# block 1

Figure 1. Local utilization (block 1).
10 x 10 tiles, from black (low) to pale yellow (high), 0 to 100% covered.
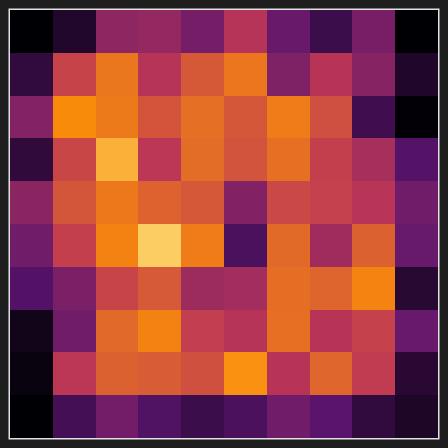
[src/rtl/seg7_scan_decoder_pkg.sv]
// Shared definitions for the 7-segment scan decoder.
// Holds the hex glyph table (active-high, {a,b,c,d,e,f,g,dp}), the same table the hex encoder
// uses, plus small helpers shared by the decoder top level and its pattern-decode sub-module.
package seg7_scan_decoder_pkg;

  // Active-high glyphs, bit7 = segment a ... bit1 = segment g, bit0 = decimal point (always 0 here)
  localparam logic [7:0] SEG7_GLYPH_0 = 8'hFC;
  localparam logic [7:0] SEG7_GLYPH_1 = 8'h60;
  localparam logic [7:0] SEG7_GLYPH_2 = 8'hDA;
  localparam logic [7:0] SEG7_GLYPH_3 = 8'hF2;
  localparam logic [7:0] SEG7_GLYPH_4 = 8'h66;
  localparam logic [7:0] SEG7_GLYPH_5 = 8'hB6;
  localparam logic [7:0] SEG7_GLYPH_6 = 8'hBE;
  localparam logic [7:0] SEG7_GLYPH_7 = 8'hE0;
  localparam logic [7:0] SEG7_GLYPH_8 = 8'hFE;
  localparam logic [7:0] SEG7_GLYPH_9 = 8'hF6;
  localparam logic [7:0] SEG7_GLYPH_A = 8'hEE;
  localparam logic [7:0] SEG7_GLYPH_B = 8'h3E;
  localparam logic [7:0] SEG7_GLYPH_C = 8'h9C;
  localparam logic [7:0] SEG7_GLYPH_D = 8'h7A;
  localparam logic [7:0] SEG7_GLYPH_E = 8'h9E;
  localparam logic [7:0] SEG7_GLYPH_F = 8'h8E;

  // Position of the decimal point inside a segment byte
  localparam int SEG7_DP_BIT = 0;

  // Number of distinct hex glyphs
  localparam int SEG7_N_GLYPHS = 16;

  // Classification of the anode bus during a stable window
  typedef enum logic [1:0] {
    AN_NONE  = 2'd0,  // all anodes high: display blanked between digits
    AN_ONE   = 2'd1,  // exactly one digit selected
    AN_MULTI = 2'd2   // bus fault: several digits selected at once
  } an_class_t;

  // Glyph lookup by nibble; usable in constant context
  function automatic logic [7:0] seg7_glyph(input logic [3:0] nib);
    logic [7:0] g;
    case (nib)
      4'h0: g = SEG7_GLYPH_0;
      4'h1: g = SEG7_GLYPH_1;
      4'h2: g = SEG7_GLYPH_2;
      4'h3: g = SEG7_GLYPH_3;
      4'h4: g = SEG7_GLYPH_4;
      4'h5: g = SEG7_GLYPH_5;
      4'h6: g = SEG7_GLYPH_6;
      4'h7: g = SEG7_GLYPH_7;
      4'h8: g = SEG7_GLYPH_8;
      4'h9: g = SEG7_GLYPH_9;
      4'hA: g = SEG7_GLYPH_A;
      4'hB: g = SEG7_GLYPH_B;
      4'hC: g = SEG7_GLYPH_C;
      4'hD: g = SEG7_GLYPH_D;
      4'hE: g = SEG7_GLYPH_E;
      default: g = SEG7_GLYPH_F;
    endcase
    return g;
  endfunction

endpackage

[src/rtl/seg7_pattern_decode.sv]
// Combinational inverse of the hex-to-segment encoder.
// Maps an active-high a..g pattern back to its hex nibble; o_hit is low when the
// pattern is not one of the sixteen hex glyphs (o_nibble is then 0 and must be ignored).
module seg7_pattern_decode
  import seg7_scan_decoder_pkg::*;
(
  input  logic [6:0] i_pat,     // active-high {a,b,c,d,e,f,g}
  output logic [3:0] o_nibble,
  output logic       o_hit
);

  logic [SEG7_N_GLYPHS-1:0] w_match;

  // One comparator per glyph; the glyph patterns are all distinct so at most one matches
  generate
    for (genvar gi = 0; gi < SEG7_N_GLYPHS; gi++) begin : g_match
      localparam logic [7:0] GLYPH = seg7_glyph(4'(gi));
      assign w_match[gi] = (i_pat == GLYPH[7:1]);
    end
  endgenerate

  // Encode the single matching comparator into its nibble
  always_comb begin
    o_nibble = 4'h0;
    o_hit    = |w_match;
    for (int k = 0; k < SEG7_N_GLYPHS; k++) begin
      if (w_match[k]) begin
        o_nibble = 4'(k);
      end
    end
  end

endmodule

[src/rtl/seg7_scan_decoder.sv]
// Multiplexed 7-segment bus monitor.
// Samples the active-low segment and anode lines, waits until they have been steady for
// STABLE_CYC consecutive samples, then decodes the selected digit back to a hex nibble and
// stores it in a per-digit register file. Also reports completed scan frames and sticky
// errors for non-glyph patterns and multiple simultaneously selected anodes.
module seg7_scan_decoder
  import seg7_scan_decoder_pkg::*;
#(
  parameter int N_DIGITS   = 8,
  parameter int STABLE_CYC = 4
) (
  input  logic                        clk,
  input  logic                        rst_n,
  input  logic [7:0]                  i_seg_in,
  input  logic [N_DIGITS-1:0]         i_an_in,
  input  logic                        i_err_clr,
  output logic [4*N_DIGITS-1:0]       o_hex_out,
  output logic [N_DIGITS-1:0]         o_dp_out,
  output logic [N_DIGITS-1:0]         o_valid,
  output logic                        o_upd,
  output logic [$clog2(N_DIGITS)-1:0] o_upd_idx,
  output logic                        o_frame_done,
  output logic                        o_err_pat,
  output logic                        o_err_multi
);

  localparam int IDX_W = $clog2(N_DIGITS);
  localparam int CNT_W = $clog2(STABLE_CYC + 1);
  localparam int SMP_W = 8 + N_DIGITS;
  localparam logic [N_DIGITS-1:0] ONE_N = {{(N_DIGITS-1){1'b0}}, 1'b1};

  // Sampling and stability tracking
  logic [SMP_W-1:0]    w_sample;
  logic [SMP_W-1:0]    r_s1;
  logic [CNT_W-1:0]    r_cnt;
  logic                w_same;
  logic                w_capture;

  // Anode decode
  logic [N_DIGITS-1:0] w_an_act;
  logic                w_an_any;
  logic                w_an_single;
  an_class_t           w_an_class;
  logic [IDX_W-1:0]    w_an_idx;

  // Pattern decode
  logic [7:0]          w_seg_act;
  logic [3:0]          w_dec_nibble;
  logic                w_dec_hit;

  // Capture qualification
  logic                w_cap_one;
  logic                w_cap_multi;
  logic                w_set_pat;
  logic [N_DIGITS-1:0] w_wr_en;
  logic [N_DIGITS-1:0] w_seen_next;
  logic                w_frame_full;

  // Register file and status
  logic [3:0]          r_hex [N_DIGITS];
  logic [N_DIGITS-1:0] r_dp;
  logic [N_DIGITS-1:0] r_valid;
  logic [N_DIGITS-1:0] r_seen;
  logic                r_upd;
  logic [IDX_W-1:0]    r_upd_idx;
  logic                r_frame_done;
  logic                r_err_pat;
  logic                r_err_multi;

  assign w_sample  = {i_seg_in, i_an_in};
  assign w_same    = (w_sample == r_s1);
  // The counter passes STABLE_CYC-1 exactly once per window before saturating,
  // so a held pattern produces a single capture however long it stays.
  assign w_capture = w_same && (r_cnt == CNT_W'(STABLE_CYC - 1));

  // Previous-sample register and saturating run-length counter
  always_ff @(posedge clk or negedge rst_n) begin
    if (!rst_n) begin
      r_s1  <= '0;
      r_cnt <= '0;
    end else begin
      r_s1 <= w_sample;
      if (!w_same) begin
        r_cnt <= '0;
      end else if (r_cnt < CNT_W'(STABLE_CYC)) begin
        r_cnt <= r_cnt + 1'b1;
      end
    end
  end

  // Anode lines are active-low; classify how many digits are selected.
  // x & (x-1) clears the lowest set bit, so it is zero only for a single set bit.
  assign w_an_act    = ~i_an_in;
  assign w_an_any    = |w_an_act;
  assign w_an_single = w_an_any && ((w_an_act & (w_an_act - ONE_N)) == '0);

  // Anode classification used by the capture qualification below
  always_comb begin
    w_an_class = AN_NONE;
    if (w_an_single) begin
      w_an_class = AN_ONE;
    end else if (w_an_any) begin
      w_an_class = AN_MULTI;
    end
  end

  // Index of the selected digit; only meaningful when exactly one anode is low
  always_comb begin
    w_an_idx = '0;
    for (int k = 0; k < N_DIGITS; k++) begin
      if (w_an_act[k]) begin
        w_an_idx = IDX_W'(k);
      end
    end
  end

  // Segment lines are active-low; dp sits in the low bit and is not part of the glyph
  assign w_seg_act = ~i_seg_in;

  seg7_pattern_decode u_pattern_decode (
    .i_pat    (w_seg_act[7:1]),
    .o_nibble (w_dec_nibble),
    .o_hit    (w_dec_hit)
  );

  assign w_cap_one    = w_capture && (w_an_class == AN_ONE);
  assign w_cap_multi  = w_capture && (w_an_class == AN_MULTI);
  assign w_set_pat    = w_cap_one && !w_dec_hit;
  assign w_seen_next  = r_seen | w_an_act;
  assign w_frame_full = &w_seen_next;

  // Per-digit write enables and output mapping of the register file
  generate
    for (genvar gi = 0; gi < N_DIGITS; gi++) begin : g_digit
      assign w_wr_en[gi]            = w_cap_one && w_an_act[gi];
      assign o_hex_out[4*gi +: 4]   = r_hex[gi];
    end
  endgenerate

  // Register file: nibble only replaced on a legal glyph, validity and dp on every capture
  always_ff @(posedge clk or negedge rst_n) begin
    if (!rst_n) begin
      for (int k = 0; k < N_DIGITS; k++) begin
        r_hex[k] <= 4'h0;
      end
      r_dp    <= '0;
      r_valid <= '0;
    end else begin
      for (int k = 0; k < N_DIGITS; k++) begin
        if (w_wr_en[k]) begin
          r_dp[k]    <= w_seg_act[SEG7_DP_BIT];
          r_valid[k] <= w_dec_hit;
          if (w_dec_hit) begin
            r_hex[k] <= w_dec_nibble;
          end
        end
      end
    end
  end

  // Update/frame pulses and the seen-digit mask; a repeated digit does not advance the frame
  always_ff @(posedge clk or negedge rst_n) begin
    if (!rst_n) begin
      r_upd        <= 1'b0;
      r_upd_idx    <= '0;
      r_frame_done <= 1'b0;
      r_seen       <= '0;
    end else begin
      r_upd        <= 1'b0;
      r_frame_done <= 1'b0;
      if (w_cap_one) begin
        r_upd     <= 1'b1;
        r_upd_idx <= w_an_idx;
        if (w_frame_full) begin
          r_frame_done <= 1'b1;
          r_seen       <= '0;
        end else begin
          r_seen <= w_seen_next;
        end
      end
    end
  end

  // Sticky error flags; a new error in the same cycle as a clear keeps the flag set
  always_ff @(posedge clk or negedge rst_n) begin
    if (!rst_n) begin
      r_err_pat   <= 1'b0;
      r_err_multi <= 1'b0;
    end else begin
      if (w_set_pat) begin
        r_err_pat <= 1'b1;
      end else if (i_err_clr) begin
        r_err_pat <= 1'b0;
      end
      if (w_cap_multi) begin
        r_err_multi <= 1'b1;
      end else if (i_err_clr) begin
        r_err_multi <= 1'b0;
      end
    end
  end

  assign o_dp_out     = r_dp;
  assign o_valid      = r_valid;
  assign o_upd        = r_upd;
  assign o_upd_idx    = r_upd_idx;
  assign o_frame_done = r_frame_done;
  assign o_err_pat    = r_err_pat;
  assign o_err_multi  = r_err_multi;

endmodule

[config.mk]
export PLATFORM = sky130hd
export DESIGN_NAME = seg7_scan_decoder
export DESIGN_NICKNAME = d
export VERILOG_FILES = /design/src/rtl/seg7_scan_decoder_pkg.sv /design/src/rtl/seg7_pattern_decode.sv /design/src/rtl/seg7_scan_decoder.sv
export SDC_FILE = /design/constraint.sdc
export NUM_CORES = 1
export LEC_CHECK = 0
export CORE_MARGIN = 4
export CORE_UTILIZATION = 42
export DETAILED_ROUTE_END_ITERATION = 10
export PLACE_DENSITY_LB_ADDON = 0.05
export RECOVER_POWER = 25
export SLEW_MARGIN = 30
export SYNTH_ARGS = -nofsm -noshare
export SYNTH_HDL_FRONTEND = slang
export SYNTH_SLANG_ARGS = --single-unit
export TNS_END_PERCENT = 100
[constraint.sdc]
create_clock -name clk -period 6.69 [get_ports clk]
set_input_delay 1.338 -clock clk [delete_from_list [all_inputs] [get_ports clk]]
set_output_delay 1.338 -clock clk [all_outputs]
set_load 0.005 [all_outputs]
==> results.yml <==
# flow metrics
global_routing:
  antenna_found_initial: 0
  grt_overflow_total: 0
  grt_pass1_vias: 2525
  use_met3_pct: 3.69
floorplan:
  die_y_um: 102
  core-area_um2: 8680
  core_util_floorplan_pct: 42.7
final_layout:
  drive_gt1_share_pct: 15.0
  final-instance-count-excl-fill: 487
  n_all_inverters: 19
  n_fill_cell: 797
  area_delta_synth_final_pct: 25.7
  buffers: 73
yosys:
  edf_count: 0
  ys_area_um2: 3710
  ys_ff: 82
  synthXorXnorAreaFrac_pct: 4.25
  synthMostInstantiatedCell: "dfrtp_1"
  yosys.area.top_type: "dfrtp_1"
  yosys.area_share.aoi_pct: 11.0
  yosys-top-cells-count: "dfrtp_1 (82), mux2_2 (24), inv_1 (19), nor2_1 (18), xor2_1 (17)"
  syn-cell-area_um2: 3710
drt:
  drt-vias-per-instance: 5.30
  routed_wl_mm: 8.54
  wl_per_cell_um: 17.5
  drc: 0
  dr.pass1.iters: 4
status:
  status: "completed"
pwr:
  powerDensity_nw_per_um2: 202
  clkPwrFrac_pct: 39.5
  power_switching_uw: 227
  pwr.group.clock_uw: 372
setup_path:
  ff2ff_path_depth: 6
  cpMaxStageDelayCell: "or4_4"
  path_cells: "clkdlybuf4s50_1 -> xor2_1 -> nor4_1 -> nand4_2 -> or4_4 -> or3_1 -> mux2_4"
  arrival_ps: 4770
  cp-endpoint: "o_hex_out[1]"
sta:
  max-slew-margin-rel_pct: 38.7
  hold-worst-slack_ps: 480
  finClkSkew_ps: 9.47
  hold_viol: 0
job:
  max-cap-violations: 0
cts:
  cts_resized: 0
  clock_latency_ps: 350
  numCtsBuffers: 9
worst_hold_path:
  hold_depth: 2
placement:
  routabilityCongestion: 0.736
  hpwl_mm: 5.85
## Picture notes: Figure 1
The fullest tile reaches 89%. The mean over all tiles is 44%. 3.0% of the tiles are over 75% full. The emptiest ninth of the die: upper right.


# block 2

Figure 2. Local utilization (block 2).
13 x 25 tiles, from black (low) to pale yellow (high), 0 to 100% covered.
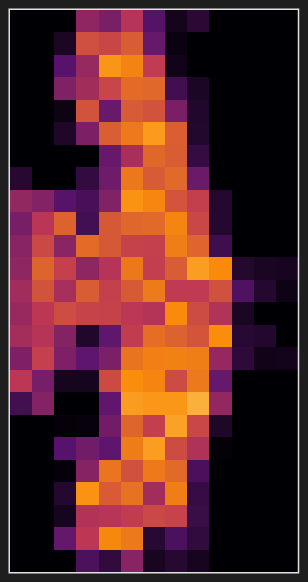
$ cat config.mk
export PLATFORM = sky130hd
export DESIGN_NAME = box_stat
export DESIGN_NICKNAME = d
export VERILOG_FILES = /design/src/rtl/box_stat.sv
export SDC_FILE = /design/constraint.sdc
export NUM_CORES = 1
export LEC_CHECK = 0
export CAP_MARGIN = 40
export CORE_ASPECT_RATIO = 2
export CORE_MARGIN = 3
export CORE_UTILIZATION = 23
export DETAILED_ROUTE_END_ITERATION = 10
export SETUP_SLACK_MARGIN = 0.3
export SYNTH_ARGS = -nofsm -noshare
export SYNTH_HDL_FRONTEND = slang
export SYNTH_SLANG_ARGS = --single-unit
$ cat constraint.sdc
create_clock -name CLK -period 5.5 [get_ports CLK]
set_clock_uncertainty 0.15 [all_clocks]
set_input_delay 1.1 -clock CLK [delete_from_list [all_inputs] [get_ports CLK]]
set_output_delay 1.1 -clock CLK [all_outputs]
set_load 0.03 [all_outputs]
$ cat src/rtl/box_stat.sv
// Scans one level of the box-count RAM in raster order and reduces it to occupied-box count,
// saturating mass and second-moment sums, and the peak box value.
module box_stat #(
   parameter int unsigned BOX_IDX  = 3,
   parameter int unsigned DATA_LEN = 8,
   parameter int unsigned ACC_LEN  = 24
) (
   input  logic                CLK,
   input  logic                RST,
   input  logic                start,
   input  logic [BOX_IDX-1:0]  side_log,
   input  logic                bank,
   output logic [2*BOX_IDX:0]  rd_addr,
   input  logic [DATA_LEN-1:0] rd_data,
   output logic                busy,
   output logic                done,
   output logic [2*BOX_IDX:0]  n_occ,
   output logic [ACC_LEN-1:0]  mass_sum,
   output logic [ACC_LEN-1:0]  sq_sum,
   output logic [DATA_LEN-1:0] max_val,
   output logic                ovf
);

   // Adders are one bit wider than the larger operand so a carry past ACC_LEN is visible.
   localparam int unsigned MS_W = ((ACC_LEN > DATA_LEN) ? ACC_LEN : DATA_LEN) + 1;
   localparam int unsigned SQ_W = ((ACC_LEN > 2 * DATA_LEN) ? ACC_LEN : 2 * DATA_LEN) + 1;
   localparam logic [BOX_IDX-1:0] S_MAX = BOX_IDX'(BOX_IDX);

   typedef enum logic [1:0] {StIdle, StRun, StDrain, StDone} state_t;

   state_t                state;
   logic [BOX_IDX-1:0]    x_cnt;
   logic [BOX_IDX-1:0]    y_cnt;
   logic [BOX_IDX-1:0]    lim;
   logic                  bank_q;
   logic                  valid;

   logic [BOX_IDX-1:0]    s_clamp;
   logic [BOX_IDX:0]      side_pow;
   logic [BOX_IDX-1:0]    lim_new;
   logic [BOX_IDX-1:0]    x_nxt;
   logic [BOX_IDX-1:0]    y_nxt;
   logic                  last;
   logic [2*DATA_LEN-1:0] sq;
   logic [MS_W-1:0]       mass_wide;
   logic [SQ_W-1:0]       sq_wide;
   logic                  mass_sat;
   logic                  sq_sat;

   always_comb begin
      s_clamp  = (side_log > S_MAX) ? S_MAX : side_log;
      side_pow = (BOX_IDX + 1)'(1) << s_clamp;
      lim_new  = BOX_IDX'(side_pow - (BOX_IDX + 1)'(1));

      last = (x_cnt == lim) && (y_cnt == lim);
      if (y_cnt == lim) begin
         y_nxt = '0;
         x_nxt = x_cnt + BOX_IDX'(1);
      end else begin
         y_nxt = y_cnt + BOX_IDX'(1);
         x_nxt = x_cnt;
      end

      sq        = (2 * DATA_LEN)'(rd_data) * (2 * DATA_LEN)'(rd_data);
      mass_wide = MS_W'(mass_sum) + MS_W'(rd_data);
      sq_wide   = SQ_W'(sq_sum) + SQ_W'(sq);
      mass_sat  = |mass_wide[MS_W-1:ACC_LEN];
      sq_sat    = |sq_wide[SQ_W-1:ACC_LEN];
   end

   always_ff @(posedge CLK or posedge RST) begin
      if (RST) begin
         state    <= StIdle;
         x_cnt    <= '0;
         y_cnt    <= '0;
         lim      <= '0;
         bank_q   <= 1'b0;
         valid    <= 1'b0;
         rd_addr  <= '0;
         busy     <= 1'b0;
         done     <= 1'b0;
         n_occ    <= '0;
         mass_sum <= '0;
         sq_sum   <= '0;
         max_val  <= '0;
         ovf      <= 1'b0;
      end else begin
         // rd_data lags rd_addr by one cycle, so the valid pipe trails the RUN state.
         valid <= (state == StRun);

         if (valid) begin
            n_occ    <= n_occ + (2 * BOX_IDX + 1)'(rd_data != '0);
            mass_sum <= mass_sat ? '1 : mass_wide[ACC_LEN-1:0];
            sq_sum   <= sq_sat ? '1 : sq_wide[ACC_LEN-1:0];
            if (rd_data > max_val) begin
               max_val <= rd_data;
            end
            if (mass_sat || sq_sat) begin
               ovf <= 1'b1;
            end
         end

         unique case (state)
            StIdle: begin
               if (start) begin
                  lim      <= lim_new;
                  bank_q   <= bank;
                  x_cnt    <= '0;
                  y_cnt    <= '0;
                  rd_addr  <= {BOX_IDX'(0), bank, BOX_IDX'(0)};
                  n_occ    <= '0;
                  mass_sum <= '0;
                  sq_sum   <= '0;
                  max_val  <= '0;
                  ovf      <= 1'b0;
                  busy     <= 1'b1;
                  state    <= StRun;
               end
            end
            StRun: begin
               if (last) begin
                  state <= StDrain;
               end else begin
                  x_cnt   <= x_nxt;
                  y_cnt   <= y_nxt;
                  rd_addr <= {x_nxt, bank_q, y_nxt};
               end
            end
            StDrain: begin
               done  <= 1'b1;
               state <= StDone;
            end
            StDone: begin
               done  <= 1'b0;
               busy  <= 1'b0;
               state <= StIdle;
            end
            default: state <= StIdle;
         endcase
      end
   end

endmodule

==> results.yml <==
# flow metrics
status:
  status: "completed"
yosys:
  yosys-top-cells-count: "inv_1 (97), dfrtp_1 (80), ha_1 (68), nand2_1 (51), o21ai_0 (50)"
  synthMuxAreaShare_pct: 1.54
  synthMostInstantiatedCell: "inv_1"
  syn_inst: 749
  syn-cell-area_um2: 6730
drt:
  drtAntennaViolNets: 0
  wl_met3_um: 651
  drc: 0
setup_path:
  rr_endpoint: "sq_sum[14]"
  crit_family: "adder cells"
sta:
  hold-worst-slack_ps: 344
  max-slew-margin-rel_pct: 49.7
  maxSlewViolCount: 0
  layout_setup_ws_ps: 404
final_layout:
  postLayoutCoreUtil_pct: 31.7
  n_all_inverters: 98
  buf_share_pct: 16.2
  seq_area_um2: 2000
  area_delta_synth_final_pct: 35.7
  final_common_cell: "inv_1"
  drive_gt1_share_pct: 19.7
floorplan:
  core-area_um2: 28800
cts:
  cts_hold_buf: 0
global_routing:
  grt_pass1_wl_mm: 33.5
  grt_pass1_vias: 6339
placement:
  routabilityCongestion: 0.838
## Picture notes: Figure 2
The fullest tile reaches 83%. The mean over all tiles is 28%. The densest ninth of the die: centre.


# block 3

--- src/rtl/flippin_pkg.sv ---
// Shared constants and types for the falling-letter game datapath.
// Used by the letter spawner and its drop-tick generator.
package flippin_pkg;

  localparam int NUM_COLS = 3;
  localparam int LETTER_W = 8;
  localparam int SCORE_W  = 8;
  localparam int LFSR_W   = 16;

  localparam logic [LFSR_W-1:0] LFSR_TAPS = 16'hB400;

  typedef enum logic {
    WAIT_GAP = 1'b0,
    ARMED    = 1'b1
  } spawn_state_t;

  // One step of the right-shifting Galois LFSR: shift down, fold taps in when a 1 falls out.
  function automatic logic [LFSR_W-1:0] lfsr_next(input logic [LFSR_W-1:0] cur);
    lfsr_next = {1'b0, cur[LFSR_W-1:1]} ^ (cur[0] ? LFSR_TAPS : '0);
  endfunction

endpackage

--- src/rtl/drop_tick_gen.sv ---
// Global drop-step tick generator.
// The step period shrinks by TICK_STEP for every 8 points of score and is
// clamped at TICK_MIN. The period register tracks the score continuously,
// but the countdown only picks it up when it reloads, so a score change never
// shortens an interval that is already running. Registering the period also
// keeps the multiply/clamp path off the counter reload path.
module drop_tick_gen
  import flippin_pkg::*;
#(
  parameter int TICK_BASE = 25_000_000,
  parameter int TICK_MIN  = 5_000_000,
  parameter int TICK_STEP = 1_000_000
) (
  input  logic               clock,
  input  logic               reset_n,
  input  logic               game_reset,
  input  logic [SCORE_W-1:0] score,
  output logic               drop_tick
);

  localparam logic signed [31:0] BASE_S      = $signed(32'(TICK_BASE));
  localparam logic signed [31:0] MIN_S       = $signed(32'(TICK_MIN));
  localparam logic signed [31:0] STEP_S      = $signed(32'(TICK_STEP));
  localparam logic        [31:0] BASE_U      = 32'(TICK_BASE);
  localparam logic        [31:0] BASE_RELOAD = 32'(TICK_BASE - 1);

  logic        [31:0] tick_cnt;
  logic        [31:0] period;
  logic signed [31:0] score_steps;
  logic signed [31:0] raw_period;
  logic        [31:0] target_period;

  // Score-derived period in signed 32-bit math; anything below the floor, including negatives, clamps to TICK_MIN.
  always_comb begin
    score_steps   = $signed(32'(score >> 3));
    raw_period    = BASE_S - (score_steps * STEP_S);
    target_period = (raw_period < MIN_S) ? $unsigned(MIN_S) : $unsigned(raw_period);
  end

  // Countdown, period tracking and the registered drop_tick pulse; a game restart re-arms a full base interval.
  always_ff @(posedge clock or negedge reset_n) begin
    if (!reset_n) begin
      tick_cnt  <= BASE_RELOAD;
      period    <= BASE_U;
      drop_tick <= 1'b0;
    end else if (game_reset) begin
      tick_cnt  <= BASE_RELOAD;
      period    <= BASE_U;
      drop_tick <= 1'b0;
    end else begin
      period <= target_period;
      if (tick_cnt == '0) begin
        drop_tick <= 1'b1;
        tick_cnt  <= period - 32'd1;
      end else begin
        drop_tick <= 1'b0;
        tick_cnt  <= tick_cnt - 32'd1;
      end
    end
  end

endmodule

--- src/rtl/letter_spawner.sv ---
// Upstream stage for the falling-letter columns.
// Produces pseudo-random non-zero letters from a free-running LFSR and hands
// each one to an idle column with a one-cycle one-hot spawn pulse. Columns
// are granted round-robin, and after every spawn the block waits for
// GAP_TICKS drop steps before it arms again.
module letter_spawner #(
  parameter int          NUM_COLS  = 3,
  parameter int          TICK_BASE = 25_000_000,
  parameter int          TICK_MIN  = 5_000_000,
  parameter int          TICK_STEP = 1_000_000,
  parameter int          GAP_TICKS = 4,
  parameter logic [15:0] LFSR_SEED = 16'hACE1
) (
  input  logic                              clock,
  input  logic                              reset_n,
  input  logic                              game_reset,
  input  logic [flippin_pkg::SCORE_W-1:0]   score,
  input  logic [NUM_COLS-1:0]               column_free,
  output logic [NUM_COLS-1:0]               spawn,
  output logic [flippin_pkg::LETTER_W-1:0]  letter,
  output logic                              drop_tick
);

  import flippin_pkg::*;

  localparam int PTR_W = (NUM_COLS > 1) ? $clog2(NUM_COLS) : 1;
  localparam int GAP_W = (GAP_TICKS > 0) ? $clog2(GAP_TICKS + 1) : 1;

  localparam logic [PTR_W:0]   COLS_WIDE = (PTR_W + 1)'(NUM_COLS);
  localparam logic [PTR_W-1:0] LAST_COL  = PTR_W'(NUM_COLS - 1);
  localparam logic [GAP_W-1:0] GAP_LOAD  = GAP_W'(GAP_TICKS);
  localparam logic [GAP_W-1:0] GAP_ONE   = GAP_W'(1);

  logic [LFSR_W-1:0]   lfsr;
  logic [LETTER_W-1:0] candidate;
  logic                candidate_ok;
  spawn_state_t        state;
  logic [GAP_W-1:0]    gap_cnt;
  logic [PTR_W-1:0]    rr_ptr;
  logic [PTR_W-1:0]    grant_idx;
  logic                grant_found;
  logic [PTR_W:0]      probe;

  drop_tick_gen #(
    .TICK_BASE (TICK_BASE),
    .TICK_MIN  (TICK_MIN),
    .TICK_STEP (TICK_STEP)
  ) u_drop_tick_gen (
    .clock      (clock),
    .reset_n    (reset_n),
    .game_reset (game_reset),
    .score      (score),
    .drop_tick  (drop_tick)
  );

  // Free-running letter source; only the hard reset reseeds it so restarts do not replay the same letters.
  always_ff @(posedge clock or negedge reset_n) begin
    if (!reset_n) begin
      lfsr <= LFSR_SEED;
    end else begin
      lfsr <= lfsr_next(lfsr);
    end
  end

  // A letter is usable only if non-zero and different from the one most recently handed out.
  always_comb begin
    candidate    = lfsr[LETTER_W-1:0];
    candidate_ok = (candidate != '0) && (candidate != letter);
  end

  // Round-robin search from rr_ptr upward; walking offsets high-to-low lets the nearest free column win.
  always_comb begin
    grant_found = 1'b0;
    grant_idx   = '0;
    probe       = '0;
    for (int i = NUM_COLS - 1; i >= 0; i--) begin
      probe = {1'b0, rr_ptr} + (PTR_W + 1)'(i);
      if (probe >= COLS_WIDE) begin
        probe = probe - COLS_WIDE;
      end
      if (column_free[probe[PTR_W-1:0]]) begin
        grant_found = 1'b1;
        grant_idx   = probe[PTR_W-1:0];
      end
    end
  end

  // Spawn FSM: count drop ticks down to zero, then grant the first free column a valid letter.
  always_ff @(posedge clock or negedge reset_n) begin
    if (!reset_n) begin
      state   <= WAIT_GAP;
      gap_cnt <= GAP_LOAD;
      rr_ptr  <= '0;
      spawn   <= '0;
      letter  <= '0;
    end else if (game_reset) begin
      state   <= WAIT_GAP;
      gap_cnt <= GAP_LOAD;
      rr_ptr  <= '0;
      spawn   <= '0;
      letter  <= '0;
    end else begin
      spawn <= '0;
      case (state)
        WAIT_GAP: begin
          if (gap_cnt == '0) begin
            state <= ARMED;
          end else if (drop_tick) begin
            gap_cnt <= gap_cnt - GAP_ONE;
            if (gap_cnt == GAP_ONE) begin
              state <= ARMED;
            end
          end
        end
        ARMED: begin
          if (grant_found && candidate_ok) begin
            spawn[grant_idx] <= 1'b1;
            letter           <= candidate;
            rr_ptr           <= (grant_idx == LAST_COL) ? '0 : (grant_idx + PTR_W'(1));
            gap_cnt          <= GAP_LOAD;
            state            <= WAIT_GAP;
          end
        end
        default: begin
          state <= WAIT_GAP;
        end
      endcase
    end
  end

endmodule

--- config.mk ---
export PLATFORM = sky130hd
export DESIGN_NAME = letter_spawner
export DESIGN_NICKNAME = d
export VERILOG_FILES = /design/src/rtl/flippin_pkg.sv /design/src/rtl/drop_tick_gen.sv /design/src/rtl/letter_spawner.sv
export SDC_FILE = /design/constraint.sdc
export NUM_CORES = 1
export LEC_CHECK = 0
export ABC_CLOCK_PERIOD_IN_PS = 3000
export CORE_UTILIZATION = 35
export DETAILED_ROUTE_END_ITERATION = 12
export GPL_TIMING_DRIVEN = 0
export PLACE_DENSITY_LB_ADDON = 0.25
export SETUP_SLACK_MARGIN = 0.02
export SYNTH_ARGS = -nofsm -noshare
export SYNTH_HDL_FRONTEND = slang
export SYNTH_HIERARCHICAL = 1
export SYNTH_SLANG_ARGS = --single-unit
--- constraint.sdc ---
create_clock -name clock -period 3 [get_ports clock]
set_input_delay 0.6 -clock clock [delete_from_list [all_inputs] [get_ports clock]]
set_output_delay 0.6 -clock clock [all_outputs]
set_load 0.01 [all_outputs]
==> results.yml <==
# flow metrics
job:
  max-cap-violations: 0
  warnings: 39
drt:
  wl_per_cell_um: 15.1
  drt-vias-per-instance: 5.34
status:
  violations: "setup timing"
  status: "finished with violations"
final_layout:
  n_all_inverters: 32
  layout_top_cells: "nor2_1 (54), dfrtp_1 (54), a21oi_1 (42), dfstp_2 (38), nand2_1 (34)"
  buffers: 77
yosys:
  edf_count: 0
  synthMuxAreaShare_pct: 0.842
  synth_top_area_share_pct: 22.7
  yosys.area.top_type: "dfrtp_1"
  simple_gate_share_pct: 19.7
  yosys.area_share.aoi_pct: 18.8
sta:
  setup_violations: 31
  layout_setup_ws_ps: -1340
  hold_viol: 0
  finClkSkew_ps: 6.31
pwr:
  p_int_mw: 2.61
  maxPowerGroup: "registers"
global_routing:
  antenna_found_initial: 0
  grt_overflow_total: 0
cts:
  cts_hold_buf: 0
  numCtsBuffers: 9
  cts_resized: 72
setup_path:
  crit_path_start: "score[6]"
  rr_endpoint: "u_drop_tick_gen/tick_cnt[28]"
Figure 3. Cell sizes after repair (block 3).
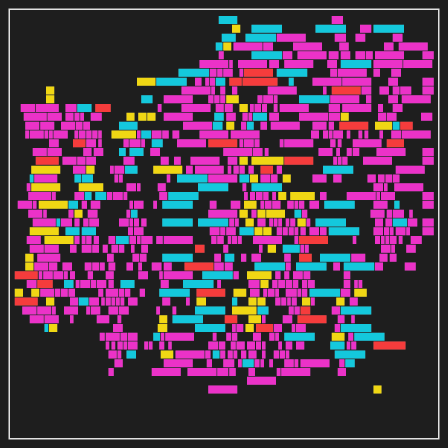
Key: red = _6 and larger [cells 26, share 3.7%]; yellow = _3 and _4 cells [cells 61, share 8.7%]; magenta = _0 and _1 cells [cells 532, share 75%]; cyan = _2 cells [cells 86, share 12%]


# block 4

Figure 4. Cells coloured by class (block 4).
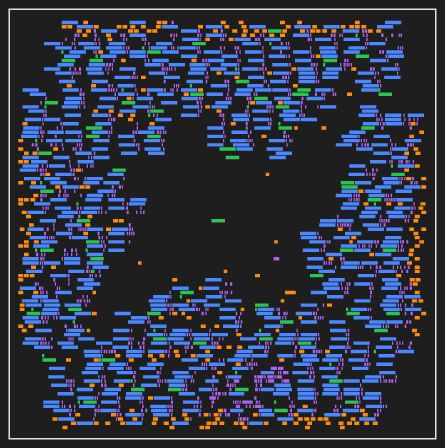
## src/rtl/decomp_pkg.sv

```systemverilog
// decomp_pkg: shared widths and line type for the word-decompression path.
package decomp_pkg;
    localparam int LINE_W          = 128;
    localparam int BEATS_PER_BLOCK = 4;
    typedef logic [LINE_W-1:0] line_t;
endpackage

```

## src/rtl/line_fifo_mem.sv

```systemverilog
// line_fifo_mem: DEPTH x DATA_W register array, one write port, async read.
module line_fifo_mem #(
    parameter  int DATA_W = 128,
    parameter  int DEPTH  = 4,
    localparam int AW     = $clog2(DEPTH)
) (
    input  logic              i_clk,
    input  logic              i_we,
    input  logic [AW-1:0]     i_waddr,
    input  logic [DATA_W-1:0] i_wdata,
    input  logic [AW-1:0]     i_raddr,
    output logic [DATA_W-1:0] o_rdata
);
    logic [DATA_W-1:0] r_mem [DEPTH];

    always_ff @(posedge i_clk)
        if (i_we) r_mem[i_waddr] <= i_wdata;

    assign o_rdata = r_mem[i_raddr];
endmodule

```

## src/rtl/line_out_fifo.sv

```systemverilog
// line_out_fifo: buffers packer lines for the cache-fill port, tags block-final beats
// and flags lines dropped while full (the packer cannot be stalled).
module line_out_fifo
    import decomp_pkg::*;
#(
    parameter int DATA_W = LINE_W,
    parameter int DEPTH  = 4,
    parameter int BEATS  = BEATS_PER_BLOCK
) (
    input  logic                       i_clk,
    input  logic                       i_reset,
    input  logic [DATA_W-1:0]          i_line,
    input  logic                       i_count,
    input  logic                       i_clear,
    output logic [DATA_W-1:0]          o_data,
    output logic                       o_valid,
    input  logic                       i_ready,
    output logic                       o_last,
    output logic [$clog2(DEPTH+1)-1:0] o_level,
    output logic                       o_full,
    output logic                       o_overflow
);
    localparam int AW = $clog2(DEPTH);
    localparam int LW = $clog2(DEPTH + 1);
    localparam int BW = $clog2(BEATS);

    logic [AW-1:0]     r_wr_ptr, r_rd_ptr;
    logic [LW-1:0]     r_level;
    logic [BW-1:0]     r_beat;
    logic              r_overflow;
    logic [DATA_W-1:0] w_rdata;
    logic              w_valid, w_full, w_pop, w_push, w_drop;

    assign w_valid = r_level != '0;
    assign w_full  = r_level == LW'(DEPTH);
    assign w_pop   = w_valid && i_ready;
    // A pop in the same cycle frees the slot, so a full FIFO can still accept.
    assign w_push  = i_count && (!w_full || w_pop);
    assign w_drop  = i_count && !w_push;

    line_fifo_mem #(.DATA_W(DATA_W), .DEPTH(DEPTH)) u_mem (
        .i_clk   (i_clk),
        .i_we    (w_push && !i_clear),
        .i_waddr (r_wr_ptr),
        .i_wdata (i_line),
        .i_raddr (r_rd_ptr),
        .o_rdata (w_rdata)
    );

    always_ff @(posedge i_clk or negedge i_reset)
        if (!i_reset) begin
            r_wr_ptr   <= '0;
            r_rd_ptr   <= '0;
            r_level    <= '0;
            r_beat     <= '0;
            r_overflow <= 1'b0;
        end else if (i_clear) begin
            r_wr_ptr   <= '0;
            r_rd_ptr   <= '0;
            r_level    <= '0;
            r_beat     <= '0;
            r_overflow <= 1'b0;
        end else begin
            if (w_push) r_wr_ptr <= r_wr_ptr + AW'(1);
            if (w_pop) begin
                r_rd_ptr <= r_rd_ptr + AW'(1);
                r_beat   <= r_beat + BW'(1);
            end
            r_level <= r_level + LW'(w_push) - LW'(w_pop);
            if (w_drop) r_overflow <= 1'b1;
        end

    assign o_valid    = w_valid;
    assign o_data     = w_valid ? w_rdata : '0;
    assign o_last     = w_valid && r_beat == BW'(BEATS - 1);
    assign o_level    = r_level;
    assign o_full     = w_full;
    assign o_overflow = r_overflow;
endmodule

```

## config.mk

```make
export PLATFORM = sky130hd
export DESIGN_NAME = line_out_fifo
export DESIGN_NICKNAME = d
export VERILOG_FILES = /design/src/rtl/decomp_pkg.sv /design/src/rtl/line_fifo_mem.sv /design/src/rtl/line_out_fifo.sv
export SDC_FILE = /design/constraint.sdc
export NUM_CORES = 1
export LEC_CHECK = 0
export ABC_AREA = 1
export CORE_AREA = 5 5 269 271
export DETAILED_ROUTE_END_ITERATION = 10
export DIE_AREA = 0 0 274 276
export PLACE_DENSITY = 0.47
export SLEW_MARGIN = 15
export SYNTH_ARGS = -nofsm -noshare
export SYNTH_HDL_FRONTEND = slang
export SYNTH_SLANG_ARGS = --single-unit
```

## constraint.sdc

```tcl
create_clock -name i_clk -period 13.64 [get_ports i_clk]
set_input_delay 2.728 -clock i_clk [delete_from_list [all_inputs] [get_ports i_clk]]
set_output_delay 2.728 -clock i_clk [all_outputs]
set_load 0.02 [all_outputs]
```

==> results.yml <==
# flow metrics
yosys:
  ys_async_sr_fraction_pct: 1.92
  ys_ff: 522
  synthMostInstantiatedCell: "nand2_1"
  avgSynthCellArea_um2: 12.1
  ys_top_logic_family: "simple AND/OR/NAND/NOR gates"
final_layout:
  final-instance-count-excl-fill: 2937
  area_delta_synth_final_pct: 24.9
  layout.area.top_class: "flip-flops and latches"
  nets: 2098
setup_path:
  critPathMaxStageDelay_ps: 850
  cp-endpoint: "o_data[101]"
  setup.worst_path.start_class: "flip-flop"
  critPathMostFrequentCell: "nand2_1"
  arrival_ps: 4340
status:
  status: "completed"
global_routing:
  grt.total_usage_pct: 13.3
pwr:
  swShare_pct: 34.8
  pwr.group.clock_mw: 1.43
cts:
  numCtsBuffers: 57
Notes on Figure 4 above:
Key: orange = remaining buffers and delay cells [cells 283, share of their area 11%]; green = clock drivers and dummy loads [cells 98, share of their area 6.9%]; blue = sequential cells [cells 522, share of their area 63%]; purple = combinational and other logic [cells 1094, share of their area 19%]


# block 5

$ cat config.mk
export PLATFORM = sky130hd
export DESIGN_NAME = eth_rx_parser
export DESIGN_NICKNAME = d
export VERILOG_FILES = /design/src/rtl/eth_rx_pkg.sv /design/src/rtl/eth_rx_parser.sv
export SDC_FILE = /design/constraint.sdc
export NUM_CORES = 1
export LEC_CHECK = 0
export ABC_AREA = 0
export CELL_PAD_IN_SITES_DETAIL_PLACEMENT = 0
export CELL_PAD_IN_SITES_GLOBAL_PLACEMENT = 1
export CORE_MARGIN = 2
export CORE_UTILIZATION = 40
export DETAILED_ROUTE_END_ITERATION = 10
export PLACE_DENSITY = 0.74
export REMOVE_ABC_BUFFERS = 1
export SYNTH_ARGS = -nofsm -noshare
export SYNTH_HDL_FRONTEND = slang
export SYNTH_SLANG_ARGS = --single-unit
$ cat constraint.sdc
create_clock -name clk -period 2.8 [get_ports clk]
set_clock_uncertainty 0.1 [all_clocks]
set_input_delay 0.84 -clock clk [delete_from_list [all_inputs] [get_ports clk]]
set_output_delay 0.84 -clock clk [all_outputs]
set_load 0.005 [all_outputs]
$ cat src/rtl/eth_rx_pkg.sv
// Shared types and constants for the Ethernet receive parser: packet types,
// ethertypes, FSM states and the byte offsets of the parsed ARP fields.
package eth_rx_pkg;

  typedef enum logic [1:0] {
    PKT_NONE = 2'd0,
    PKT_ARP  = 2'd1,
    PKT_IPV4 = 2'd2,
    PKT_RSVD = 2'd3
  } pkt_type_e;

  typedef enum logic [2:0] {
    ST_IDLE,
    ST_HDR,
    ST_ARP,
    ST_SKIP,
    ST_END
  } rx_state_e;

  localparam logic [15:0] ETYPE_ARP  = 16'h0806;
  localparam logic [15:0] ETYPE_IPV4 = 16'h0800;

  // Byte offsets from the first destination-MAC byte.
  localparam logic [5:0] DST_LAST_OFF  = 6'd5;
  localparam logic [5:0] SRC_LAST_OFF  = 6'd11;
  localparam logic [5:0] HDR_LAST_OFF  = 6'd13;
  localparam logic [5:0] ARP_HTYPE_OFF = 6'd14;
  localparam logic [5:0] ARP_PTYPE_OFF = 6'd16;
  localparam logic [5:0] ARP_HLEN_OFF  = 6'd18;
  localparam logic [5:0] ARP_PLEN_OFF  = 6'd19;
  localparam logic [5:0] ARP_OPER_OFF  = 6'd20;
  localparam logic [5:0] ARP_SHA_OFF   = 6'd22;
  localparam logic [5:0] ARP_SPA_OFF   = 6'd28;
  localparam logic [5:0] ARP_THA_OFF   = 6'd32;
  localparam logic [5:0] ARP_TPA_OFF   = 6'd38;
  localparam logic [5:0] ARP_LAST_OFF  = 6'd41;

  localparam logic [5:0] IPV4_MIN_LEN  = 6'd14;
  localparam logic [5:0] ARP_MIN_LEN   = 6'd42;

  // Fixed ARP header bytes are checked as they arrive, so no HTYPE/PTYPE/
  // HLEN/PLEN shadow is needed; OPER must be 0x0001 or 0x0002.
  function automatic logic arp_hdr_byte_ok(input logic [5:0] idx, input logic [7:0] b);
    case (idx)
      ARP_HTYPE_OFF:         return b == 8'h00;
      ARP_HTYPE_OFF + 6'd1:  return b == 8'h01;
      ARP_PTYPE_OFF:         return b == 8'h08;
      ARP_PTYPE_OFF + 6'd1:  return b == 8'h00;
      ARP_HLEN_OFF:          return b == 8'd6;
      ARP_PLEN_OFF:          return b == 8'd4;
      ARP_OPER_OFF:          return b == 8'h00;
      ARP_OPER_OFF + 6'd1:   return (b == 8'h01) || (b == 8'h02);
      default:               return 1'b1;
    endcase
  endfunction

endpackage

$ cat src/rtl/eth_rx_parser.sv
// Byte-serial Ethernet receive parser: captures MACs, classifies ARP/IPv4 and
// commits validated ARP fields to stable output registers at end of frame.
module eth_rx_parser
  import eth_rx_pkg::*;
(
  input  logic        clk,
  input  logic        rst_n,
  input  logic        i_rx_dv,
  input  logic        i_rx_en,
  input  logic [7:0]  i_rx_data,
  output logic [47:0] o_dst_mac,
  output logic [47:0] o_src_mac,
  output logic [1:0]  o_operation,
  output logic [47:0] o_SHA,
  output logic [47:0] o_THA,
  output logic [31:0] o_SPA,
  output logic [31:0] o_TPA,
  output logic [1:0]  o_packet_type,
  output logic        o_pkt_valid,
  output logic [15:0] o_drop_cnt
);

  rx_state_e   state, state_nx;
  logic        acc, take, enter_end, commit_arp, commit_ip;
  logic        armed, bad;
  logic [5:0]  cnt;
  logic [15:0] etype;
  logic [47:0] dst_sh, src_sh, sha_sh, tha_sh;
  logic [31:0] spa_sh, tpa_sh;
  logic [1:0]  oper_sh;

  assign acc = i_rx_dv & i_rx_en;

  always_ff @(posedge clk or negedge rst_n) begin
    if (!rst_n) state <= ST_IDLE;
    else        state <= state_nx;
  end

  always_comb begin
    state_nx = state;
    take     = 1'b0;
    unique case (state)
      // armed stays low after a reset until dv has been seen low once
      ST_IDLE: if (acc && armed) begin
        take     = 1'b1;
        state_nx = ST_HDR;
      end
      ST_HDR: begin
        if (!i_rx_dv) state_nx = ST_END;
        else if (acc) begin
          take = 1'b1;
          if (cnt == HDR_LAST_OFF)
            state_nx = ({etype[7:0], i_rx_data} == ETYPE_ARP) ? ST_ARP : ST_SKIP;
        end
      end
      ST_ARP: begin
        if (!i_rx_dv) state_nx = ST_END;
        else if (acc) begin
          take = 1'b1;
          if (cnt == ARP_LAST_OFF) state_nx = ST_SKIP;
        end
      end
      ST_SKIP: begin
        if (!i_rx_dv) state_nx = ST_END;
        else if (acc) take = 1'b1;
      end
      ST_END:  state_nx = ST_IDLE;
      default: state_nx = ST_IDLE;
    endcase
  end

  // Commit is decided on the edge that moves into END, so the outputs and
  // the pulse become visible together during the END cycle.
  always_comb begin
    enter_end  = (state != ST_END) && (state_nx == ST_END);
    commit_arp = enter_end && (etype == ETYPE_ARP) && (cnt >= ARP_MIN_LEN) && !bad;
    commit_ip  = enter_end && (etype == ETYPE_IPV4) && (cnt >= IPV4_MIN_LEN);
  end

  always_ff @(posedge clk or negedge rst_n) begin
    if (!rst_n) begin
      armed   <= 1'b0;
      bad     <= 1'b0;
      cnt     <= '0;
      etype   <= '0;
      dst_sh  <= '0;
      src_sh  <= '0;
      sha_sh  <= '0;
      tha_sh  <= '0;
      spa_sh  <= '0;
      tpa_sh  <= '0;
      oper_sh <= '0;
    end else begin
      if (!i_rx_dv) armed <= 1'b1;
      if (state == ST_END) cnt <= '0;
      else if (take) begin
        cnt <= (cnt == 6'd63) ? cnt : cnt + 6'd1;
        if (state == ST_IDLE) bad <= 1'b0;
        if (cnt <= DST_LAST_OFF)      dst_sh <= {dst_sh[39:0], i_rx_data};
        else if (cnt <= SRC_LAST_OFF) src_sh <= {src_sh[39:0], i_rx_data};
        else if (cnt <= HDR_LAST_OFF) etype  <= {etype[7:0], i_rx_data};
        else if (state == ST_ARP) begin
          if (!arp_hdr_byte_ok(cnt, i_rx_data)) bad <= 1'b1;
          if (cnt == ARP_OPER_OFF + 6'd1) oper_sh <= i_rx_data[1:0];
          if (cnt >= ARP_SHA_OFF && cnt < ARP_SPA_OFF)
            sha_sh <= {sha_sh[39:0], i_rx_data};
          if (cnt >= ARP_SPA_OFF && cnt < ARP_THA_OFF)
            spa_sh <= {spa_sh[23:0], i_rx_data};
          if (cnt >= ARP_THA_OFF && cnt < ARP_TPA_OFF)
            tha_sh <= {tha_sh[39:0], i_rx_data};
          if (cnt >= ARP_TPA_OFF)
            tpa_sh <= {tpa_sh[23:0], i_rx_data};
        end
      end
    end
  end

  always_ff @(posedge clk or negedge rst_n) begin
    if (!rst_n) begin
      o_dst_mac     <= '0;
      o_src_mac     <= '0;
      o_operation   <= '0;
      o_SHA         <= '0;
      o_THA         <= '0;
      o_SPA         <= '0;
      o_TPA         <= '0;
      o_packet_type <= PKT_NONE;
      o_pkt_valid   <= 1'b0;
      o_drop_cnt    <= '0;
    end else begin
      o_pkt_valid <= commit_arp | commit_ip;
      if (commit_arp | commit_ip) begin
        o_dst_mac <= dst_sh;
        o_src_mac <= src_sh;
      end
      if (commit_arp) begin
        o_packet_type <= PKT_ARP;
        o_operation   <= oper_sh;
        o_SHA         <= sha_sh;
        o_THA         <= tha_sh;
        o_SPA         <= spa_sh;
        o_TPA         <= tpa_sh;
      end
      if (commit_ip) o_packet_type <= PKT_IPV4;
      if (enter_end && !(commit_arp | commit_ip) && (o_drop_cnt != 16'hFFFF))
        o_drop_cnt <= o_drop_cnt + 16'd1;
    end
  end

endmodule

Figure 5. Cells coloured by class (block 5).
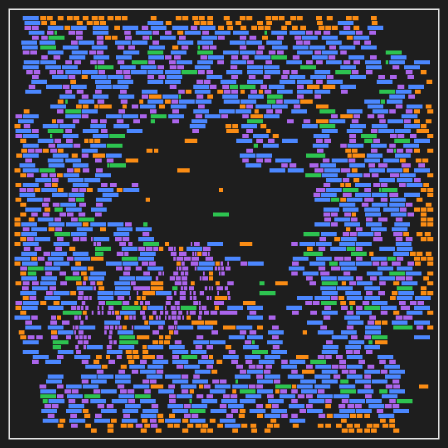
Key: orange = remaining buffers and delay cells [cells 376, share of their area 14%]; green = clock drivers and dummy loads [cells 105, share of their area 7.4%]; blue = sequential cells [cells 562, share of their area 51%]; purple = combinational and other logic [cells 705, share of their area 27%]

==> results.yml <==
# flow metrics
status:
  status: "completed"
setup_path:
  path_class: "flip-flop to flip-flop"
  cpMaxStageDelayCell: "a2111o_1"
  crit_buf_inv: 2
  worstSetupEndpointType: "flip-flop"
  worst_ep_required_time_ps: 3160
  worst-path-stages: 7
  critPathMaxStageDelay_ps: 520
  ff2ff_path_depth: 7
sta:
  max_freq_mhz: 384
  tns_ps: 0
  rsz0062_at_grt: "false"
  worstMarginPinSlew_ps: 582
  hold-worst-slack_ps: 124
  setup_violations: 0
yosys:
  synthMostInstantiatedCell: "dfrtp_1"
  ys_ff: 562
  syn-cell-area_um2: 21700
  simple_gate_share_pct: 3.18
  syn_inst: 1333
  avgSynthCellArea_um2: 16.3
  yosys.area_share.aoi_pct: 0.824
  flop_cell: "dfrtp_1"
  edf_count: 0
  ys_area_um2: 21700
  ys_top_logic_family: "multiplexers"
  yosys.area.top_type: "dfrtp_1"
  fa_ha_area_share_pct: 0.346
pwr:
  pg_comb_mw: 1.57
  seqPwrFrac_pct: 48.8
  p_leak_nw: 13.7
  comb_power_share_pct: 8.4
  pwr.group.clock_mw: 8.03
  swShare_pct: 23.0
final_layout:
  layout_top_cells: "dfrtp_1 (562), mux2_2 (418), clkdlybuf4s50_1 (287), mux2_1 (97), clkbuf_16 (61)"
  area_delta_synth_final_pct: 29.9
  n_clock_buffer: 84
  buf_share_pct: 14.0
  flops: 562
  n_fill_cell: 4394
  comb_cells: 700
  sh_seq_area_pct: 49.8
drt:
  wl_per_cell_um: 19.2
  drc: 0
  dr.first_iter.drc_count: 537
  wl_met1_mm: 20.8
  via_count: 12186
placement:
  routabilityCongestion: 0.817
  place_inst: 2339
global_routing:
  met2_usage_pct: 27.6
  met1_usage_pct: 22.6
  antenna_found_initial: 4
  grt_pass1_wl_mm: 75.3
job:
  warnings: 29
floorplan:
  die-area_um2: 56200
cts:
  cts_tree: "done"
  clockRootBuffer: "clkbuf_16"
  clock_sinks: 562
Figure 6. Cell sizes after repair (block 5).
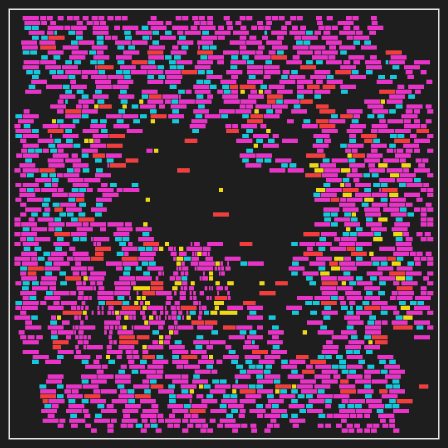
Key: red = _6 and larger [cells 116, share 6.6%]; cyan = _2 cells [cells 430, share 25%]; yellow = _3 and _4 cells [cells 90, share 5.1%]; magenta = _0 and _1 cells [cells 1112, share 64%]


# block 6

`src/rtl/pipe_pkg.sv`:
```
// -----------------------------------------------------------------------------
// pipe_pkg
// Shared definitions for the generic pipeline stage register.
//   - pipeState_e : occupancy state of a stage (EMPTY / ONE / FULL)
//   - default control/data payload widths for each core stage boundary
// No ports (package).
// -----------------------------------------------------------------------------
package pipe_pkg;

   // Encoding is fixed: the value 3 is illegal and must recover to ST_EMPTY.
   typedef enum logic [1:0] {
      ST_EMPTY = 2'd0,
      ST_ONE   = 2'd1,
      ST_FULL  = 2'd2
   } pipeState_e;

   // D/E boundary: control = RegWrite, MemtoReg, MemWrite, Jump, Branch,
   // ALUControl[2:0], ALUSrc; data = RD1, RD2, PC, ImmExt, rd, PCPlus4.
   localparam int DE_CTRL_W = 9;
   localparam int DE_DATA_W = 32 + 32 + 32 + 32 + 5 + 32;

   // E/M boundary: control = RegWrite, MemtoReg, MemWrite;
   // data = ALUResult, WriteData, rd.
   localparam int EM_CTRL_W = 3;
   localparam int EM_DATA_W = 32 + 32 + 5;

   // M/W boundary: control = RegWrite, MemtoReg;
   // data = ReadData, ComputeResult, rd.
   localparam int MW_CTRL_W = 2;
   localparam int MW_DATA_W = 32 + 32 + 5;

endpackage : pipe_pkg

```
`src/rtl/sat_counter.sv`:
```
// -----------------------------------------------------------------------------
// sat_counter
// Saturating up-counter used for stage performance statistics.
// Ports:
//   CLK    in   clock
//   RESET  in   synchronous active-high clear
//   inc    in   count enable for this cycle
//   count  out  W-bit count, sticks at all-ones
// -----------------------------------------------------------------------------
module sat_counter #(
   parameter int W = 32
) (
   input  logic         CLK,
   input  logic         RESET,
   input  logic         inc,
   output logic [W-1:0] count
);

   logic atMax;

   assign atMax = (count == {W{1'b1}});

   always_ff @(posedge CLK) begin
      if (RESET) begin
         count <= '0;
      end else if (inc && !atMax) begin
         count <= count + 1'b1;
      end
   end

endmodule : sat_counter

```
`src/rtl/pipeline_stage_skid.sv`:
```
// -----------------------------------------------------------------------------
// pipeline_stage_skid
// Generic pipeline stage register with valid/ready handshake, a two-entry
// (main + skid) buffer and a synchronous flush. All outputs come straight
// from registers; nothing from in_* or out_ready reaches an output
// combinationally. Control payload is zeroed whenever its entry is invalid
// so a bubble or squashed instruction can never assert RegWrite/MemWrite.
//
// Optional feature macro: PIPE_STAGE_PERF_EN (adds stall/bubble counters).
//
// Ports:
//   CLK         in   clock
//   RESET       in   synchronous active-high reset
//   flush       in   squash all held entries this cycle
//   in_valid    in   upstream beat valid
//   in_ready    out  stage can accept (registered: state != FULL)
//   in_ctrl     in   upstream control payload   [CTRL_W]
//   in_data     in   upstream data payload      [DATA_W]
//   out_valid   out  main entry valid (state != EMPTY)
//   out_ready   in   downstream accepts
//   out_ctrl    out  main-entry control, 0 when out_valid=0
//   out_data    out  main-entry data
//   stall_cnt   out  cycles with out_valid & !out_ready  (PIPE_STAGE_PERF_EN)
//   bubble_cnt  out  cycles with !out_valid              (PIPE_STAGE_PERF_EN)
//
// State      | meaning
// -----------+-----------------------------------------------------------
// ST_EMPTY   | nothing held; out_valid=0, in_ready=1
// ST_ONE     | main entry valid, skid empty; in_ready=1
// ST_FULL    | main and skid valid, skid is the younger beat; in_ready=0
// -----------------------------------------------------------------------------
module pipeline_stage_skid
   import pipe_pkg::*;
#(
   parameter int DATA_W = MW_DATA_W,
   parameter int CTRL_W = MW_CTRL_W,
   parameter int CNT_W  = 32
) (
   input  logic              CLK,
   input  logic              RESET,
   input  logic              flush,
   input  logic              in_valid,
   output logic              in_ready,
   input  logic [CTRL_W-1:0] in_ctrl,
   input  logic [DATA_W-1:0] in_data,
   output logic              out_valid,
   input  logic              out_ready,
   output logic [CTRL_W-1:0] out_ctrl,
   output logic [DATA_W-1:0] out_data
`ifdef PIPE_STAGE_PERF_EN
   ,
   output logic [CNT_W-1:0]  stall_cnt,
   output logic [CNT_W-1:0]  bubble_cnt
`endif
);

   // Degenerate widths are a configuration error, caught at elaboration.
   if (DATA_W < 1 || CTRL_W < 1 || CNT_W < 1) begin : gBadParams
      $error("pipeline_stage_skid: DATA_W, CTRL_W and CNT_W must be >= 1");
   end

   pipeState_e        stateQ,    stateNext;
   logic [CTRL_W-1:0] mainCtrlQ, mainCtrlNext;
   logic [DATA_W-1:0] mainDataQ, mainDataNext;
   logic [CTRL_W-1:0] skidCtrlQ, skidCtrlNext;
   logic [DATA_W-1:0] skidDataQ, skidDataNext;

   logic outValid;
   logic inReady;
   logic inFire;
   logic outFire;

   assign outValid = (stateQ != ST_EMPTY);
   assign inReady  = (stateQ != ST_FULL);
   assign inFire   = in_valid & inReady;
   assign outFire  = outValid & out_ready;

   always_ff @(posedge CLK) begin
      if (RESET) begin
         stateQ    <= ST_EMPTY;
         mainCtrlQ <= '0;
         mainDataQ <= '0;
         skidCtrlQ <= '0;
         skidDataQ <= '0;
      end else begin
         stateQ    <= stateNext;
         mainCtrlQ <= mainCtrlNext;
         mainDataQ <= mainDataNext;
         skidCtrlQ <= skidCtrlNext;
         skidDataQ <= skidDataNext;
      end
   end

   // Data fields are never cleared here; only their ctrl companions are,
   // so an invalid entry carries a stale but harmless data value.
   always_comb begin
      stateNext    = stateQ;
      mainCtrlNext = mainCtrlQ;
      mainDataNext = mainDataQ;
      skidCtrlNext = skidCtrlQ;
      skidDataNext = skidDataQ;

      if (flush) begin
         // Any beat accepted this cycle is dropped; an out_fire this cycle
         // still counts as taken downstream, so nothing is replayed.
         stateNext    = ST_EMPTY;
         mainCtrlNext = '0;
         skidCtrlNext = '0;
      end else begin
         unique case (stateQ)
            ST_EMPTY: begin
               if (inFire) begin
                  stateNext    = ST_ONE;
                  mainCtrlNext = in_ctrl;
                  mainDataNext = in_data;
               end
            end
            ST_ONE: begin
               if (inFire && outFire) begin
                  mainCtrlNext = in_ctrl;
                  mainDataNext = in_data;
               end else if (inFire) begin
                  stateNext    = ST_FULL;
                  skidCtrlNext = in_ctrl;
                  skidDataNext = in_data;
               end else if (outFire) begin
                  stateNext    = ST_EMPTY;
                  mainCtrlNext = '0;
               end
            end
            ST_FULL: begin
               // in_ready is low here, so the skid entry is always the
               // older of any beat still waiting upstream.
               if (outFire) begin
                  stateNext    = ST_ONE;
                  mainCtrlNext = skidCtrlQ;
                  mainDataNext = skidDataQ;
                  skidCtrlNext = '0;
               end
            end
            default: begin
               stateNext    = ST_EMPTY;
               mainCtrlNext = '0;
               skidCtrlNext = '0;
            end
         endcase
      end
   end

   assign in_ready  = inReady;
   assign out_valid = outValid;
   assign out_ctrl  = mainCtrlQ;
   assign out_data  = mainDataQ;

`ifdef PIPE_STAGE_PERF_EN
   logic stallInc;
   logic bubbleInc;

   assign stallInc  = outValid & ~out_ready;
   assign bubbleInc = ~outValid;

   sat_counter #(.W(CNT_W)) uStallCnt (
      .CLK   (CLK),
      .RESET (RESET),
      .inc   (stallInc),
      .count (stall_cnt)
   );

   sat_counter #(.W(CNT_W)) uBubbleCnt (
      .CLK   (CLK),
      .RESET (RESET),
      .inc   (bubbleInc),
      .count (bubble_cnt)
   );
`endif

endmodule : pipeline_stage_skid
```
`config.mk`:
```
export PLATFORM = sky130hd
export DESIGN_NAME = pipeline_stage_skid
export DESIGN_NICKNAME = d
export VERILOG_FILES = /design/src/rtl/pipe_pkg.sv /design/src/rtl/sat_counter.sv /design/src/rtl/pipeline_stage_skid.sv
export SDC_FILE = /design/constraint.sdc
export NUM_CORES = 1
export LEC_CHECK = 0
export CORE_MARGIN = 1.5
export CORE_UTILIZATION = 53
export DETAILED_ROUTE_END_ITERATION = 10
export GPL_ROUTABILITY_DRIVEN = 0
export HOLD_SLACK_MARGIN = 0.06
export PLACE_DENSITY = 0.85
export SLEW_MARGIN = 20
export SYNTH_ARGS = -nofsm -noshare
export SYNTH_HDL_FRONTEND = slang
export SYNTH_HIERARCHICAL = 1
export SYNTH_SLANG_ARGS = --single-unit
export TNS_END_PERCENT = 1
```
`constraint.sdc`:
```
create_clock -name CLK -period 2.5 [get_ports CLK]
set_clock_uncertainty 0.15 [all_clocks]
set_input_delay 0.5 -clock CLK [delete_from_list [all_inputs] [get_ports CLK]]
set_output_delay 0.5 -clock CLK [all_outputs]
set_load 0.005 [all_outputs]
```
Figure 7. Cells coloured by class (block 6).
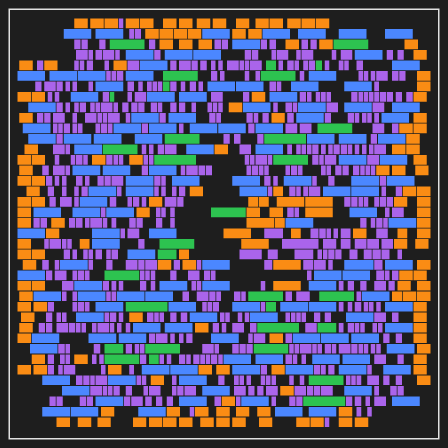
Key: orange = remaining buffers and delay cells [cells 163, share of their area 21%]; green = clock drivers and dummy loads [cells 31, share of their area 8.0%]; purple = combinational and other logic [cells 589, share of their area 36%]; blue = sequential cells [cells 144, share of their area 35%]

Figure 8. Where the registers sit (block 6).
Other sequential cells in the stronger grey, the rest of the logic in the fainter grey.
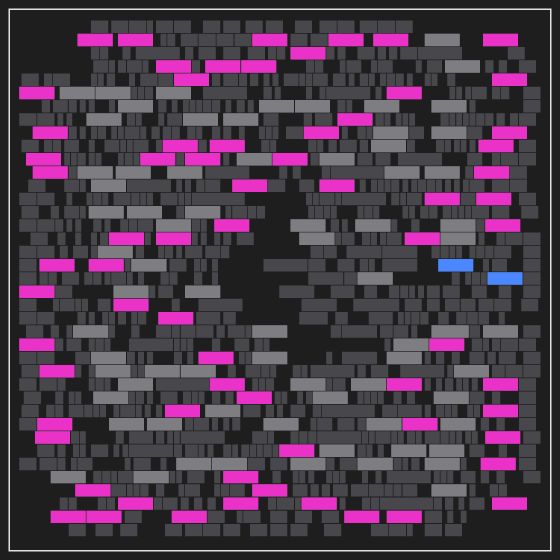
Key: magenta = out_data [sequential cells 69, where all over the die]; blue = skidCtrlQ [sequential cells 2]
Another 73 sequential cells are not coloured.

==> results.yml <==
# flow metrics
yosys:
  ys_top_cells_by_area: "dfxtp_1 (47%), nand2_1 (17%), a21oi_1 (11%)"
  yosys.area_share.aoi_pct: 28.1
  synthMuxAreaShare_pct: 0.162
  ys_seq_share_pct: 46.7
  synth_top_area_share_pct: 46.7
  ys_area_um2: 6170
  synthMostInstantiatedCell: "nand2_1"
  ys_cells: 811
  simple_gate_share_pct: 18.9
  ys_ff: 144
drt:
  wl_per_cell_um: 15.1
  wl_met3_mm: 1.11
  wl_met1_mm: 7.25
  dr_wl_met2_mm: 7.52
  routed_wl_mm: 16.2
setup_path:
  setup.worst_path.start_class: "flip-flop"
  crit_path_start: "stateQ[0]"
  r2r_slack_ps: 520
  worst_ep_required_time_ps: 1850
  ff2ff_path_depth: 5
  cp-endpoint: "in_ready"
  crit_buf_inv: 2
  worstSetupEndpointType: "output pin"
  crit_family: "buffers and inverters"
  path_cells: "nor2b_4 -> clkinv_2 -> clkdlybuf4s50_1"
  r2r_start: "stateQ[0]"
  critPathMaxStageDelay_ps: 590
status:
  status: "completed"
pwr:
  p_int_mw: 4.51
  power_switching_mw: 1.26
  comb_power_share_pct: 10.0
  powerDensity_nw_per_um2: 691
  p_seq_mw: 2.40
  p_leak_nw: 2.94
global_routing:
  grt_pass1_vias: 5567
  grt_overflow_total: 0
  grt.total_usage_pct: 26.4
  met2_usage_pct: 41.3
cts:
  clockRootBuffer: "clkbuf_16"
  post_cts_buffers: 0
  cts_tree: "done"
  clk_pin_slew_ps: 60
  cts_hold_buf: 0
  clock_latency_ps: 420
sta:
  worstMarginPinSlew_ps: 520
  layout_setup_ws_ps: 130
  period_minus_slack_ps: 2370
  rsz0062_at_grt: "false"
final_layout:
  n_fill_cell: 879
  n_all_inverters: 3
  area_delta_synth_final_pct: 35.4
  buffers: 163
  layout_top_cells: "nand2_1 (279), clkdlybuf4s50_1 (146), dfxtp_1 (143), a21oi_1 (141), a211o_1 (69)"
  drive_gt1_share_pct: 6.04
  layout.area.top_class: "multi-input combinational cells"
  final_area_um2: 8350
  comb_cells: 586
  comb_share_pct: 35.2
placement:
  port_buffers: 148
  hpwl_mm: 9.46
  place_inst: 1039
  place_area_um2: 7700
floorplan:
  die_y_um: 111
  tap_cells: 143
  die-area_um2: 12300
  row_count: 39
worst_hold_path:
  holdCritStartpoint: "out_ctrl[0]"
  hold_class: "flip-flop to flip-flop"
  hold_depth: 2
job:
  warnings: 26

# block 7

Figure 9. Where the registers sit (block 7).
Other sequential cells in the stronger grey, the rest of the logic in the fainter grey.
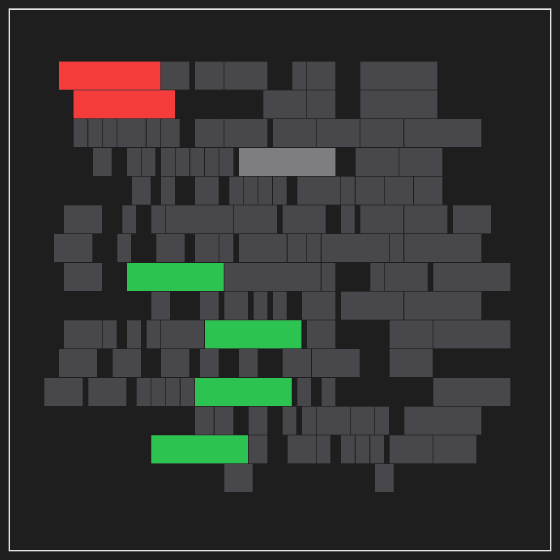
Figure 10. Cells coloured by class (block 7).
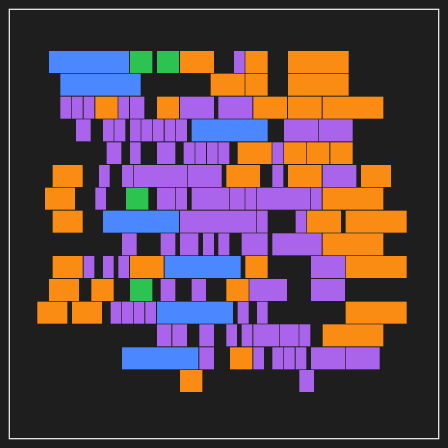
Figure 11. Local utilization (block 7).
10 x 10 tiles, from black (low) to pale yellow (high), 0 to 100% covered.
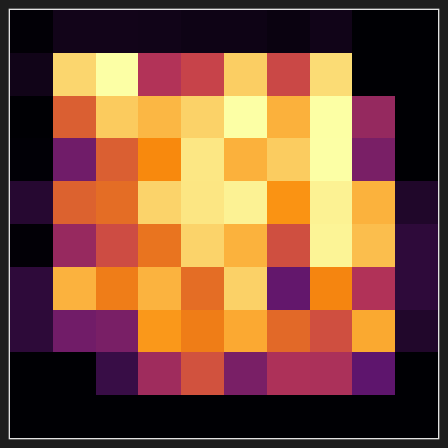
## src/rtl/fetch_seq_pkg.sv

```systemverilog
// fetch_seq_pkg: shared types and constants for the instruction-fetch sequencer.
//   fetch_state_e   - 2-bit sequencer state encoding (RUN/STALL/DELAY/REDIRECT)
//   NOP_INSTR       - instruction word substituted into decode while stalled/held
//   NOP_BUNDLE      - control bundle substituted into decode while stalled/held
//   STALL_W_DEFAULT - default width of stall length / stall counter
package fetch_seq_pkg;

    typedef enum logic [1:0] {
        StRun      = 2'd0,
        StStall    = 2'd1,
        StDelay    = 2'd2,
        StRedirect = 2'd3
    } fetch_state_e;

    localparam logic [31:0] NOP_INSTR  = 32'h3400_0000;
    localparam logic [23:0] NOP_BUNDLE = 24'h0E_2531;

    localparam int unsigned STALL_W_DEFAULT = 4;

endpackage

```

## src/rtl/stall_down_counter.sv

```systemverilog
// stall_down_counter: loadable down counter that saturates at zero.
//   clk, reset       - clock, asynchronous active-high reset (count -> 0)
//   hold             - freeze count (dominates load and dec)
//   load, load_val   - load a new count
//   dec              - decrement by one; no effect once the count is zero
//   count            - current count
//   is_zero, is_one  - terminal-condition flags
module stall_down_counter #(
    parameter int unsigned Width = 4
) (
    input  logic             clk,
    input  logic             reset,
    input  logic             hold,
    input  logic             load,
    input  logic [Width-1:0] load_val,
    input  logic             dec,
    output logic [Width-1:0] count,
    output logic             is_zero,
    output logic             is_one
);

    logic [Width-1:0] count_q, count_d;

    always_comb begin
        count_d = count_q;
        if (!hold) begin
            if (load) begin
                count_d = load_val;
            end else if (dec && (count_q != '0)) begin
                count_d = count_q - Width'(1);
            end
        end
    end

    always_ff @(posedge clk or posedge reset) begin
        if (reset) begin
            count_q <= '0;
        end else begin
            count_q <= count_d;
        end
    end

    assign count   = count_q;
    assign is_zero = (count_q == '0);
    assign is_one  = (count_q == Width'(1));

endmodule

```

## src/rtl/fetch_sequencer.sv

```systemverilog
// fetch_sequencer: Moore controller for the instruction-fetch stage.
//   clk, reset      - clock, asynchronous active-high reset
//   stall_req       - multi-cycle stall request (sampled in RUN only)
//   stall_len       - requested stall cycles; 0 means no stall
//   jump_branch_in  - taken jump/branch resolved this cycle (sampled in RUN only)
//   ext_hold        - external freeze; forces a bubble and freezes all state
//   pc_en           - PC / PC+4 / jump-flag register enable
//   nop_sel         - substitute NOP instruction and NOP bundle into decode
//   restore_sel     - take next PC from the saved sequential PC
//   stall_cnt       - remaining stall cycles (0 outside STALL)
//   busy            - state is not RUN
//   state_out       - current state, for debug
module fetch_sequencer
    import fetch_seq_pkg::*;
#(
    parameter int unsigned STALL_W = STALL_W_DEFAULT
) (
    input  logic               clk,
    input  logic               reset,
    input  logic               stall_req,
    input  logic [STALL_W-1:0] stall_len,
    input  logic               jump_branch_in,
    input  logic               ext_hold,
    output logic               pc_en,
    output logic               nop_sel,
    output logic               restore_sel,
    output logic [STALL_W-1:0] stall_cnt,
    output logic               busy,
    output logic [1:0]         state_out
);

    fetch_state_e state_q, state_d;
    logic         pending_jb_q, pending_jb_d;

    logic               cnt_load;
    logic               cnt_dec;
    logic [STALL_W-1:0] cnt_value;
    logic               cnt_is_zero;
    logic               cnt_is_one;

    stall_down_counter #(
        .Width (STALL_W)
    ) u_stall_cnt (
        .clk      (clk),
        .reset    (reset),
        .hold     (ext_hold),
        .load     (cnt_load),
        .load_val (stall_len),
        .dec      (cnt_dec),
        .count    (cnt_value),
        .is_zero  (cnt_is_zero),
        .is_one   (cnt_is_one)
    );

    // Next-state logic. Under ext_hold nothing is sampled and nothing moves.
    always_comb begin
        state_d      = state_q;
        pending_jb_d = pending_jb_q;
        cnt_load     = 1'b0;
        cnt_dec      = 1'b0;
        if (!ext_hold) begin
            case (state_q)
                StRun: begin
                    if (stall_req && (stall_len != '0)) begin
                        // A jump arriving with the stall is serviced once the stall ends.
                        cnt_load     = 1'b1;
                        state_d      = StStall;
                        pending_jb_d = jump_branch_in;
                    end else if (jump_branch_in) begin
                        state_d = StDelay;
                    end
                end
                StStall: begin
                    cnt_dec = 1'b1;
                    // is_zero cannot occur in STALL; treated as terminal so STALL never sticks.
                    if (cnt_is_one || cnt_is_zero) begin
                        state_d      = pending_jb_q ? StDelay : StRun;
                        pending_jb_d = 1'b0;
                    end
                end
                StDelay:    state_d = StRedirect;
                StRedirect: state_d = StRun;
                default:    state_d = StRun;
            endcase
        end
    end

    always_ff @(posedge clk or posedge reset) begin
        if (reset) begin
            state_q      <= StRun;
            pending_jb_q <= 1'b0;
        end else begin
            state_q      <= state_d;
            pending_jb_q <= pending_jb_d;
        end
    end

    // Outputs depend on state and ext_hold only.
    always_comb begin
        pc_en       = 1'b1;
        nop_sel     = 1'b0;
        restore_sel = 1'b0;
        if (ext_hold) begin
            pc_en   = 1'b0;
            nop_sel = 1'b1;
        end else begin
            case (state_q)
                StRun:      pc_en = 1'b1;
                StStall: begin
                    pc_en   = 1'b0;
                    nop_sel = 1'b1;
                end
                StDelay:    pc_en = 1'b1;
                StRedirect: restore_sel = 1'b1;
                default:    pc_en = 1'b1;
            endcase
        end
    end

    assign stall_cnt = (state_q == StStall) ? cnt_value : '0;
    assign busy      = (state_q != StRun);
    assign state_out = state_q;

endmodule

```

## config.mk

```make
export PLATFORM = sky130hd
export DESIGN_NAME = fetch_sequencer
export DESIGN_NICKNAME = d
export VERILOG_FILES = /design/src/rtl/fetch_seq_pkg.sv /design/src/rtl/stall_down_counter.sv /design/src/rtl/fetch_sequencer.sv
export SDC_FILE = /design/constraint.sdc
export NUM_CORES = 1
export LEC_CHECK = 0
export ABC_AREA = 1
export CELL_PAD_IN_SITES_DETAIL_PLACEMENT = 0
export CELL_PAD_IN_SITES_GLOBAL_PLACEMENT = 1
export CORE_MARGIN = 3
export CORE_UTILIZATION = 28
export CTS_BUF_LIST = sky130_fd_sc_hd__clkbuf_4 sky130_fd_sc_hd__clkbuf_8
export CTS_CLUSTER_SIZE = 30
export DETAILED_ROUTE_END_ITERATION = 10
export PLACE_DENSITY = 0.73
export SETUP_SLACK_MARGIN = 0.2
export SYNTH_ARGS = -nofsm -noshare
export SYNTH_HDL_FRONTEND = slang
export SYNTH_SLANG_ARGS = --single-unit
```

## constraint.sdc

```tcl
create_clock -name clk -period 1.3 [get_ports clk]
set_input_delay 0.26 -clock clk [delete_from_list [all_inputs] [get_ports clk]]
set_output_delay 0.26 -clock clk [all_outputs]
set_load 0.05 [all_outputs]
```

==> results.yml <==
# flow metrics
drt:
  dr.pass1.iters: 4
  dr_wl_met2_um: 656
  via_count: 687
  drc: 0
  wl_met3_um: 84
final_layout:
  sh_seq_area_pct: 15.0
  seq_area_um2: 178
  final-instance-count-excl-fill: 154
  combGateArea_um2: 438
  n_all_inverters: 14
  layout_top_cells: "nand2_1 (27), nand3_1 (13), buf_4 (12), inv_1 (10)"
  buffers: 38
  n_clock_buffer: 4
pwr:
  p_leak_nw: 0.568
  clkPwrFrac_pct: 7.9
  pg_comb_mw: 2.19
  powerDensity_nw_per_um2: 2380
  seqPwrFrac_pct: 14.1
  swShare_pct: 46.8
  maxPowerGroup: "combinational cells"
cts:
  cts_buffer_depth: 2
  clock_latency_ps: 250
  h-tree-depth: 1
  clock_sinks: 7
  cts_hold_buf: 0
  cts_resized: 12
floorplan:
  tap_cells: 25
  core_util_floorplan_pct: 31.3
  core-area_um2: 1820
  io_pins: 19
global_routing:
  met2_usage_pct: 19.1
  grt_overflow_total: 0
  grt.total_usage_pct: 12.7
  use_met3_pct: 1.75
  grt_pass1_vias: 565
  grt_start_max_net_pins: 8
  busiest_layer: "met2"
sta:
  layout_setup_ws_ps: -296
  maxSlewViolCount: 0
  max-slew-margin-rel_pct: 77.9
  setup_violations: 15
  period_minus_slack_ps: 1600
  max_freq_mhz: 627
  tns_ps: -2620
yosys:
  ys_cells: 87
  avgSynthCellArea_um2: 6.54
  ys_top_logic_family: "simple AND/OR/NAND/NOR gates"
  synthXorXnorAreaFrac_pct: 1.54
  edf_count: 0
  syn-cell-area_um2: 569
  synth_top_area_share_pct: 30.8
  ys_ff: 7
setup_path:
  setup.worst_path.start_class: "flip-flop"
  r2r_slack_ps: -100
  rr_endpoint: "u_stall_cnt.count[2]"
  path_cells: "inv_2 -> nor2_4 -> buf_6 -> buf_6 -> nor2_4 -> inv_2 -> buf_12"
  worst_ep_required_time_ps: 1040
placement:
  place_ws_ps: -157
status:
  violations: "setup timing"
  status: "finished with violations"
Notes on Figure 9 above:
Key: green = u_stall_cnt.count [sequential cells 4]; red = state_out [sequential cells 2]
Another 1 sequential cells are not coloured.

Notes on Figure 10 above:
Key: purple = combinational and other logic [cells 80, share of their area 43%]; green = clock drivers and dummy loads [cells 4, share of their area 2.6%]; blue = sequential cells [cells 7, share of their area 15%]; orange = remaining buffers and delay cells [cells 38, share of their area 39%]

Notes on Figure 11 above:
The emptiest ninth of the die: lower left. 23% of the tiles are nearly empty. The mean over all tiles is 44%. The densest ninth of the die: centre.


# block 8

--- config.mk ---
export PLATFORM = sky130hd
export DESIGN_NAME = rx_link_arbiter
export DESIGN_NICKNAME = d
export VERILOG_FILES = /design/src/rtl/rx_link_pkg.sv /design/src/rtl/rx_link_if.sv /design/src/rtl/rx_link_arbiter.sv
export SDC_FILE = /design/constraint.sdc
export NUM_CORES = 1
export LEC_CHECK = 0
export CORE_ASPECT_RATIO = 1.2
export CORE_UTILIZATION = 45
export DETAILED_ROUTE_END_ITERATION = 6
export GPL_TIMING_DRIVEN = 0
export PLACE_DENSITY = 0.77
export SLEW_MARGIN = 10
export SYNTH_ARGS = -nofsm -noshare
export SYNTH_HDL_FRONTEND = slang
export SYNTH_HIERARCHICAL = 1
export SYNTH_SLANG_ARGS = --single-unit
--- constraint.sdc ---
create_clock -name clk -period 5.2 [get_ports clk]
set_clock_uncertainty 0.05 [all_clocks]
set_input_delay 1.3 -clock clk [delete_from_list [all_inputs] [get_ports clk]]
set_output_delay 1.3 -clock clk [all_outputs]
set_load 0.02 [all_outputs]
--- src/rtl/rx_link_pkg.sv ---
// Shared constants and width helpers for the receive-link arbiter slice.
package rx_link_pkg;

    localparam int DIR_E = 0;
    localparam int DIR_S = 1;
    localparam int DIR_W = 2;
    localparam int DIR_N = 3;

    // tkeep bit value used to mark a null (timeout) beat
    localparam logic NULL_KEEP_BIT = 1'b0;

    function automatic int ch_w(input int n);
        return (n <= 1) ? 1 : $clog2(n);
    endfunction

    function automatic int cnt_w(input int max_val);
        return (max_val < 1) ? 1 : $clog2(max_val + 1);
    endfunction

endpackage

--- src/rtl/rx_link_if.sv ---
// One toggle REQ/ACK receive link: request synchroniser, one-word buffer, ack toggle.
module rx_link_if #(
    parameter int DATA_W = 16
) (
    input  logic              clk,
    input  logic              rst,
    input  logic              en,
    input  logic              req,
    input  logic [DATA_W-1:0] data,
    input  logic              take,
    output logic              ack,
    output logic              full,
    output logic [DATA_W-1:0] word
);

    logic              meta_r;
    logic              req_s_r;
    logic              ack_r;
    logic              full_r;
    logic [DATA_W-1:0] word_r;
    logic              capture_s;

    assign capture_s = (req_s_r != ack_r) && en && !full_r;

    // synchroniser, capture-and-acknowledge, buffer release on grant
    always_ff @(posedge clk) begin
        if (rst) begin
            meta_r  <= 1'b0;
            req_s_r <= 1'b0;
            ack_r   <= 1'b0;
            full_r  <= 1'b0;
            word_r  <= {DATA_W{1'b0}};
        end else begin
            meta_r  <= req;
            req_s_r <= meta_r;
            if (capture_s) begin
                word_r <= data;
                full_r <= 1'b1;
                ack_r  <= ~ack_r;
            end else if (take) begin
                full_r <= 1'b0;
            end
        end
    end

    assign ack  = ack_r;
    assign full = full_r;
    assign word = word_r;

endmodule

--- src/rtl/rx_link_arbiter.sv ---
// Multi-link receive front end: round-robin merge of link buffers onto one
// AXI4-Stream master with source tagging, beat-count and idle-timeout framing.
module rx_link_arbiter
    import rx_link_pkg::*;
#(
    parameter  int CH_NUM  = 4,
    parameter  int DATA_W  = 16,
    parameter  int PKT_LEN = 256,
    parameter  int TIMEOUT = 1024,
    localparam int CH_W    = ch_w(CH_NUM)
) (
    input  logic                     clk,
    input  logic                     rst,
    input  logic [CH_NUM-1:0]        ch_en,
    input  logic [CH_NUM-1:0]        rx_req,
    input  logic [CH_NUM*DATA_W-1:0] rx_data,
    output logic [CH_NUM-1:0]        rx_ack,
    input  logic                     m_axis_tready,
    output logic                     m_axis_tvalid,
    output logic [DATA_W-1:0]        m_axis_tdata,
    output logic [DATA_W/8-1:0]      m_axis_tkeep,
    output logic                     m_axis_tlast,
    output logic [CH_W-1:0]          m_axis_tid,
    output logic                     rece_done,
    output logic [31:0]              rece_count
);

    localparam int   KEEP_W     = DATA_W / 8;
    localparam int   BEAT_W     = cnt_w(PKT_LEN);
    localparam int   IDLE_W     = cnt_w(TIMEOUT);
    localparam logic TIMEOUT_EN = (TIMEOUT > 0);

    logic [CH_NUM-1:0] full_s;
    logic [CH_NUM-1:0] take_s;
    logic [DATA_W-1:0] word_s [CH_NUM];

    logic [CH_W-1:0]   ptr_r;
    logic [BEAT_W-1:0] beat_cnt_r;
    logic [IDLE_W-1:0] idle_cnt_r;
    logic              tvalid_r;
    logic [DATA_W-1:0] tdata_r;
    logic [KEEP_W-1:0] tkeep_r;
    logic              tlast_r;
    logic [CH_W-1:0]   tid_r;
    logic              rece_done_r;
    logic [31:0]       rece_count_r;

    logic              can_load_s;
    logic              grant_vld_s;
    logic [CH_W-1:0]   grant_idx_s;
    int                cand_s;
    logic              hit_s;
    logic              load_data_s;
    logic              load_null_s;
    logic              last_beat_s;

    for (genvar g = 0; g < CH_NUM; g++) begin : g_link
        rx_link_if #(.DATA_W(DATA_W)) u_link (
            .clk  (clk),
            .rst  (rst),
            .en   (ch_en[g]),
            .req  (rx_req[g]),
            .data (rx_data[g*DATA_W +: DATA_W]),
            .take (take_s[g]),
            .ack  (rx_ack[g]),
            .full (full_s[g]),
            .word (word_s[g])
        );
    end

    assign can_load_s  = !tvalid_r || m_axis_tready;
    assign load_data_s = grant_vld_s && can_load_s;
    assign load_null_s = TIMEOUT_EN && (idle_cnt_r == IDLE_W'(TIMEOUT)) && can_load_s && !grant_vld_s;
    assign last_beat_s = (beat_cnt_r == BEAT_W'(PKT_LEN - 1));

    // round-robin search starting at the channel after the previous grant
    always_comb begin
        grant_vld_s = 1'b0;
        grant_idx_s = {CH_W{1'b0}};
        cand_s      = 0;
        hit_s       = 1'b0;
        for (int i = 0; i < CH_NUM; i++) begin
            cand_s      = (int'(ptr_r) + i >= CH_NUM) ? int'(ptr_r) + i - CH_NUM : int'(ptr_r) + i;
            hit_s       = !grant_vld_s && full_s[cand_s];
            grant_idx_s = hit_s ? CH_W'(cand_s) : grant_idx_s;
            grant_vld_s = grant_vld_s || hit_s;
        end
    end

    // one-hot buffer release for the granted channel
    always_comb begin
        take_s = {CH_NUM{1'b0}};
        for (int i = 0; i < CH_NUM; i++) begin
            take_s[i] = load_data_s && (grant_idx_s == CH_W'(i));
        end
    end

    // output register: data beat, null beat, or drain on handshake
    always_ff @(posedge clk) begin
        if (rst) begin
            tvalid_r <= 1'b0;
            tdata_r  <= {DATA_W{1'b0}};
            tkeep_r  <= {KEEP_W{1'b0}};
            tlast_r  <= 1'b0;
            tid_r    <= {CH_W{1'b0}};
        end else if (load_data_s) begin
            tvalid_r <= 1'b1;
            tdata_r  <= word_s[grant_idx_s];
            tkeep_r  <= {KEEP_W{1'b1}};
            tlast_r  <= last_beat_s;
            tid_r    <= grant_idx_s;
        end else if (load_null_s) begin
            tvalid_r <= 1'b1;
            tdata_r  <= {DATA_W{1'b0}};
            tkeep_r  <= {KEEP_W{NULL_KEEP_BIT}};
            tlast_r  <= 1'b1;
            tid_r    <= {CH_W{1'b0}};
        end else if (m_axis_tready) begin
            tvalid_r <= 1'b0;
        end
    end

    // framing counters and arbitration pointer
    always_ff @(posedge clk) begin
        if (rst) begin
            ptr_r      <= {CH_W{1'b0}};
            beat_cnt_r <= {BEAT_W{1'b0}};
            idle_cnt_r <= {IDLE_W{1'b0}};
        end else if (load_data_s) begin
            ptr_r      <= (grant_idx_s == CH_W'(CH_NUM - 1)) ? {CH_W{1'b0}} : grant_idx_s + CH_W'(1'b1);
            beat_cnt_r <= last_beat_s ? {BEAT_W{1'b0}} : beat_cnt_r + BEAT_W'(1'b1);
            idle_cnt_r <= {IDLE_W{1'b0}};
        end else if (load_null_s) begin
            beat_cnt_r <= {BEAT_W{1'b0}};
            idle_cnt_r <= {IDLE_W{1'b0}};
        end else if ((beat_cnt_r != {BEAT_W{1'b0}}) && (idle_cnt_r != IDLE_W'(TIMEOUT))) begin
            idle_cnt_r <= idle_cnt_r + IDLE_W'(1'b1);
        end
    end

    // delivery statistics; null beats are not counted as data
    always_ff @(posedge clk) begin
        if (rst) begin
            rece_done_r  <= 1'b0;
            rece_count_r <= 32'd0;
        end else begin
            rece_done_r <= tvalid_r && m_axis_tready && tlast_r;
            if (tvalid_r && m_axis_tready && (tkeep_r != {KEEP_W{1'b0}})) begin
                rece_count_r <= rece_count_r + 32'd1;
            end
        end
    end

    assign m_axis_tvalid = tvalid_r;
    assign m_axis_tdata  = tdata_r;
    assign m_axis_tkeep  = tkeep_r;
    assign m_axis_tlast  = tlast_r;
    assign m_axis_tid    = tid_r;
    assign rece_done     = rece_done_r;
    assign rece_count    = rece_count_r;

endmodule

Figure 12. Cells coloured by class (block 8).
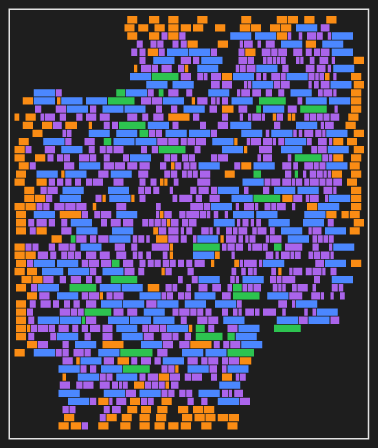
Key: green = clock drivers and dummy loads [cells 32, share of their area 5.9%]; blue = sequential cells [cells 156, share of their area 33%]; orange = remaining buffers and delay cells [cells 180, share of their area 17%]; purple = combinational and other logic [cells 594, share of their area 43%]

Figure 13. Local utilization (block 8).
12 x 14 tiles, from black (low) to pale yellow (high), 0 to 100% covered.
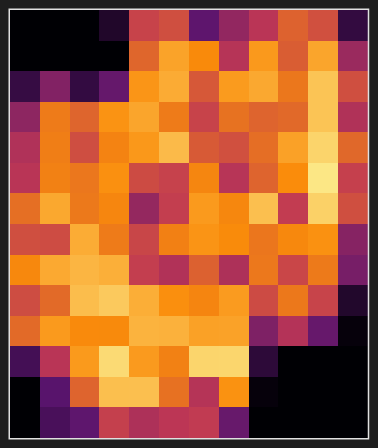
The fullest tile reaches 95%. 27% of the tiles are over 75% full. The mean over all tiles is 55%.

==> results.yml <==
# flow metrics
final_layout:
  area_delta_synth_final_pct: 28.6
  final-instance-count-excl-fill: 1174
  layout_top_cells: "dfxtp_1 (156), clkdlybuf4s50_1 (132), nand2b_1 (130), mux2i_1 (70), nor2_1 (53)"
  n_fill_cell: 1434
  flops: 156
  n_clock_buffer: 19
drt:
  dr.first_iter.drc_count: 378
  drt-vias-per-instance: 5.34
  drc: 0
  routed_wl_mm: 18.1
setup_path:
  crit_path_start: "m_axis_tready"
  cpMaxStageDelayCell: "clkdlybuf4s50_1"
  critPathMaxStageDelay_ps: 530
  r2r_slack_ps: 2790
floorplan:
  die_y_um: 143
  core-area_um2: 16300
  die-area_um2: 17200
  core_util_floorplan_pct: 46.0
global_routing:
  antenna_found_initial: 0
  met1_usage_pct: 25.1
  grt_pass1_wl_mm: 29.0
  met2_usage_pct: 37.9
sta:
  worstMarginPinSlew_ps: 705
  post-route-period-util_pct: 59.0
  max-slew-margin-rel_pct: 52.6
placement:
  place_area_um2: 9090
  place_inst: 1142
yosys:
  fa_ha_area_share_pct: 1.50
  simple_gate_share_pct: 27.3
  synthMostInstantiatedCell: "dfxtp_1"
  edf_count: 0
  ys_warn_count: 6
  yosys.area_share.aoi_pct: 10.4
  ys_top_cells_by_area: "dfxtp_1 (42%), nand2b_1 (11%), mux2i_1 (9.4%)"
  ys_seq_share_pct: 41.7
  synthMuxAreaShare_pct: 9.35
  synthXorXnorAreaFrac_pct: 5.38
  synthesis.nets: 881
  ys_top_logic_family: "simple AND/OR/NAND/NOR gates"
pwr:
  pg_comb_uw: 388
  swShare_pct: 25.9
  power_switching_uw: 730
  powerDensity_nw_per_um2: 292
  max-vdd-ir-drop_v: 0.000258
  comb_power_share_pct: 13.8
  p_int_mw: 2.08
cts:
  cts_resized: 0
  post_cts_buffers: 0
  clock_latency_ps: 420
  cts_buffer_depth: 2
  clk_pin_slew_ps: 60
worst_hold_path:
  hold_depth: 1
  holdCritStartpoint: "g_link[1].u_link/meta_r"
status:
  status: "completed"

# block 9

Figure 14. Cells coloured by class (block 9).
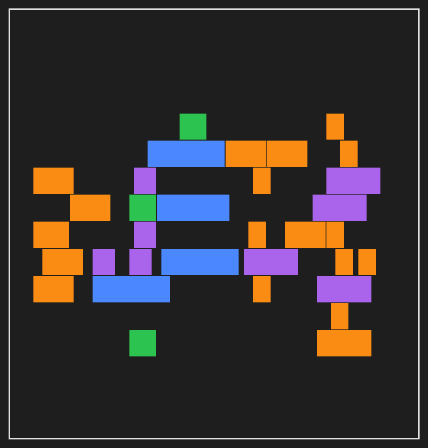
--- src/rtl/mux2to1_pkg.sv ---
// mux2to1_pkg
//   Shared constants for the mux2to1 block: default operand width, width of
//   the optional select-toggle counter, and the select encodings.
package mux2to1_pkg;

    localparam int DEFAULT_WIDTH = 4;
    localparam int SWCNT_W       = 16;

    localparam logic SEL_A = 1'b0;
    localparam logic SEL_B = 1'b1;

endpackage : mux2to1_pkg

--- src/rtl/mux2to1_comb.sv ---
// mux2to1_comb
//   Pure combinational 2-to-1 word selector.
//   Ports:
//     a  [WIDTH-1:0]  operand driven to y when s selects A
//     b  [WIDTH-1:0]  operand driven to y when s selects B
//     s               select
//     y  [WIDTH-1:0]  selected operand, zero latency
module mux2to1_comb
    import mux2to1_pkg::*;
#(
    parameter int WIDTH = DEFAULT_WIDTH
) (
    input  logic [WIDTH-1:0] a,
    input  logic [WIDTH-1:0] b,
    input  logic             s,
    output logic [WIDTH-1:0] y
);

    // An unknown select falls through to ordinary ?: merging.
    assign y = (s == SEL_A) ? a : b;

endmodule : mux2to1_comb

--- src/rtl/mux2to1.sv ---
// mux2to1
//   Parameterised 2-to-1 word multiplexer with a combinational output and a
//   one-cycle registered copy of the same result.
//   Optional feature macro: MUX2TO1_SWCNT_EN adds sw_cnt, a saturating count
//   of select toggles seen by the registered path.
//   Ports:
//     clk             rising-edge clock, registered path only
//     rst             synchronous active-high reset, registered path only
//     a   [WIDTH-1:0] operand selected when s = 0
//     b   [WIDTH-1:0] operand selected when s = 1
//     s               select
//     y   [WIDTH-1:0] combinational mux output (never reset)
//     y_q [WIDTH-1:0] registered mux output, reset to zero
//     sw_cnt [15:0]   select-toggle count (only with MUX2TO1_SWCNT_EN)
module mux2to1
    import mux2to1_pkg::*;
#(
    parameter int WIDTH = DEFAULT_WIDTH
) (
    input  logic               clk,
    input  logic               rst,
    input  logic [WIDTH-1:0]   a,
    input  logic [WIDTH-1:0]   b,
    input  logic               s,
    output logic [WIDTH-1:0]   y,
    output logic [WIDTH-1:0]   y_q
`ifdef MUX2TO1_SWCNT_EN
    ,
    output logic [SWCNT_W-1:0] sw_cnt
`endif
);

    logic [WIDTH-1:0] y_d;

    // Single selector shared by the combinational port and the register.
    mux2to1_comb #(
        .WIDTH (WIDTH)
    ) u_comb (
        .a (a),
        .b (b),
        .s (s),
        .y (y_d)
    );

    assign y = y_d;

    always_ff @(posedge clk) begin
        if (rst) begin
            y_q <= '0;
        end else begin
            y_q <= y_d;
        end
    end

`ifdef MUX2TO1_SWCNT_EN
    logic               s_q;
    logic               s_d;
    logic               s_vld_q;
    logic               s_vld_d;
    logic [SWCNT_W-1:0] sw_cnt_q;
    logic [SWCNT_W-1:0] sw_cnt_d;

    // s_vld_q marks that s_q holds a real sample; the first edge out of
    // reset only loads s_q and is never counted as a toggle.
    always_comb begin
        s_d      = s;
        s_vld_d  = 1'b1;
        sw_cnt_d = sw_cnt_q;
        if (s_vld_q && (s_d != s_q) && (sw_cnt_q != {SWCNT_W{1'b1}})) begin
            sw_cnt_d = sw_cnt_q + SWCNT_W'(1);
        end
    end

    always_ff @(posedge clk) begin
        if (rst) begin
            s_q      <= SEL_A;
            s_vld_q  <= 1'b0;
            sw_cnt_q <= '0;
        end else begin
            s_q      <= s_d;
            s_vld_q  <= s_vld_d;
            sw_cnt_q <= sw_cnt_d;
        end
    end

    assign sw_cnt = sw_cnt_q;
`else
    // Select-toggle counter not built in this configuration.
`endif

endmodule : mux2to1

--- config.mk ---
export PLATFORM = sky130hd
export DESIGN_NAME = mux2to1
export DESIGN_NICKNAME = d
export VERILOG_FILES = /design/src/rtl/mux2to1_pkg.sv /design/src/rtl/mux2to1_comb.sv /design/src/rtl/mux2to1.sv
export SDC_FILE = /design/constraint.sdc
export NUM_CORES = 1
export LEC_CHECK = 0
export CAP_MARGIN = 20
export CORE_AREA = 2 2 39 41
export CTS_CLUSTER_DIAMETER = 50
export DETAILED_ROUTE_END_ITERATION = 10
export DIE_AREA = 0 0 41 43
export HOLD_SLACK_MARGIN = 0.12
export SETUP_SLACK_MARGIN = 0.3
export SLEW_MARGIN = 10
export SYNTH_ARGS = -nofsm -noshare
export SYNTH_HDL_FRONTEND = slang
export SYNTH_SLANG_ARGS = --single-unit
--- constraint.sdc ---
create_clock -name clk -period 1.1 [get_ports clk]
set_input_delay 0.165 -clock clk [delete_from_list [all_inputs] [get_ports clk]]
set_output_delay 0.165 -clock clk [all_outputs]
set_load 0.01 [all_outputs]
==> results.yml <==
# flow metrics
final_layout:
  layout.area.top_class: "buffers"
  final_common_cell: "buf_2"
  comb_share_pct: 23.6
  area_delta_synth_final_pct: 140
  final-instance-count-excl-fill: 49
  sh_seq_area_pct: 23.3
  layout_top_cells: "buf_2 (9), buf_6 (7), mux2_4 (4), nor2b_1 (4)"
  buf_share_pct: 41.3
  flops: 4
floorplan:
  die_y_um: 43
  die-area_um2: 1760
  core_util_floorplan_pct: 10.8
  row_count: 14
cts:
  post_cts_buffers: 0
  clock_sinks: 4
  cts_hold_buf: 0
  h-tree-depth: 1
  clockRootBuffer: "clkbuf_4"
global_routing:
  grt.total_usage_pct: 6.52
  met1_usage_pct: 7.37
  grt_start_max_net_pins: 5
  antenna_found_initial: 0
sta:
  rsz0062_at_grt: "true"
  period_minus_slack_ps: 868
  tns_ps: 0
  setup_violations: 0
  max_freq_mhz: 1150
  max-slew-margin-rel_pct: 90.9
  layout_setup_ws_ps: 232
  maxSlewViolCount: 0
setup_path:
  critPathMaxFanout: 4
  crit_family: "multiplexers"
  crit_path_start: "s"
  critPathMaxStageDelay_ps: 310
  worst_ep_required_time_ps: 940
  worst-path-stages: 3
  setup.worst_path.start_class: "input pin"
  path_class: "input pin to output pin"
pwr:
  p_seq_uw: 161
  pwr.group.clock_uw: 179
  clkPwrFrac_pct: 39.4
  pg_comb_uw: 114
status:
  status: "completed"
yosys:
  ys_ff: 4
  yosysUniqueCellTypes: 3
  synthXorXnorAreaFrac_pct: 0
  yosys.area.top_type: "dfxtp_1"
  ys_seq_share_pct: 53.3
  ys_top_logic_family: "multiplexers"
  simple_gate_share_pct: 16.7
  synth_top_area_share_pct: 53.3
drt:
  dr_wl_met2_um: 174
  drc: 0
placement:
  routabilityCongestion: 0.646
About Figure 14:
Key: purple = combinational and other logic [cells 8, share of their area 25%]; orange = remaining buffers and delay cells [cells 18, share of their area 44%]; blue = sequential cells [cells 4, share of their area 25%]; green = clock drivers [cells 3, share of their area 6.6%]


# block 10

Figure 15. Cells coloured by class (block 10).
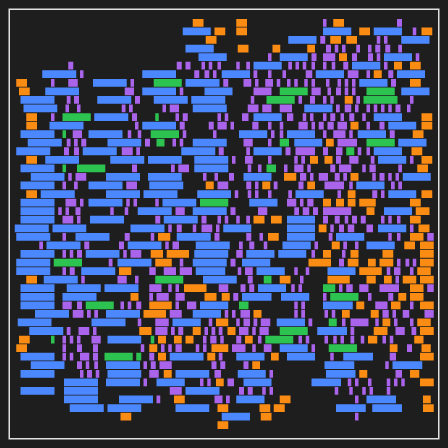
--- config.mk ---
export PLATFORM = sky130hd
export DESIGN_NAME = vga_fb_display
export DESIGN_NICKNAME = d
export VERILOG_FILES = /design/src/rtl/vga_pkg.sv /design/src/rtl/sync_fifo.sv /design/src/rtl/vga_fb_display.sv
export SDC_FILE = /design/constraint.sdc
export NUM_CORES = 1
export LEC_CHECK = 0
export ABC_AREA = 1
export CELL_PAD_IN_SITES_DETAIL_PLACEMENT = 1
export CELL_PAD_IN_SITES_GLOBAL_PLACEMENT = 1
export CORE_MARGIN = 1
export CORE_UTILIZATION = 40
export CTS_CLUSTER_SIZE = 12
export DETAILED_ROUTE_END_ITERATION = 7
export PLACE_DENSITY = 0.72
export SETUP_SLACK_MARGIN = 0.05
export SLEW_MARGIN = 0
export SYNTH_ARGS = -nofsm -noshare
export SYNTH_HDL_FRONTEND = slang
export SYNTH_SLANG_ARGS = --single-unit
--- constraint.sdc ---
create_clock -name clk -period 1.9 [get_ports clk]
set_input_delay 0.38 -clock clk [delete_from_list [all_inputs] [get_ports clk]]
set_output_delay 0.38 -clock clk [all_outputs]
set_load 0.005 [all_outputs]
--- src/rtl/vga_pkg.sv ---
// Shared VGA constants and types.
// Holds the 640x480 timing defaults, the RGB444 pixel width, framebuffer
// address width and the per-stage record carried down the display pipeline.
package vga_pkg;

  localparam int unsigned HVisibleDef = 640;
  localparam int unsigned HFrontDef   = 16;
  localparam int unsigned HSyncDef    = 96;
  localparam int unsigned VVisibleDef = 480;
  localparam int unsigned VFrontDef   = 10;
  localparam int unsigned VSyncDef    = 2;

  localparam int unsigned RgbW   = 12;  // RGB444 packed as {r, g, b}
  localparam int unsigned AddrW  = 19;
  localparam int unsigned CoordW = 10;

  typedef struct packed {
    logic visible;
    logic hsync_n;
    logic vsync_n;
  } pipe_t;

  // Invisible pixel with both syncs inactive.
  localparam pipe_t PipeIdle = '{visible: 1'b0, hsync_n: 1'b1, vsync_n: 1'b1};

endpackage

--- src/rtl/sync_fifo.sv ---
// Single-clock FIFO with first-word fall-through read data.
// Ports: clk_i/rst_ni clock and async active-low reset; push_i/data_i write;
// pop_i read; data_o head entry; empty_o/full_o status.
// A push on a full FIFO is accepted only when a pop frees a slot in the same
// cycle; otherwise it is dropped. Depth must be a power of two >= 2.
module sync_fifo #(
  parameter int unsigned Width = 12,
  parameter int unsigned Depth = 8
) (
  input  logic             clk_i,
  input  logic             rst_ni,
  input  logic             push_i,
  input  logic [Width-1:0] data_i,
  input  logic             pop_i,
  output logic [Width-1:0] data_o,
  output logic             empty_o,
  output logic             full_o
);

  localparam int unsigned PtrW = $clog2(Depth);
  localparam logic [PtrW:0] PtrOne = {{PtrW{1'b0}}, 1'b1};

  // Pointers carry one extra wrap bit to tell full from empty.
  logic [PtrW:0]    wr_ptr_q, wr_ptr_d, rd_ptr_q, rd_ptr_d;
  logic [Width-1:0] mem_q [Depth];
  logic             do_push, do_pop;

  always_comb begin
    empty_o  = (wr_ptr_q == rd_ptr_q);
    full_o   = (wr_ptr_q[PtrW] != rd_ptr_q[PtrW]) &&
               (wr_ptr_q[PtrW-1:0] == rd_ptr_q[PtrW-1:0]);
    do_pop   = pop_i && !empty_o;
    do_push  = push_i && (!full_o || do_pop);
    wr_ptr_d = do_push ? wr_ptr_q + PtrOne : wr_ptr_q;
    rd_ptr_d = do_pop ? rd_ptr_q + PtrOne : rd_ptr_q;
    data_o   = mem_q[rd_ptr_q[PtrW-1:0]];
  end

  always_ff @(posedge clk_i or negedge rst_ni) begin
    if (!rst_ni) begin
      wr_ptr_q <= '0;
      rd_ptr_q <= '0;
    end else begin
      wr_ptr_q <= wr_ptr_d;
      rd_ptr_q <= rd_ptr_d;
    end
  end

  // Storage needs no reset; resetting the pointers discards the contents.
  always_ff @(posedge clk_i) begin
    if (do_push) mem_q[wr_ptr_q[PtrW-1:0]] <= data_i;
  end

endmodule

--- src/rtl/vga_fb_display.sv ---
// Framebuffer-backed VGA display back end.
// Ports: clk/reset pixel clock and async active-low reset; enable pixel tick
// qualifying column/row from an external pixel counter; mem_rd_* framebuffer
// read request/response (RGB444); vga_* registered sync (active low) and
// colour; underflow/overflow sticky pixel-FIFO error flags.
// Each visible pixel issues one read; the returned word is buffered in a FIFO
// and popped PIPE_DEPTH ticks later, aligned with the delayed sync signals.
module vga_fb_display
  import vga_pkg::*;
#(
  parameter int unsigned H_VISIBLE  = HVisibleDef,
  parameter int unsigned H_FRONT    = HFrontDef,
  parameter int unsigned H_SYNC     = HSyncDef,
  parameter int unsigned V_VISIBLE  = VVisibleDef,
  parameter int unsigned V_FRONT    = VFrontDef,
  parameter int unsigned V_SYNC     = VSyncDef,
  parameter int unsigned PIPE_DEPTH = 4,
  parameter int unsigned FIFO_DEPTH = 8
) (
  input  logic              clk,
  input  logic              reset,
  input  logic              enable,
  input  logic [CoordW-1:0] column,
  input  logic [CoordW-1:0] row,
  output logic              mem_rd_req,
  output logic [AddrW-1:0]  mem_rd_addr,
  input  logic              mem_rd_valid,
  input  logic [RgbW-1:0]   mem_rd_data,
  output logic              vga_hsync,
  output logic              vga_vsync,
  output logic [3:0]        vga_red,
  output logic [3:0]        vga_green,
  output logic [3:0]        vga_blue,
  output logic              underflow,
  output logic              overflow
);

  localparam logic [CoordW-1:0] HVisEnd  = CoordW'(H_VISIBLE);
  localparam logic [CoordW-1:0] HSyncLo  = CoordW'(H_VISIBLE + H_FRONT);
  localparam logic [CoordW-1:0] HSyncHi  = CoordW'(H_VISIBLE + H_FRONT + H_SYNC);
  localparam logic [CoordW-1:0] VVisEnd  = CoordW'(V_VISIBLE);
  localparam logic [CoordW-1:0] VSyncLo  = CoordW'(V_VISIBLE + V_FRONT);
  localparam logic [CoordW-1:0] VSyncHi  = CoordW'(V_VISIBLE + V_FRONT + V_SYNC);
  localparam logic [AddrW-1:0]  AddrOne  = {{(AddrW - 1){1'b0}}, 1'b1};

  pipe_t            stage_in, tail;
  pipe_t            pipe_q [PIPE_DEPTH];
  logic             frame_start;
  logic [AddrW-1:0] cur_addr, addr_cnt_q, addr_cnt_d, rd_addr_q, rd_addr_d;
  logic             rd_req_q, rd_req_d;
  logic             hsync_q, vsync_q;
  logic [RgbW-1:0]  rgb_q, rgb_d;
  logic             underflow_q, overflow_q;
  logic             fifo_pop, fifo_empty, fifo_full;
  logic [RgbW-1:0]  fifo_data;

  always_comb begin
    stage_in         = PipeIdle;
    stage_in.visible = (column < HVisEnd) && (row < VVisEnd);
    stage_in.hsync_n = !((column >= HSyncLo) && (column < HSyncHi));
    stage_in.vsync_n = !((row >= VSyncLo) && (row < VSyncHi));
    tail             = pipe_q[PIPE_DEPTH-1];

    // Frame start forces the address to 0 so a mid-frame reset or a lost
    // tick cannot leave the read address permanently skewed.
    frame_start = (column == '0) && (row == '0);
    cur_addr    = frame_start ? '0 : addr_cnt_q;
    rd_req_d    = enable && stage_in.visible;
    rd_addr_d   = rd_req_d ? cur_addr : rd_addr_q;
    addr_cnt_d  = addr_cnt_q;
    if (enable) addr_cnt_d = rd_req_d ? cur_addr + AddrOne : cur_addr;

    fifo_pop = enable && tail.visible && !fifo_empty;
    rgb_d    = fifo_pop ? fifo_data : '0;
  end

  always_ff @(posedge clk or negedge reset) begin
    if (!reset) begin
      for (int unsigned i = 0; i < PIPE_DEPTH; i++) pipe_q[i] <= PipeIdle;
      addr_cnt_q  <= '0;
      rd_addr_q   <= '0;
      rd_req_q    <= 1'b0;
      hsync_q     <= 1'b1;
      vsync_q     <= 1'b1;
      rgb_q       <= '0;
      underflow_q <= 1'b0;
      overflow_q  <= 1'b0;
    end else begin
      rd_req_q   <= rd_req_d;
      rd_addr_q  <= rd_addr_d;
      addr_cnt_q <= addr_cnt_d;
      if (enable) begin
        pipe_q[0] <= stage_in;
        for (int unsigned i = 1; i < PIPE_DEPTH; i++) pipe_q[i] <= pipe_q[i-1];
        hsync_q <= tail.hsync_n;
        vsync_q <= tail.vsync_n;
        rgb_q   <= rgb_d;
        if (tail.visible && fifo_empty) underflow_q <= 1'b1;
      end
      // A pop in the same cycle frees a slot, so only a truly blocked push
      // counts as an overflow.
      if (mem_rd_valid && fifo_full && !fifo_pop) overflow_q <= 1'b1;
    end
  end

  sync_fifo #(
    .Width(RgbW),
    .Depth(FIFO_DEPTH)
  ) u_pixel_fifo (
    .clk_i  (clk),
    .rst_ni (reset),
    .push_i (mem_rd_valid),
    .data_i (mem_rd_data),
    .pop_i  (fifo_pop),
    .data_o (fifo_data),
    .empty_o(fifo_empty),
    .full_o (fifo_full)
  );

  assign mem_rd_req  = rd_req_q;
  assign mem_rd_addr = rd_addr_q;
  assign vga_hsync   = hsync_q;
  assign vga_vsync   = vsync_q;
  assign vga_red     = rgb_q[11:8];
  assign vga_green   = rgb_q[7:4];
  assign vga_blue    = rgb_q[3:0];
  assign underflow   = underflow_q;
  assign overflow    = overflow_q;

endmodule

==> results.yml <==
# flow metrics
pwr:
  clkPwrFrac_pct: 27.9
final_layout:
  n_antenna_cell: 0
  seq_area_um2: 4770
  nets: 841
  postLayoutCoreUtil_pct: 54.1
setup_path:
  setup.worst_path.start_class: "flip-flop"
  path_class: "flip-flop to flip-flop"
yosys:
  avgSynthCellArea_um2: 10.6
  ys_area_um2: 7180
  yosysUniqueCellTypes: 36
  synthXorXnorAreaFrac_pct: 1.95
sta:
  max_freq_mhz: 565
  worstMarginPinSlew_ps: 527
status:
  status: "completed"
global_routing:
  use_met3_pct: 4.14
placement:
  place_inst: 1002
worst_hold_path:
  holdCritStartpoint: "column[6]"
floorplan:
  core-area_um2: 17400
  io_pins: 72
cts:
  cts_resized: 36
drt:
  drtAntennaViolNets: 0
## Picture notes: Figure 15
Key: orange = remaining buffers and delay cells [cells 137, share of their area 15%]; green = clock drivers and dummy loads [cells 32, share of their area 6.0%]; blue = sequential cells [cells 171, share of their area 52%]; purple = combinational and other logic [cells 475, share of their area 27%]


# block 11

Figure 16. Where the registers sit (block 11).
Other sequential cells in the stronger grey, the rest of the logic in the fainter grey.
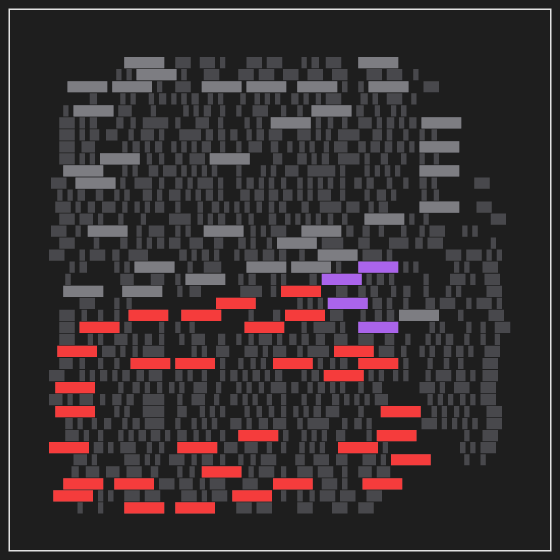
Figure 17. Cells coloured by class (block 11).
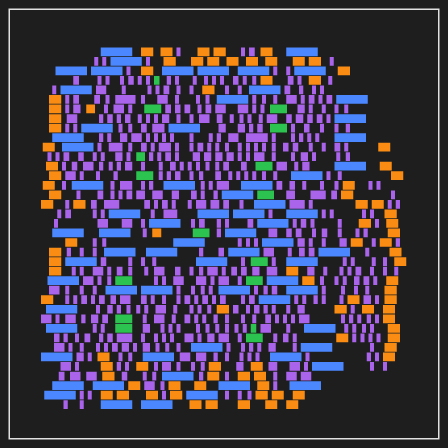
Figure 18. Congestion heat map (block 11).
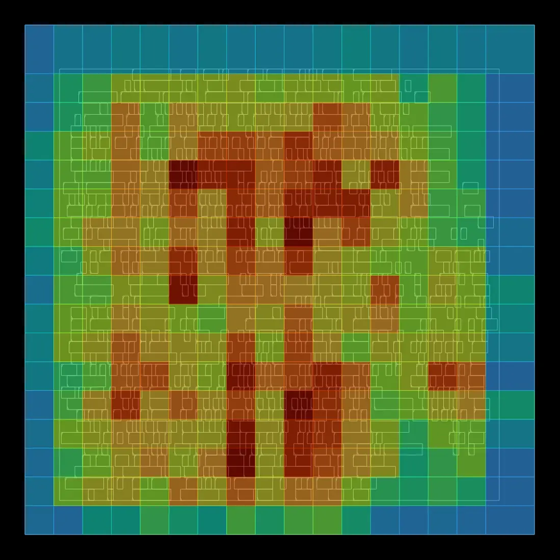
==> src/rtl/hazardctl_if.sv <==
// Pipeline-side bundle for the hazard controller: ID/EX and IF/ID fields in, pipeline
// register controls out.
interface hazardctl_if;
   logic       idexmemrd;
   logic [4:0] idexrt;
   logic [4:0] ifidrs;
   logic [4:0] ifidrt;
   logic       ifidusers;
   logic       ifiduserst;
   logic       branchtaken;
   logic       jumpmem;
   logic       pcwrite;
   logic       ifidwrite;
   logic       idexbubble;
   logic       flush;
   logic       busy;

   modport master (
      output idexmemrd, idexrt, ifidrs, ifidrt, ifidusers, ifiduserst, branchtaken, jumpmem,
      input  pcwrite, ifidwrite, idexbubble, flush, busy
   );

   modport slave (
      input  idexmemrd, idexrt, ifidrs, ifidrt, ifidusers, ifiduserst, branchtaken, jumpmem,
      output pcwrite, ifidwrite, idexbubble, flush, busy
   );
endinterface

==> src/rtl/hazardctl.sv <==
// Load-use stall / redirect flush controller with saturating stall and flush event counters.
module hazardctl #(
   parameter int unsigned CWIDTH  = 32,
   parameter int unsigned LUSTALL = 1
) (
   input  logic              clk,
   input  logic              rst,
   hazardctl_if.slave        bus,
   output logic [CWIDTH-1:0] stallcnt,
   output logic [CWIDTH-1:0] flushcnt
);

   typedef enum logic {StIdle, StStall} state_e;

   localparam logic [3:0] RemInit = 4'(LUSTALL - 1);

   state_e     state_q, state_d;
   logic [3:0] rem_q, rem_d;
   logic       hz, rd;

   always_comb begin
      hz = bus.idexmemrd && (bus.idexrt != 5'd0) &&
           ((bus.ifidusers && (bus.idexrt == bus.ifidrs)) ||
            (bus.ifiduserst && (bus.idexrt == bus.ifidrt)));
      rd = bus.branchtaken || bus.jumpmem;
   end

   always_ff @(posedge clk or posedge rst) begin
      if (rst) begin
         state_q <= StIdle;
         rem_q   <= 4'd0;
      end else begin
         state_q <= state_d;
         rem_q   <= rem_d;
      end
   end

   always_comb begin
      state_d = state_q;
      rem_d   = rem_q;
      unique case (state_q)
         StIdle: begin
            // A single-cycle stall is fully covered by the IDLE decision itself.
            if (!rd && hz && (LUSTALL > 1)) begin
               state_d = StStall;
               rem_d   = RemInit;
            end
         end
         StStall: begin
            if (rd) begin
               state_d = StIdle;
               rem_d   = 4'd0;
            end else begin
               rem_d = rem_q - 4'd1;
               if (rem_q == 4'd1) state_d = StIdle;
            end
         end
         default: begin
            state_d = StIdle;
            rem_d   = 4'd0;
         end
      endcase
   end

   always_comb begin
      bus.busy = (state_q == StStall);
      if (rst) begin
         bus.pcwrite    = 1'b0;
         bus.ifidwrite  = 1'b0;
         bus.idexbubble = 1'b1;
         bus.flush      = 1'b1;
      end else if (rd) begin
         bus.pcwrite    = 1'b1;
         bus.ifidwrite  = 1'b1;
         bus.idexbubble = 1'b1;
         bus.flush      = 1'b1;
      end else if ((state_q == StStall) || hz) begin
         bus.pcwrite    = 1'b0;
         bus.ifidwrite  = 1'b0;
         bus.idexbubble = 1'b1;
         bus.flush      = 1'b0;
      end else begin
         bus.pcwrite    = 1'b1;
         bus.ifidwrite  = 1'b1;
         bus.idexbubble = 1'b0;
         bus.flush      = 1'b0;
      end
   end

   always_ff @(posedge clk or posedge rst) begin
      if (rst) begin
         stallcnt <= '0;
         flushcnt <= '0;
      end else begin
         if (!bus.pcwrite && (stallcnt != '1)) stallcnt <= stallcnt + 1'b1;
         if (bus.flush && (flushcnt != '1)) flushcnt <= flushcnt + 1'b1;
      end
   end

endmodule
==> src/flat_wrapper.sv <==
// flat-port wrapper written by rule: the top's interface ports become plain ports
module hazardctl_flat 
#(
   parameter int unsigned CWIDTH  = 32,
   parameter int unsigned LUSTALL = 1
)
  (clk, rst, stallcnt, flushcnt, bus_idexmemrd, bus_idexrt, bus_ifidrs, bus_ifidrt, bus_ifidusers, bus_ifiduserst, bus_branchtaken, bus_jumpmem, bus_pcwrite, bus_ifidwrite, bus_idexbubble, bus_flush, bus_busy);
  hazardctl_if bus_i ();
  input  logic clk;
  input  logic rst;
  output logic [CWIDTH-1:0] stallcnt;
  output logic [CWIDTH-1:0] flushcnt;
  input wire logic [$bits(bus_i.idexmemrd)-1:0] bus_idexmemrd;
  input wire logic [$bits(bus_i.idexrt)-1:0] bus_idexrt;
  input wire logic [$bits(bus_i.ifidrs)-1:0] bus_ifidrs;
  input wire logic [$bits(bus_i.ifidrt)-1:0] bus_ifidrt;
  input wire logic [$bits(bus_i.ifidusers)-1:0] bus_ifidusers;
  input wire logic [$bits(bus_i.ifiduserst)-1:0] bus_ifiduserst;
  input wire logic [$bits(bus_i.branchtaken)-1:0] bus_branchtaken;
  input wire logic [$bits(bus_i.jumpmem)-1:0] bus_jumpmem;
  output wire logic [$bits(bus_i.pcwrite)-1:0] bus_pcwrite;
  output wire logic [$bits(bus_i.ifidwrite)-1:0] bus_ifidwrite;
  output wire logic [$bits(bus_i.idexbubble)-1:0] bus_idexbubble;
  output wire logic [$bits(bus_i.flush)-1:0] bus_flush;
  output wire logic [$bits(bus_i.busy)-1:0] bus_busy;
  assign bus_i.idexmemrd = bus_idexmemrd;
  assign bus_i.idexrt = bus_idexrt;
  assign bus_i.ifidrs = bus_ifidrs;
  assign bus_i.ifidrt = bus_ifidrt;
  assign bus_i.ifidusers = bus_ifidusers;
  assign bus_i.ifiduserst = bus_ifiduserst;
  assign bus_i.branchtaken = bus_branchtaken;
  assign bus_i.jumpmem = bus_jumpmem;
  assign bus_pcwrite = bus_i.pcwrite;
  assign bus_ifidwrite = bus_i.ifidwrite;
  assign bus_idexbubble = bus_i.idexbubble;
  assign bus_flush = bus_i.flush;
  assign bus_busy = bus_i.busy;
  hazardctl #(.CWIDTH(CWIDTH), .LUSTALL(LUSTALL)) u_core (.clk(clk), .rst(rst), .bus(bus_i), .stallcnt(stallcnt), .flushcnt(flushcnt));
endmodule
==> config.mk <==
export PLATFORM = sky130hd
export DESIGN_NAME = hazardctl_flat
export DESIGN_NICKNAME = d
export VERILOG_FILES = /design/src/rtl/hazardctl_if.sv /design/src/rtl/hazardctl.sv /design/src/flat_wrapper.sv
export SDC_FILE = /design/constraint.sdc
export NUM_CORES = 1
export LEC_CHECK = 0
export ABC_AREA = 1
export CAP_MARGIN = 40
export CELL_PAD_IN_SITES_DETAIL_PLACEMENT = 1
export CELL_PAD_IN_SITES_GLOBAL_PLACEMENT = 1
export CORE_MARGIN = 8
export CORE_UTILIZATION = 40
export CTS_CLUSTER_SIZE = 14
export DETAILED_ROUTE_END_ITERATION = 12
export PLACE_DENSITY = 0.95
export SKIP_LAST_GASP = 1
export SLEW_MARGIN = 10
export SYNTH_ARGS = -nofsm -noshare
export SYNTH_HDL_FRONTEND = slang
export SYNTH_SLANG_ARGS = --single-unit
==> constraint.sdc <==
create_clock -name clk -period 7 [get_ports clk]
set_input_delay 1.4 -clock clk [delete_from_list [all_inputs] [get_ports clk]]
set_output_delay 1.4 -clock clk [all_outputs]
set_load 0.03 [all_outputs]
==> results.yml <==
# flow metrics
drt:
  dr_wl_met2_mm: 7.26
  wl_per_cell_um: 16.8
  drtAntennaViolNets: 0
  top_layer: "met4"
  routed_wl_mm: 14.9
final_layout:
  final_area_um2: 5710
  layout.area.top_class: "multi-input combinational cells"
  top_regs: "u_core.flushcnt: 32 flops, u_core.stallcnt: 32 flops, u_core.rem_q: 4 flops"
cts:
  clockRootBuffer: "clkbuf_8"
  clock_sinks: 69
  cts_buffer_depth: 2
  cts_resized: 0
  cts_hold_buf: 0
  h-tree-depth: 3
yosys:
  synthXorXnorAreaFrac_pct: 9.15
  avgSynthCellArea_um2: 6.89
  yosysUniqueCellTypes: 30
  ys_top_logic_family: "simple AND/OR/NAND/NOR gates"
  syn-cell-area_um2: 4500
  flop_cell: "dfrtp_1"
  ys_top_cells_by_area: "dfrtp_1 (38%), nand2_1 (20%), xor2_1 (6.6%)"
  ys_seq_share_pct: 38.4
  syn_inst: 653
  ys_cells: 653
  synth_top_area_share_pct: 38.4
global_routing:
  grt_overflow_total: 0
  grt_pass1_wl_mm: 25.3
  antenna_found_initial: 0
setup_path:
  critPathMaxFanout: 4
  path_cells: "clkdlybuf4s50_1 -> inv_1 -> nand4_1 -> o21ai_0 -> inv_1 -> nand2_1 -> nand2_1 -> nand2_1 -> nand2_2 -> inv_1 -> clkdlybuf4s50_1"
  r2r_slack_ps: 3920
  ff2ff_path_depth: 10
  worstSetupEndpointType: "output pin"
  crit_buf_inv: 5
  crit_path_start: "bus_idexrt[0]"
  rr_endpoint: "u_core.flushcnt[1]"
  arrival_ps: 3470
floorplan:
  row_count: 38
  die_y_um: 122
  die-area_um2: 14900
  core_util_floorplan_pct: 41.3
pwr:
  swShare_pct: 37.0
  p_leak_nw: 2.71
  max-vdd-ir-drop_v: 0.000190
  seqPwrFrac_pct: 42.6
  comb_power_share_pct: 29.8
sta:
  post-route-period-util_pct: 69.5
  hold-worst-slack_ps: 527
  setup_violations: 0
  layout_setup_ws_ps: 2130
  finClkSkew_ps: 5.96
  hold_viol: 0
status:
  status: "completed"
job:
  max-cap-violations: 0
worst_hold_path:
  hold_class: "flip-flop to flip-flop"
placement:
  hpwl_mm: 11.3
## Picture notes: Figure 16
Key: red = u_core.flushcnt [sequential cells 32]; purple = u_core.rem_q [sequential cells 4]
Another 33 sequential cells are not coloured.

## Picture notes: Figure 17
Key: purple = combinational and other logic [cells 571, share of their area 49%]; green = clock drivers and dummy loads [cells 16, share of their area 3.6%]; orange = remaining buffers and delay cells [cells 92, share of their area 17%]; blue = sequential cells [cells 69, share of their area 31%]

## Picture notes: Figure 18
GRT met3 Usage: 3.10%
GRT Total Usage: 20.7%
gr busiest metal: met2
met2 Usage GRT: 35.2%
utilization after layout: 52.4%



## Gallery

Cells coloured by class.
(a)
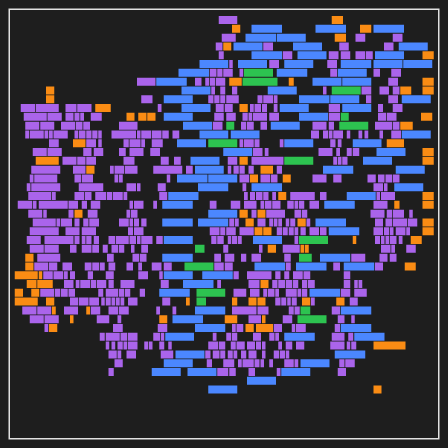
(b)
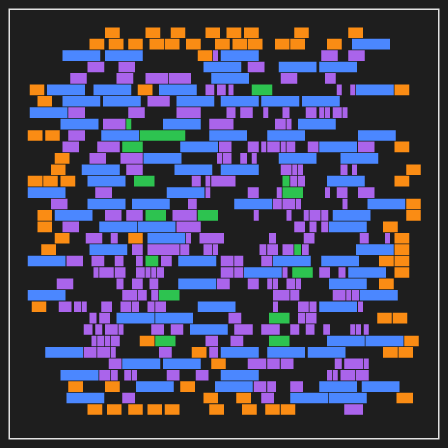
(c)
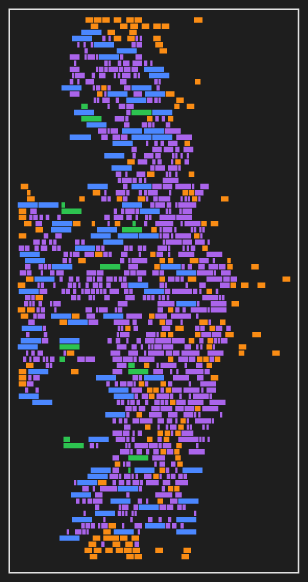
- block 3 = (a)
- block 1 = (b)
- block 2 = (c)
Of these, most cells: (c)


==> screenshots <==
Local utilization.
panel A
12 x 12 tiles, from black (low) to pale yellow (high), 0 to 100% covered.
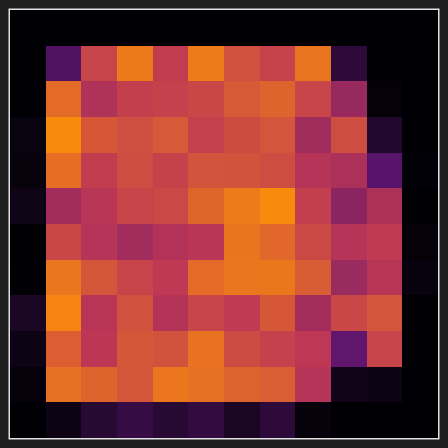
panel B
24 x 24 tiles, from black (low) to pale yellow (high), 0 to 100% covered.
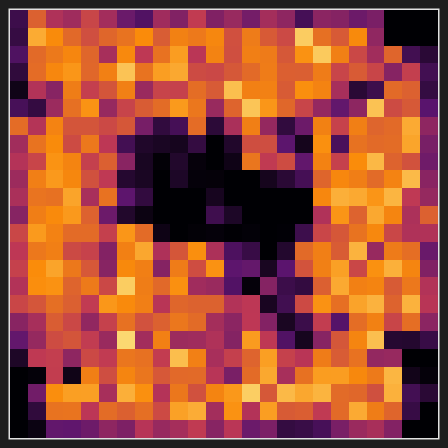
panel C
8 x 9 tiles, from black (low) to pale yellow (high), 0 to 100% covered.
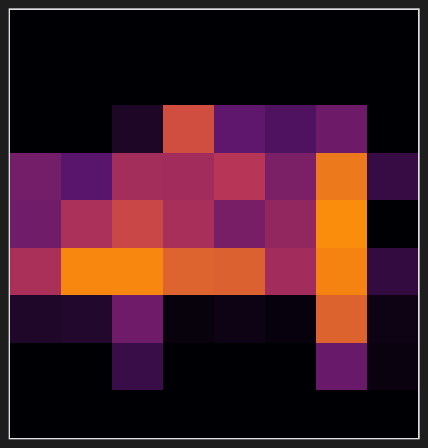
panel D
27 x 28 tiles, from black (low) to pale yellow (high), 0 to 100% covered.
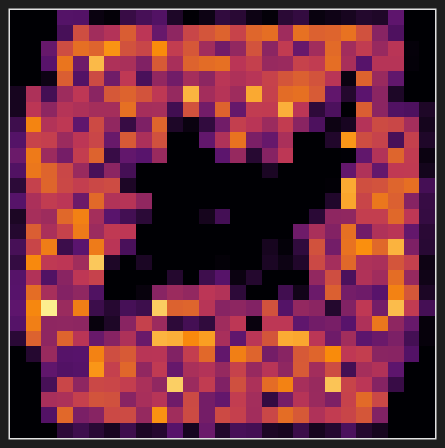
panel E
14 x 14 tiles, from black (low) to pale yellow (high), 0 to 100% covered.
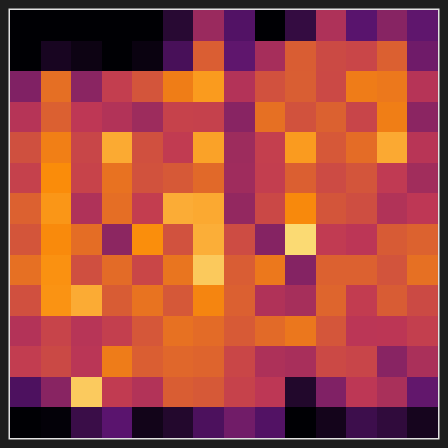
panel F
11 x 11 tiles, from black (low) to pale yellow (high), 0 to 100% covered.
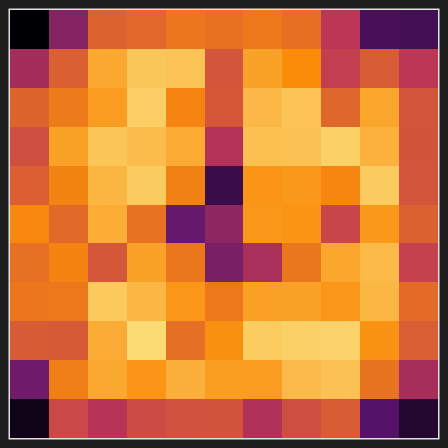
- panel E = block 10
- panel D = block 4
- panel F = block 6
- panel A = block 11
- panel B = block 5
- panel C = block 9
- highest utilization: panel F
- lowest utilization: panel C

Power and IR drop assume default switching activity.
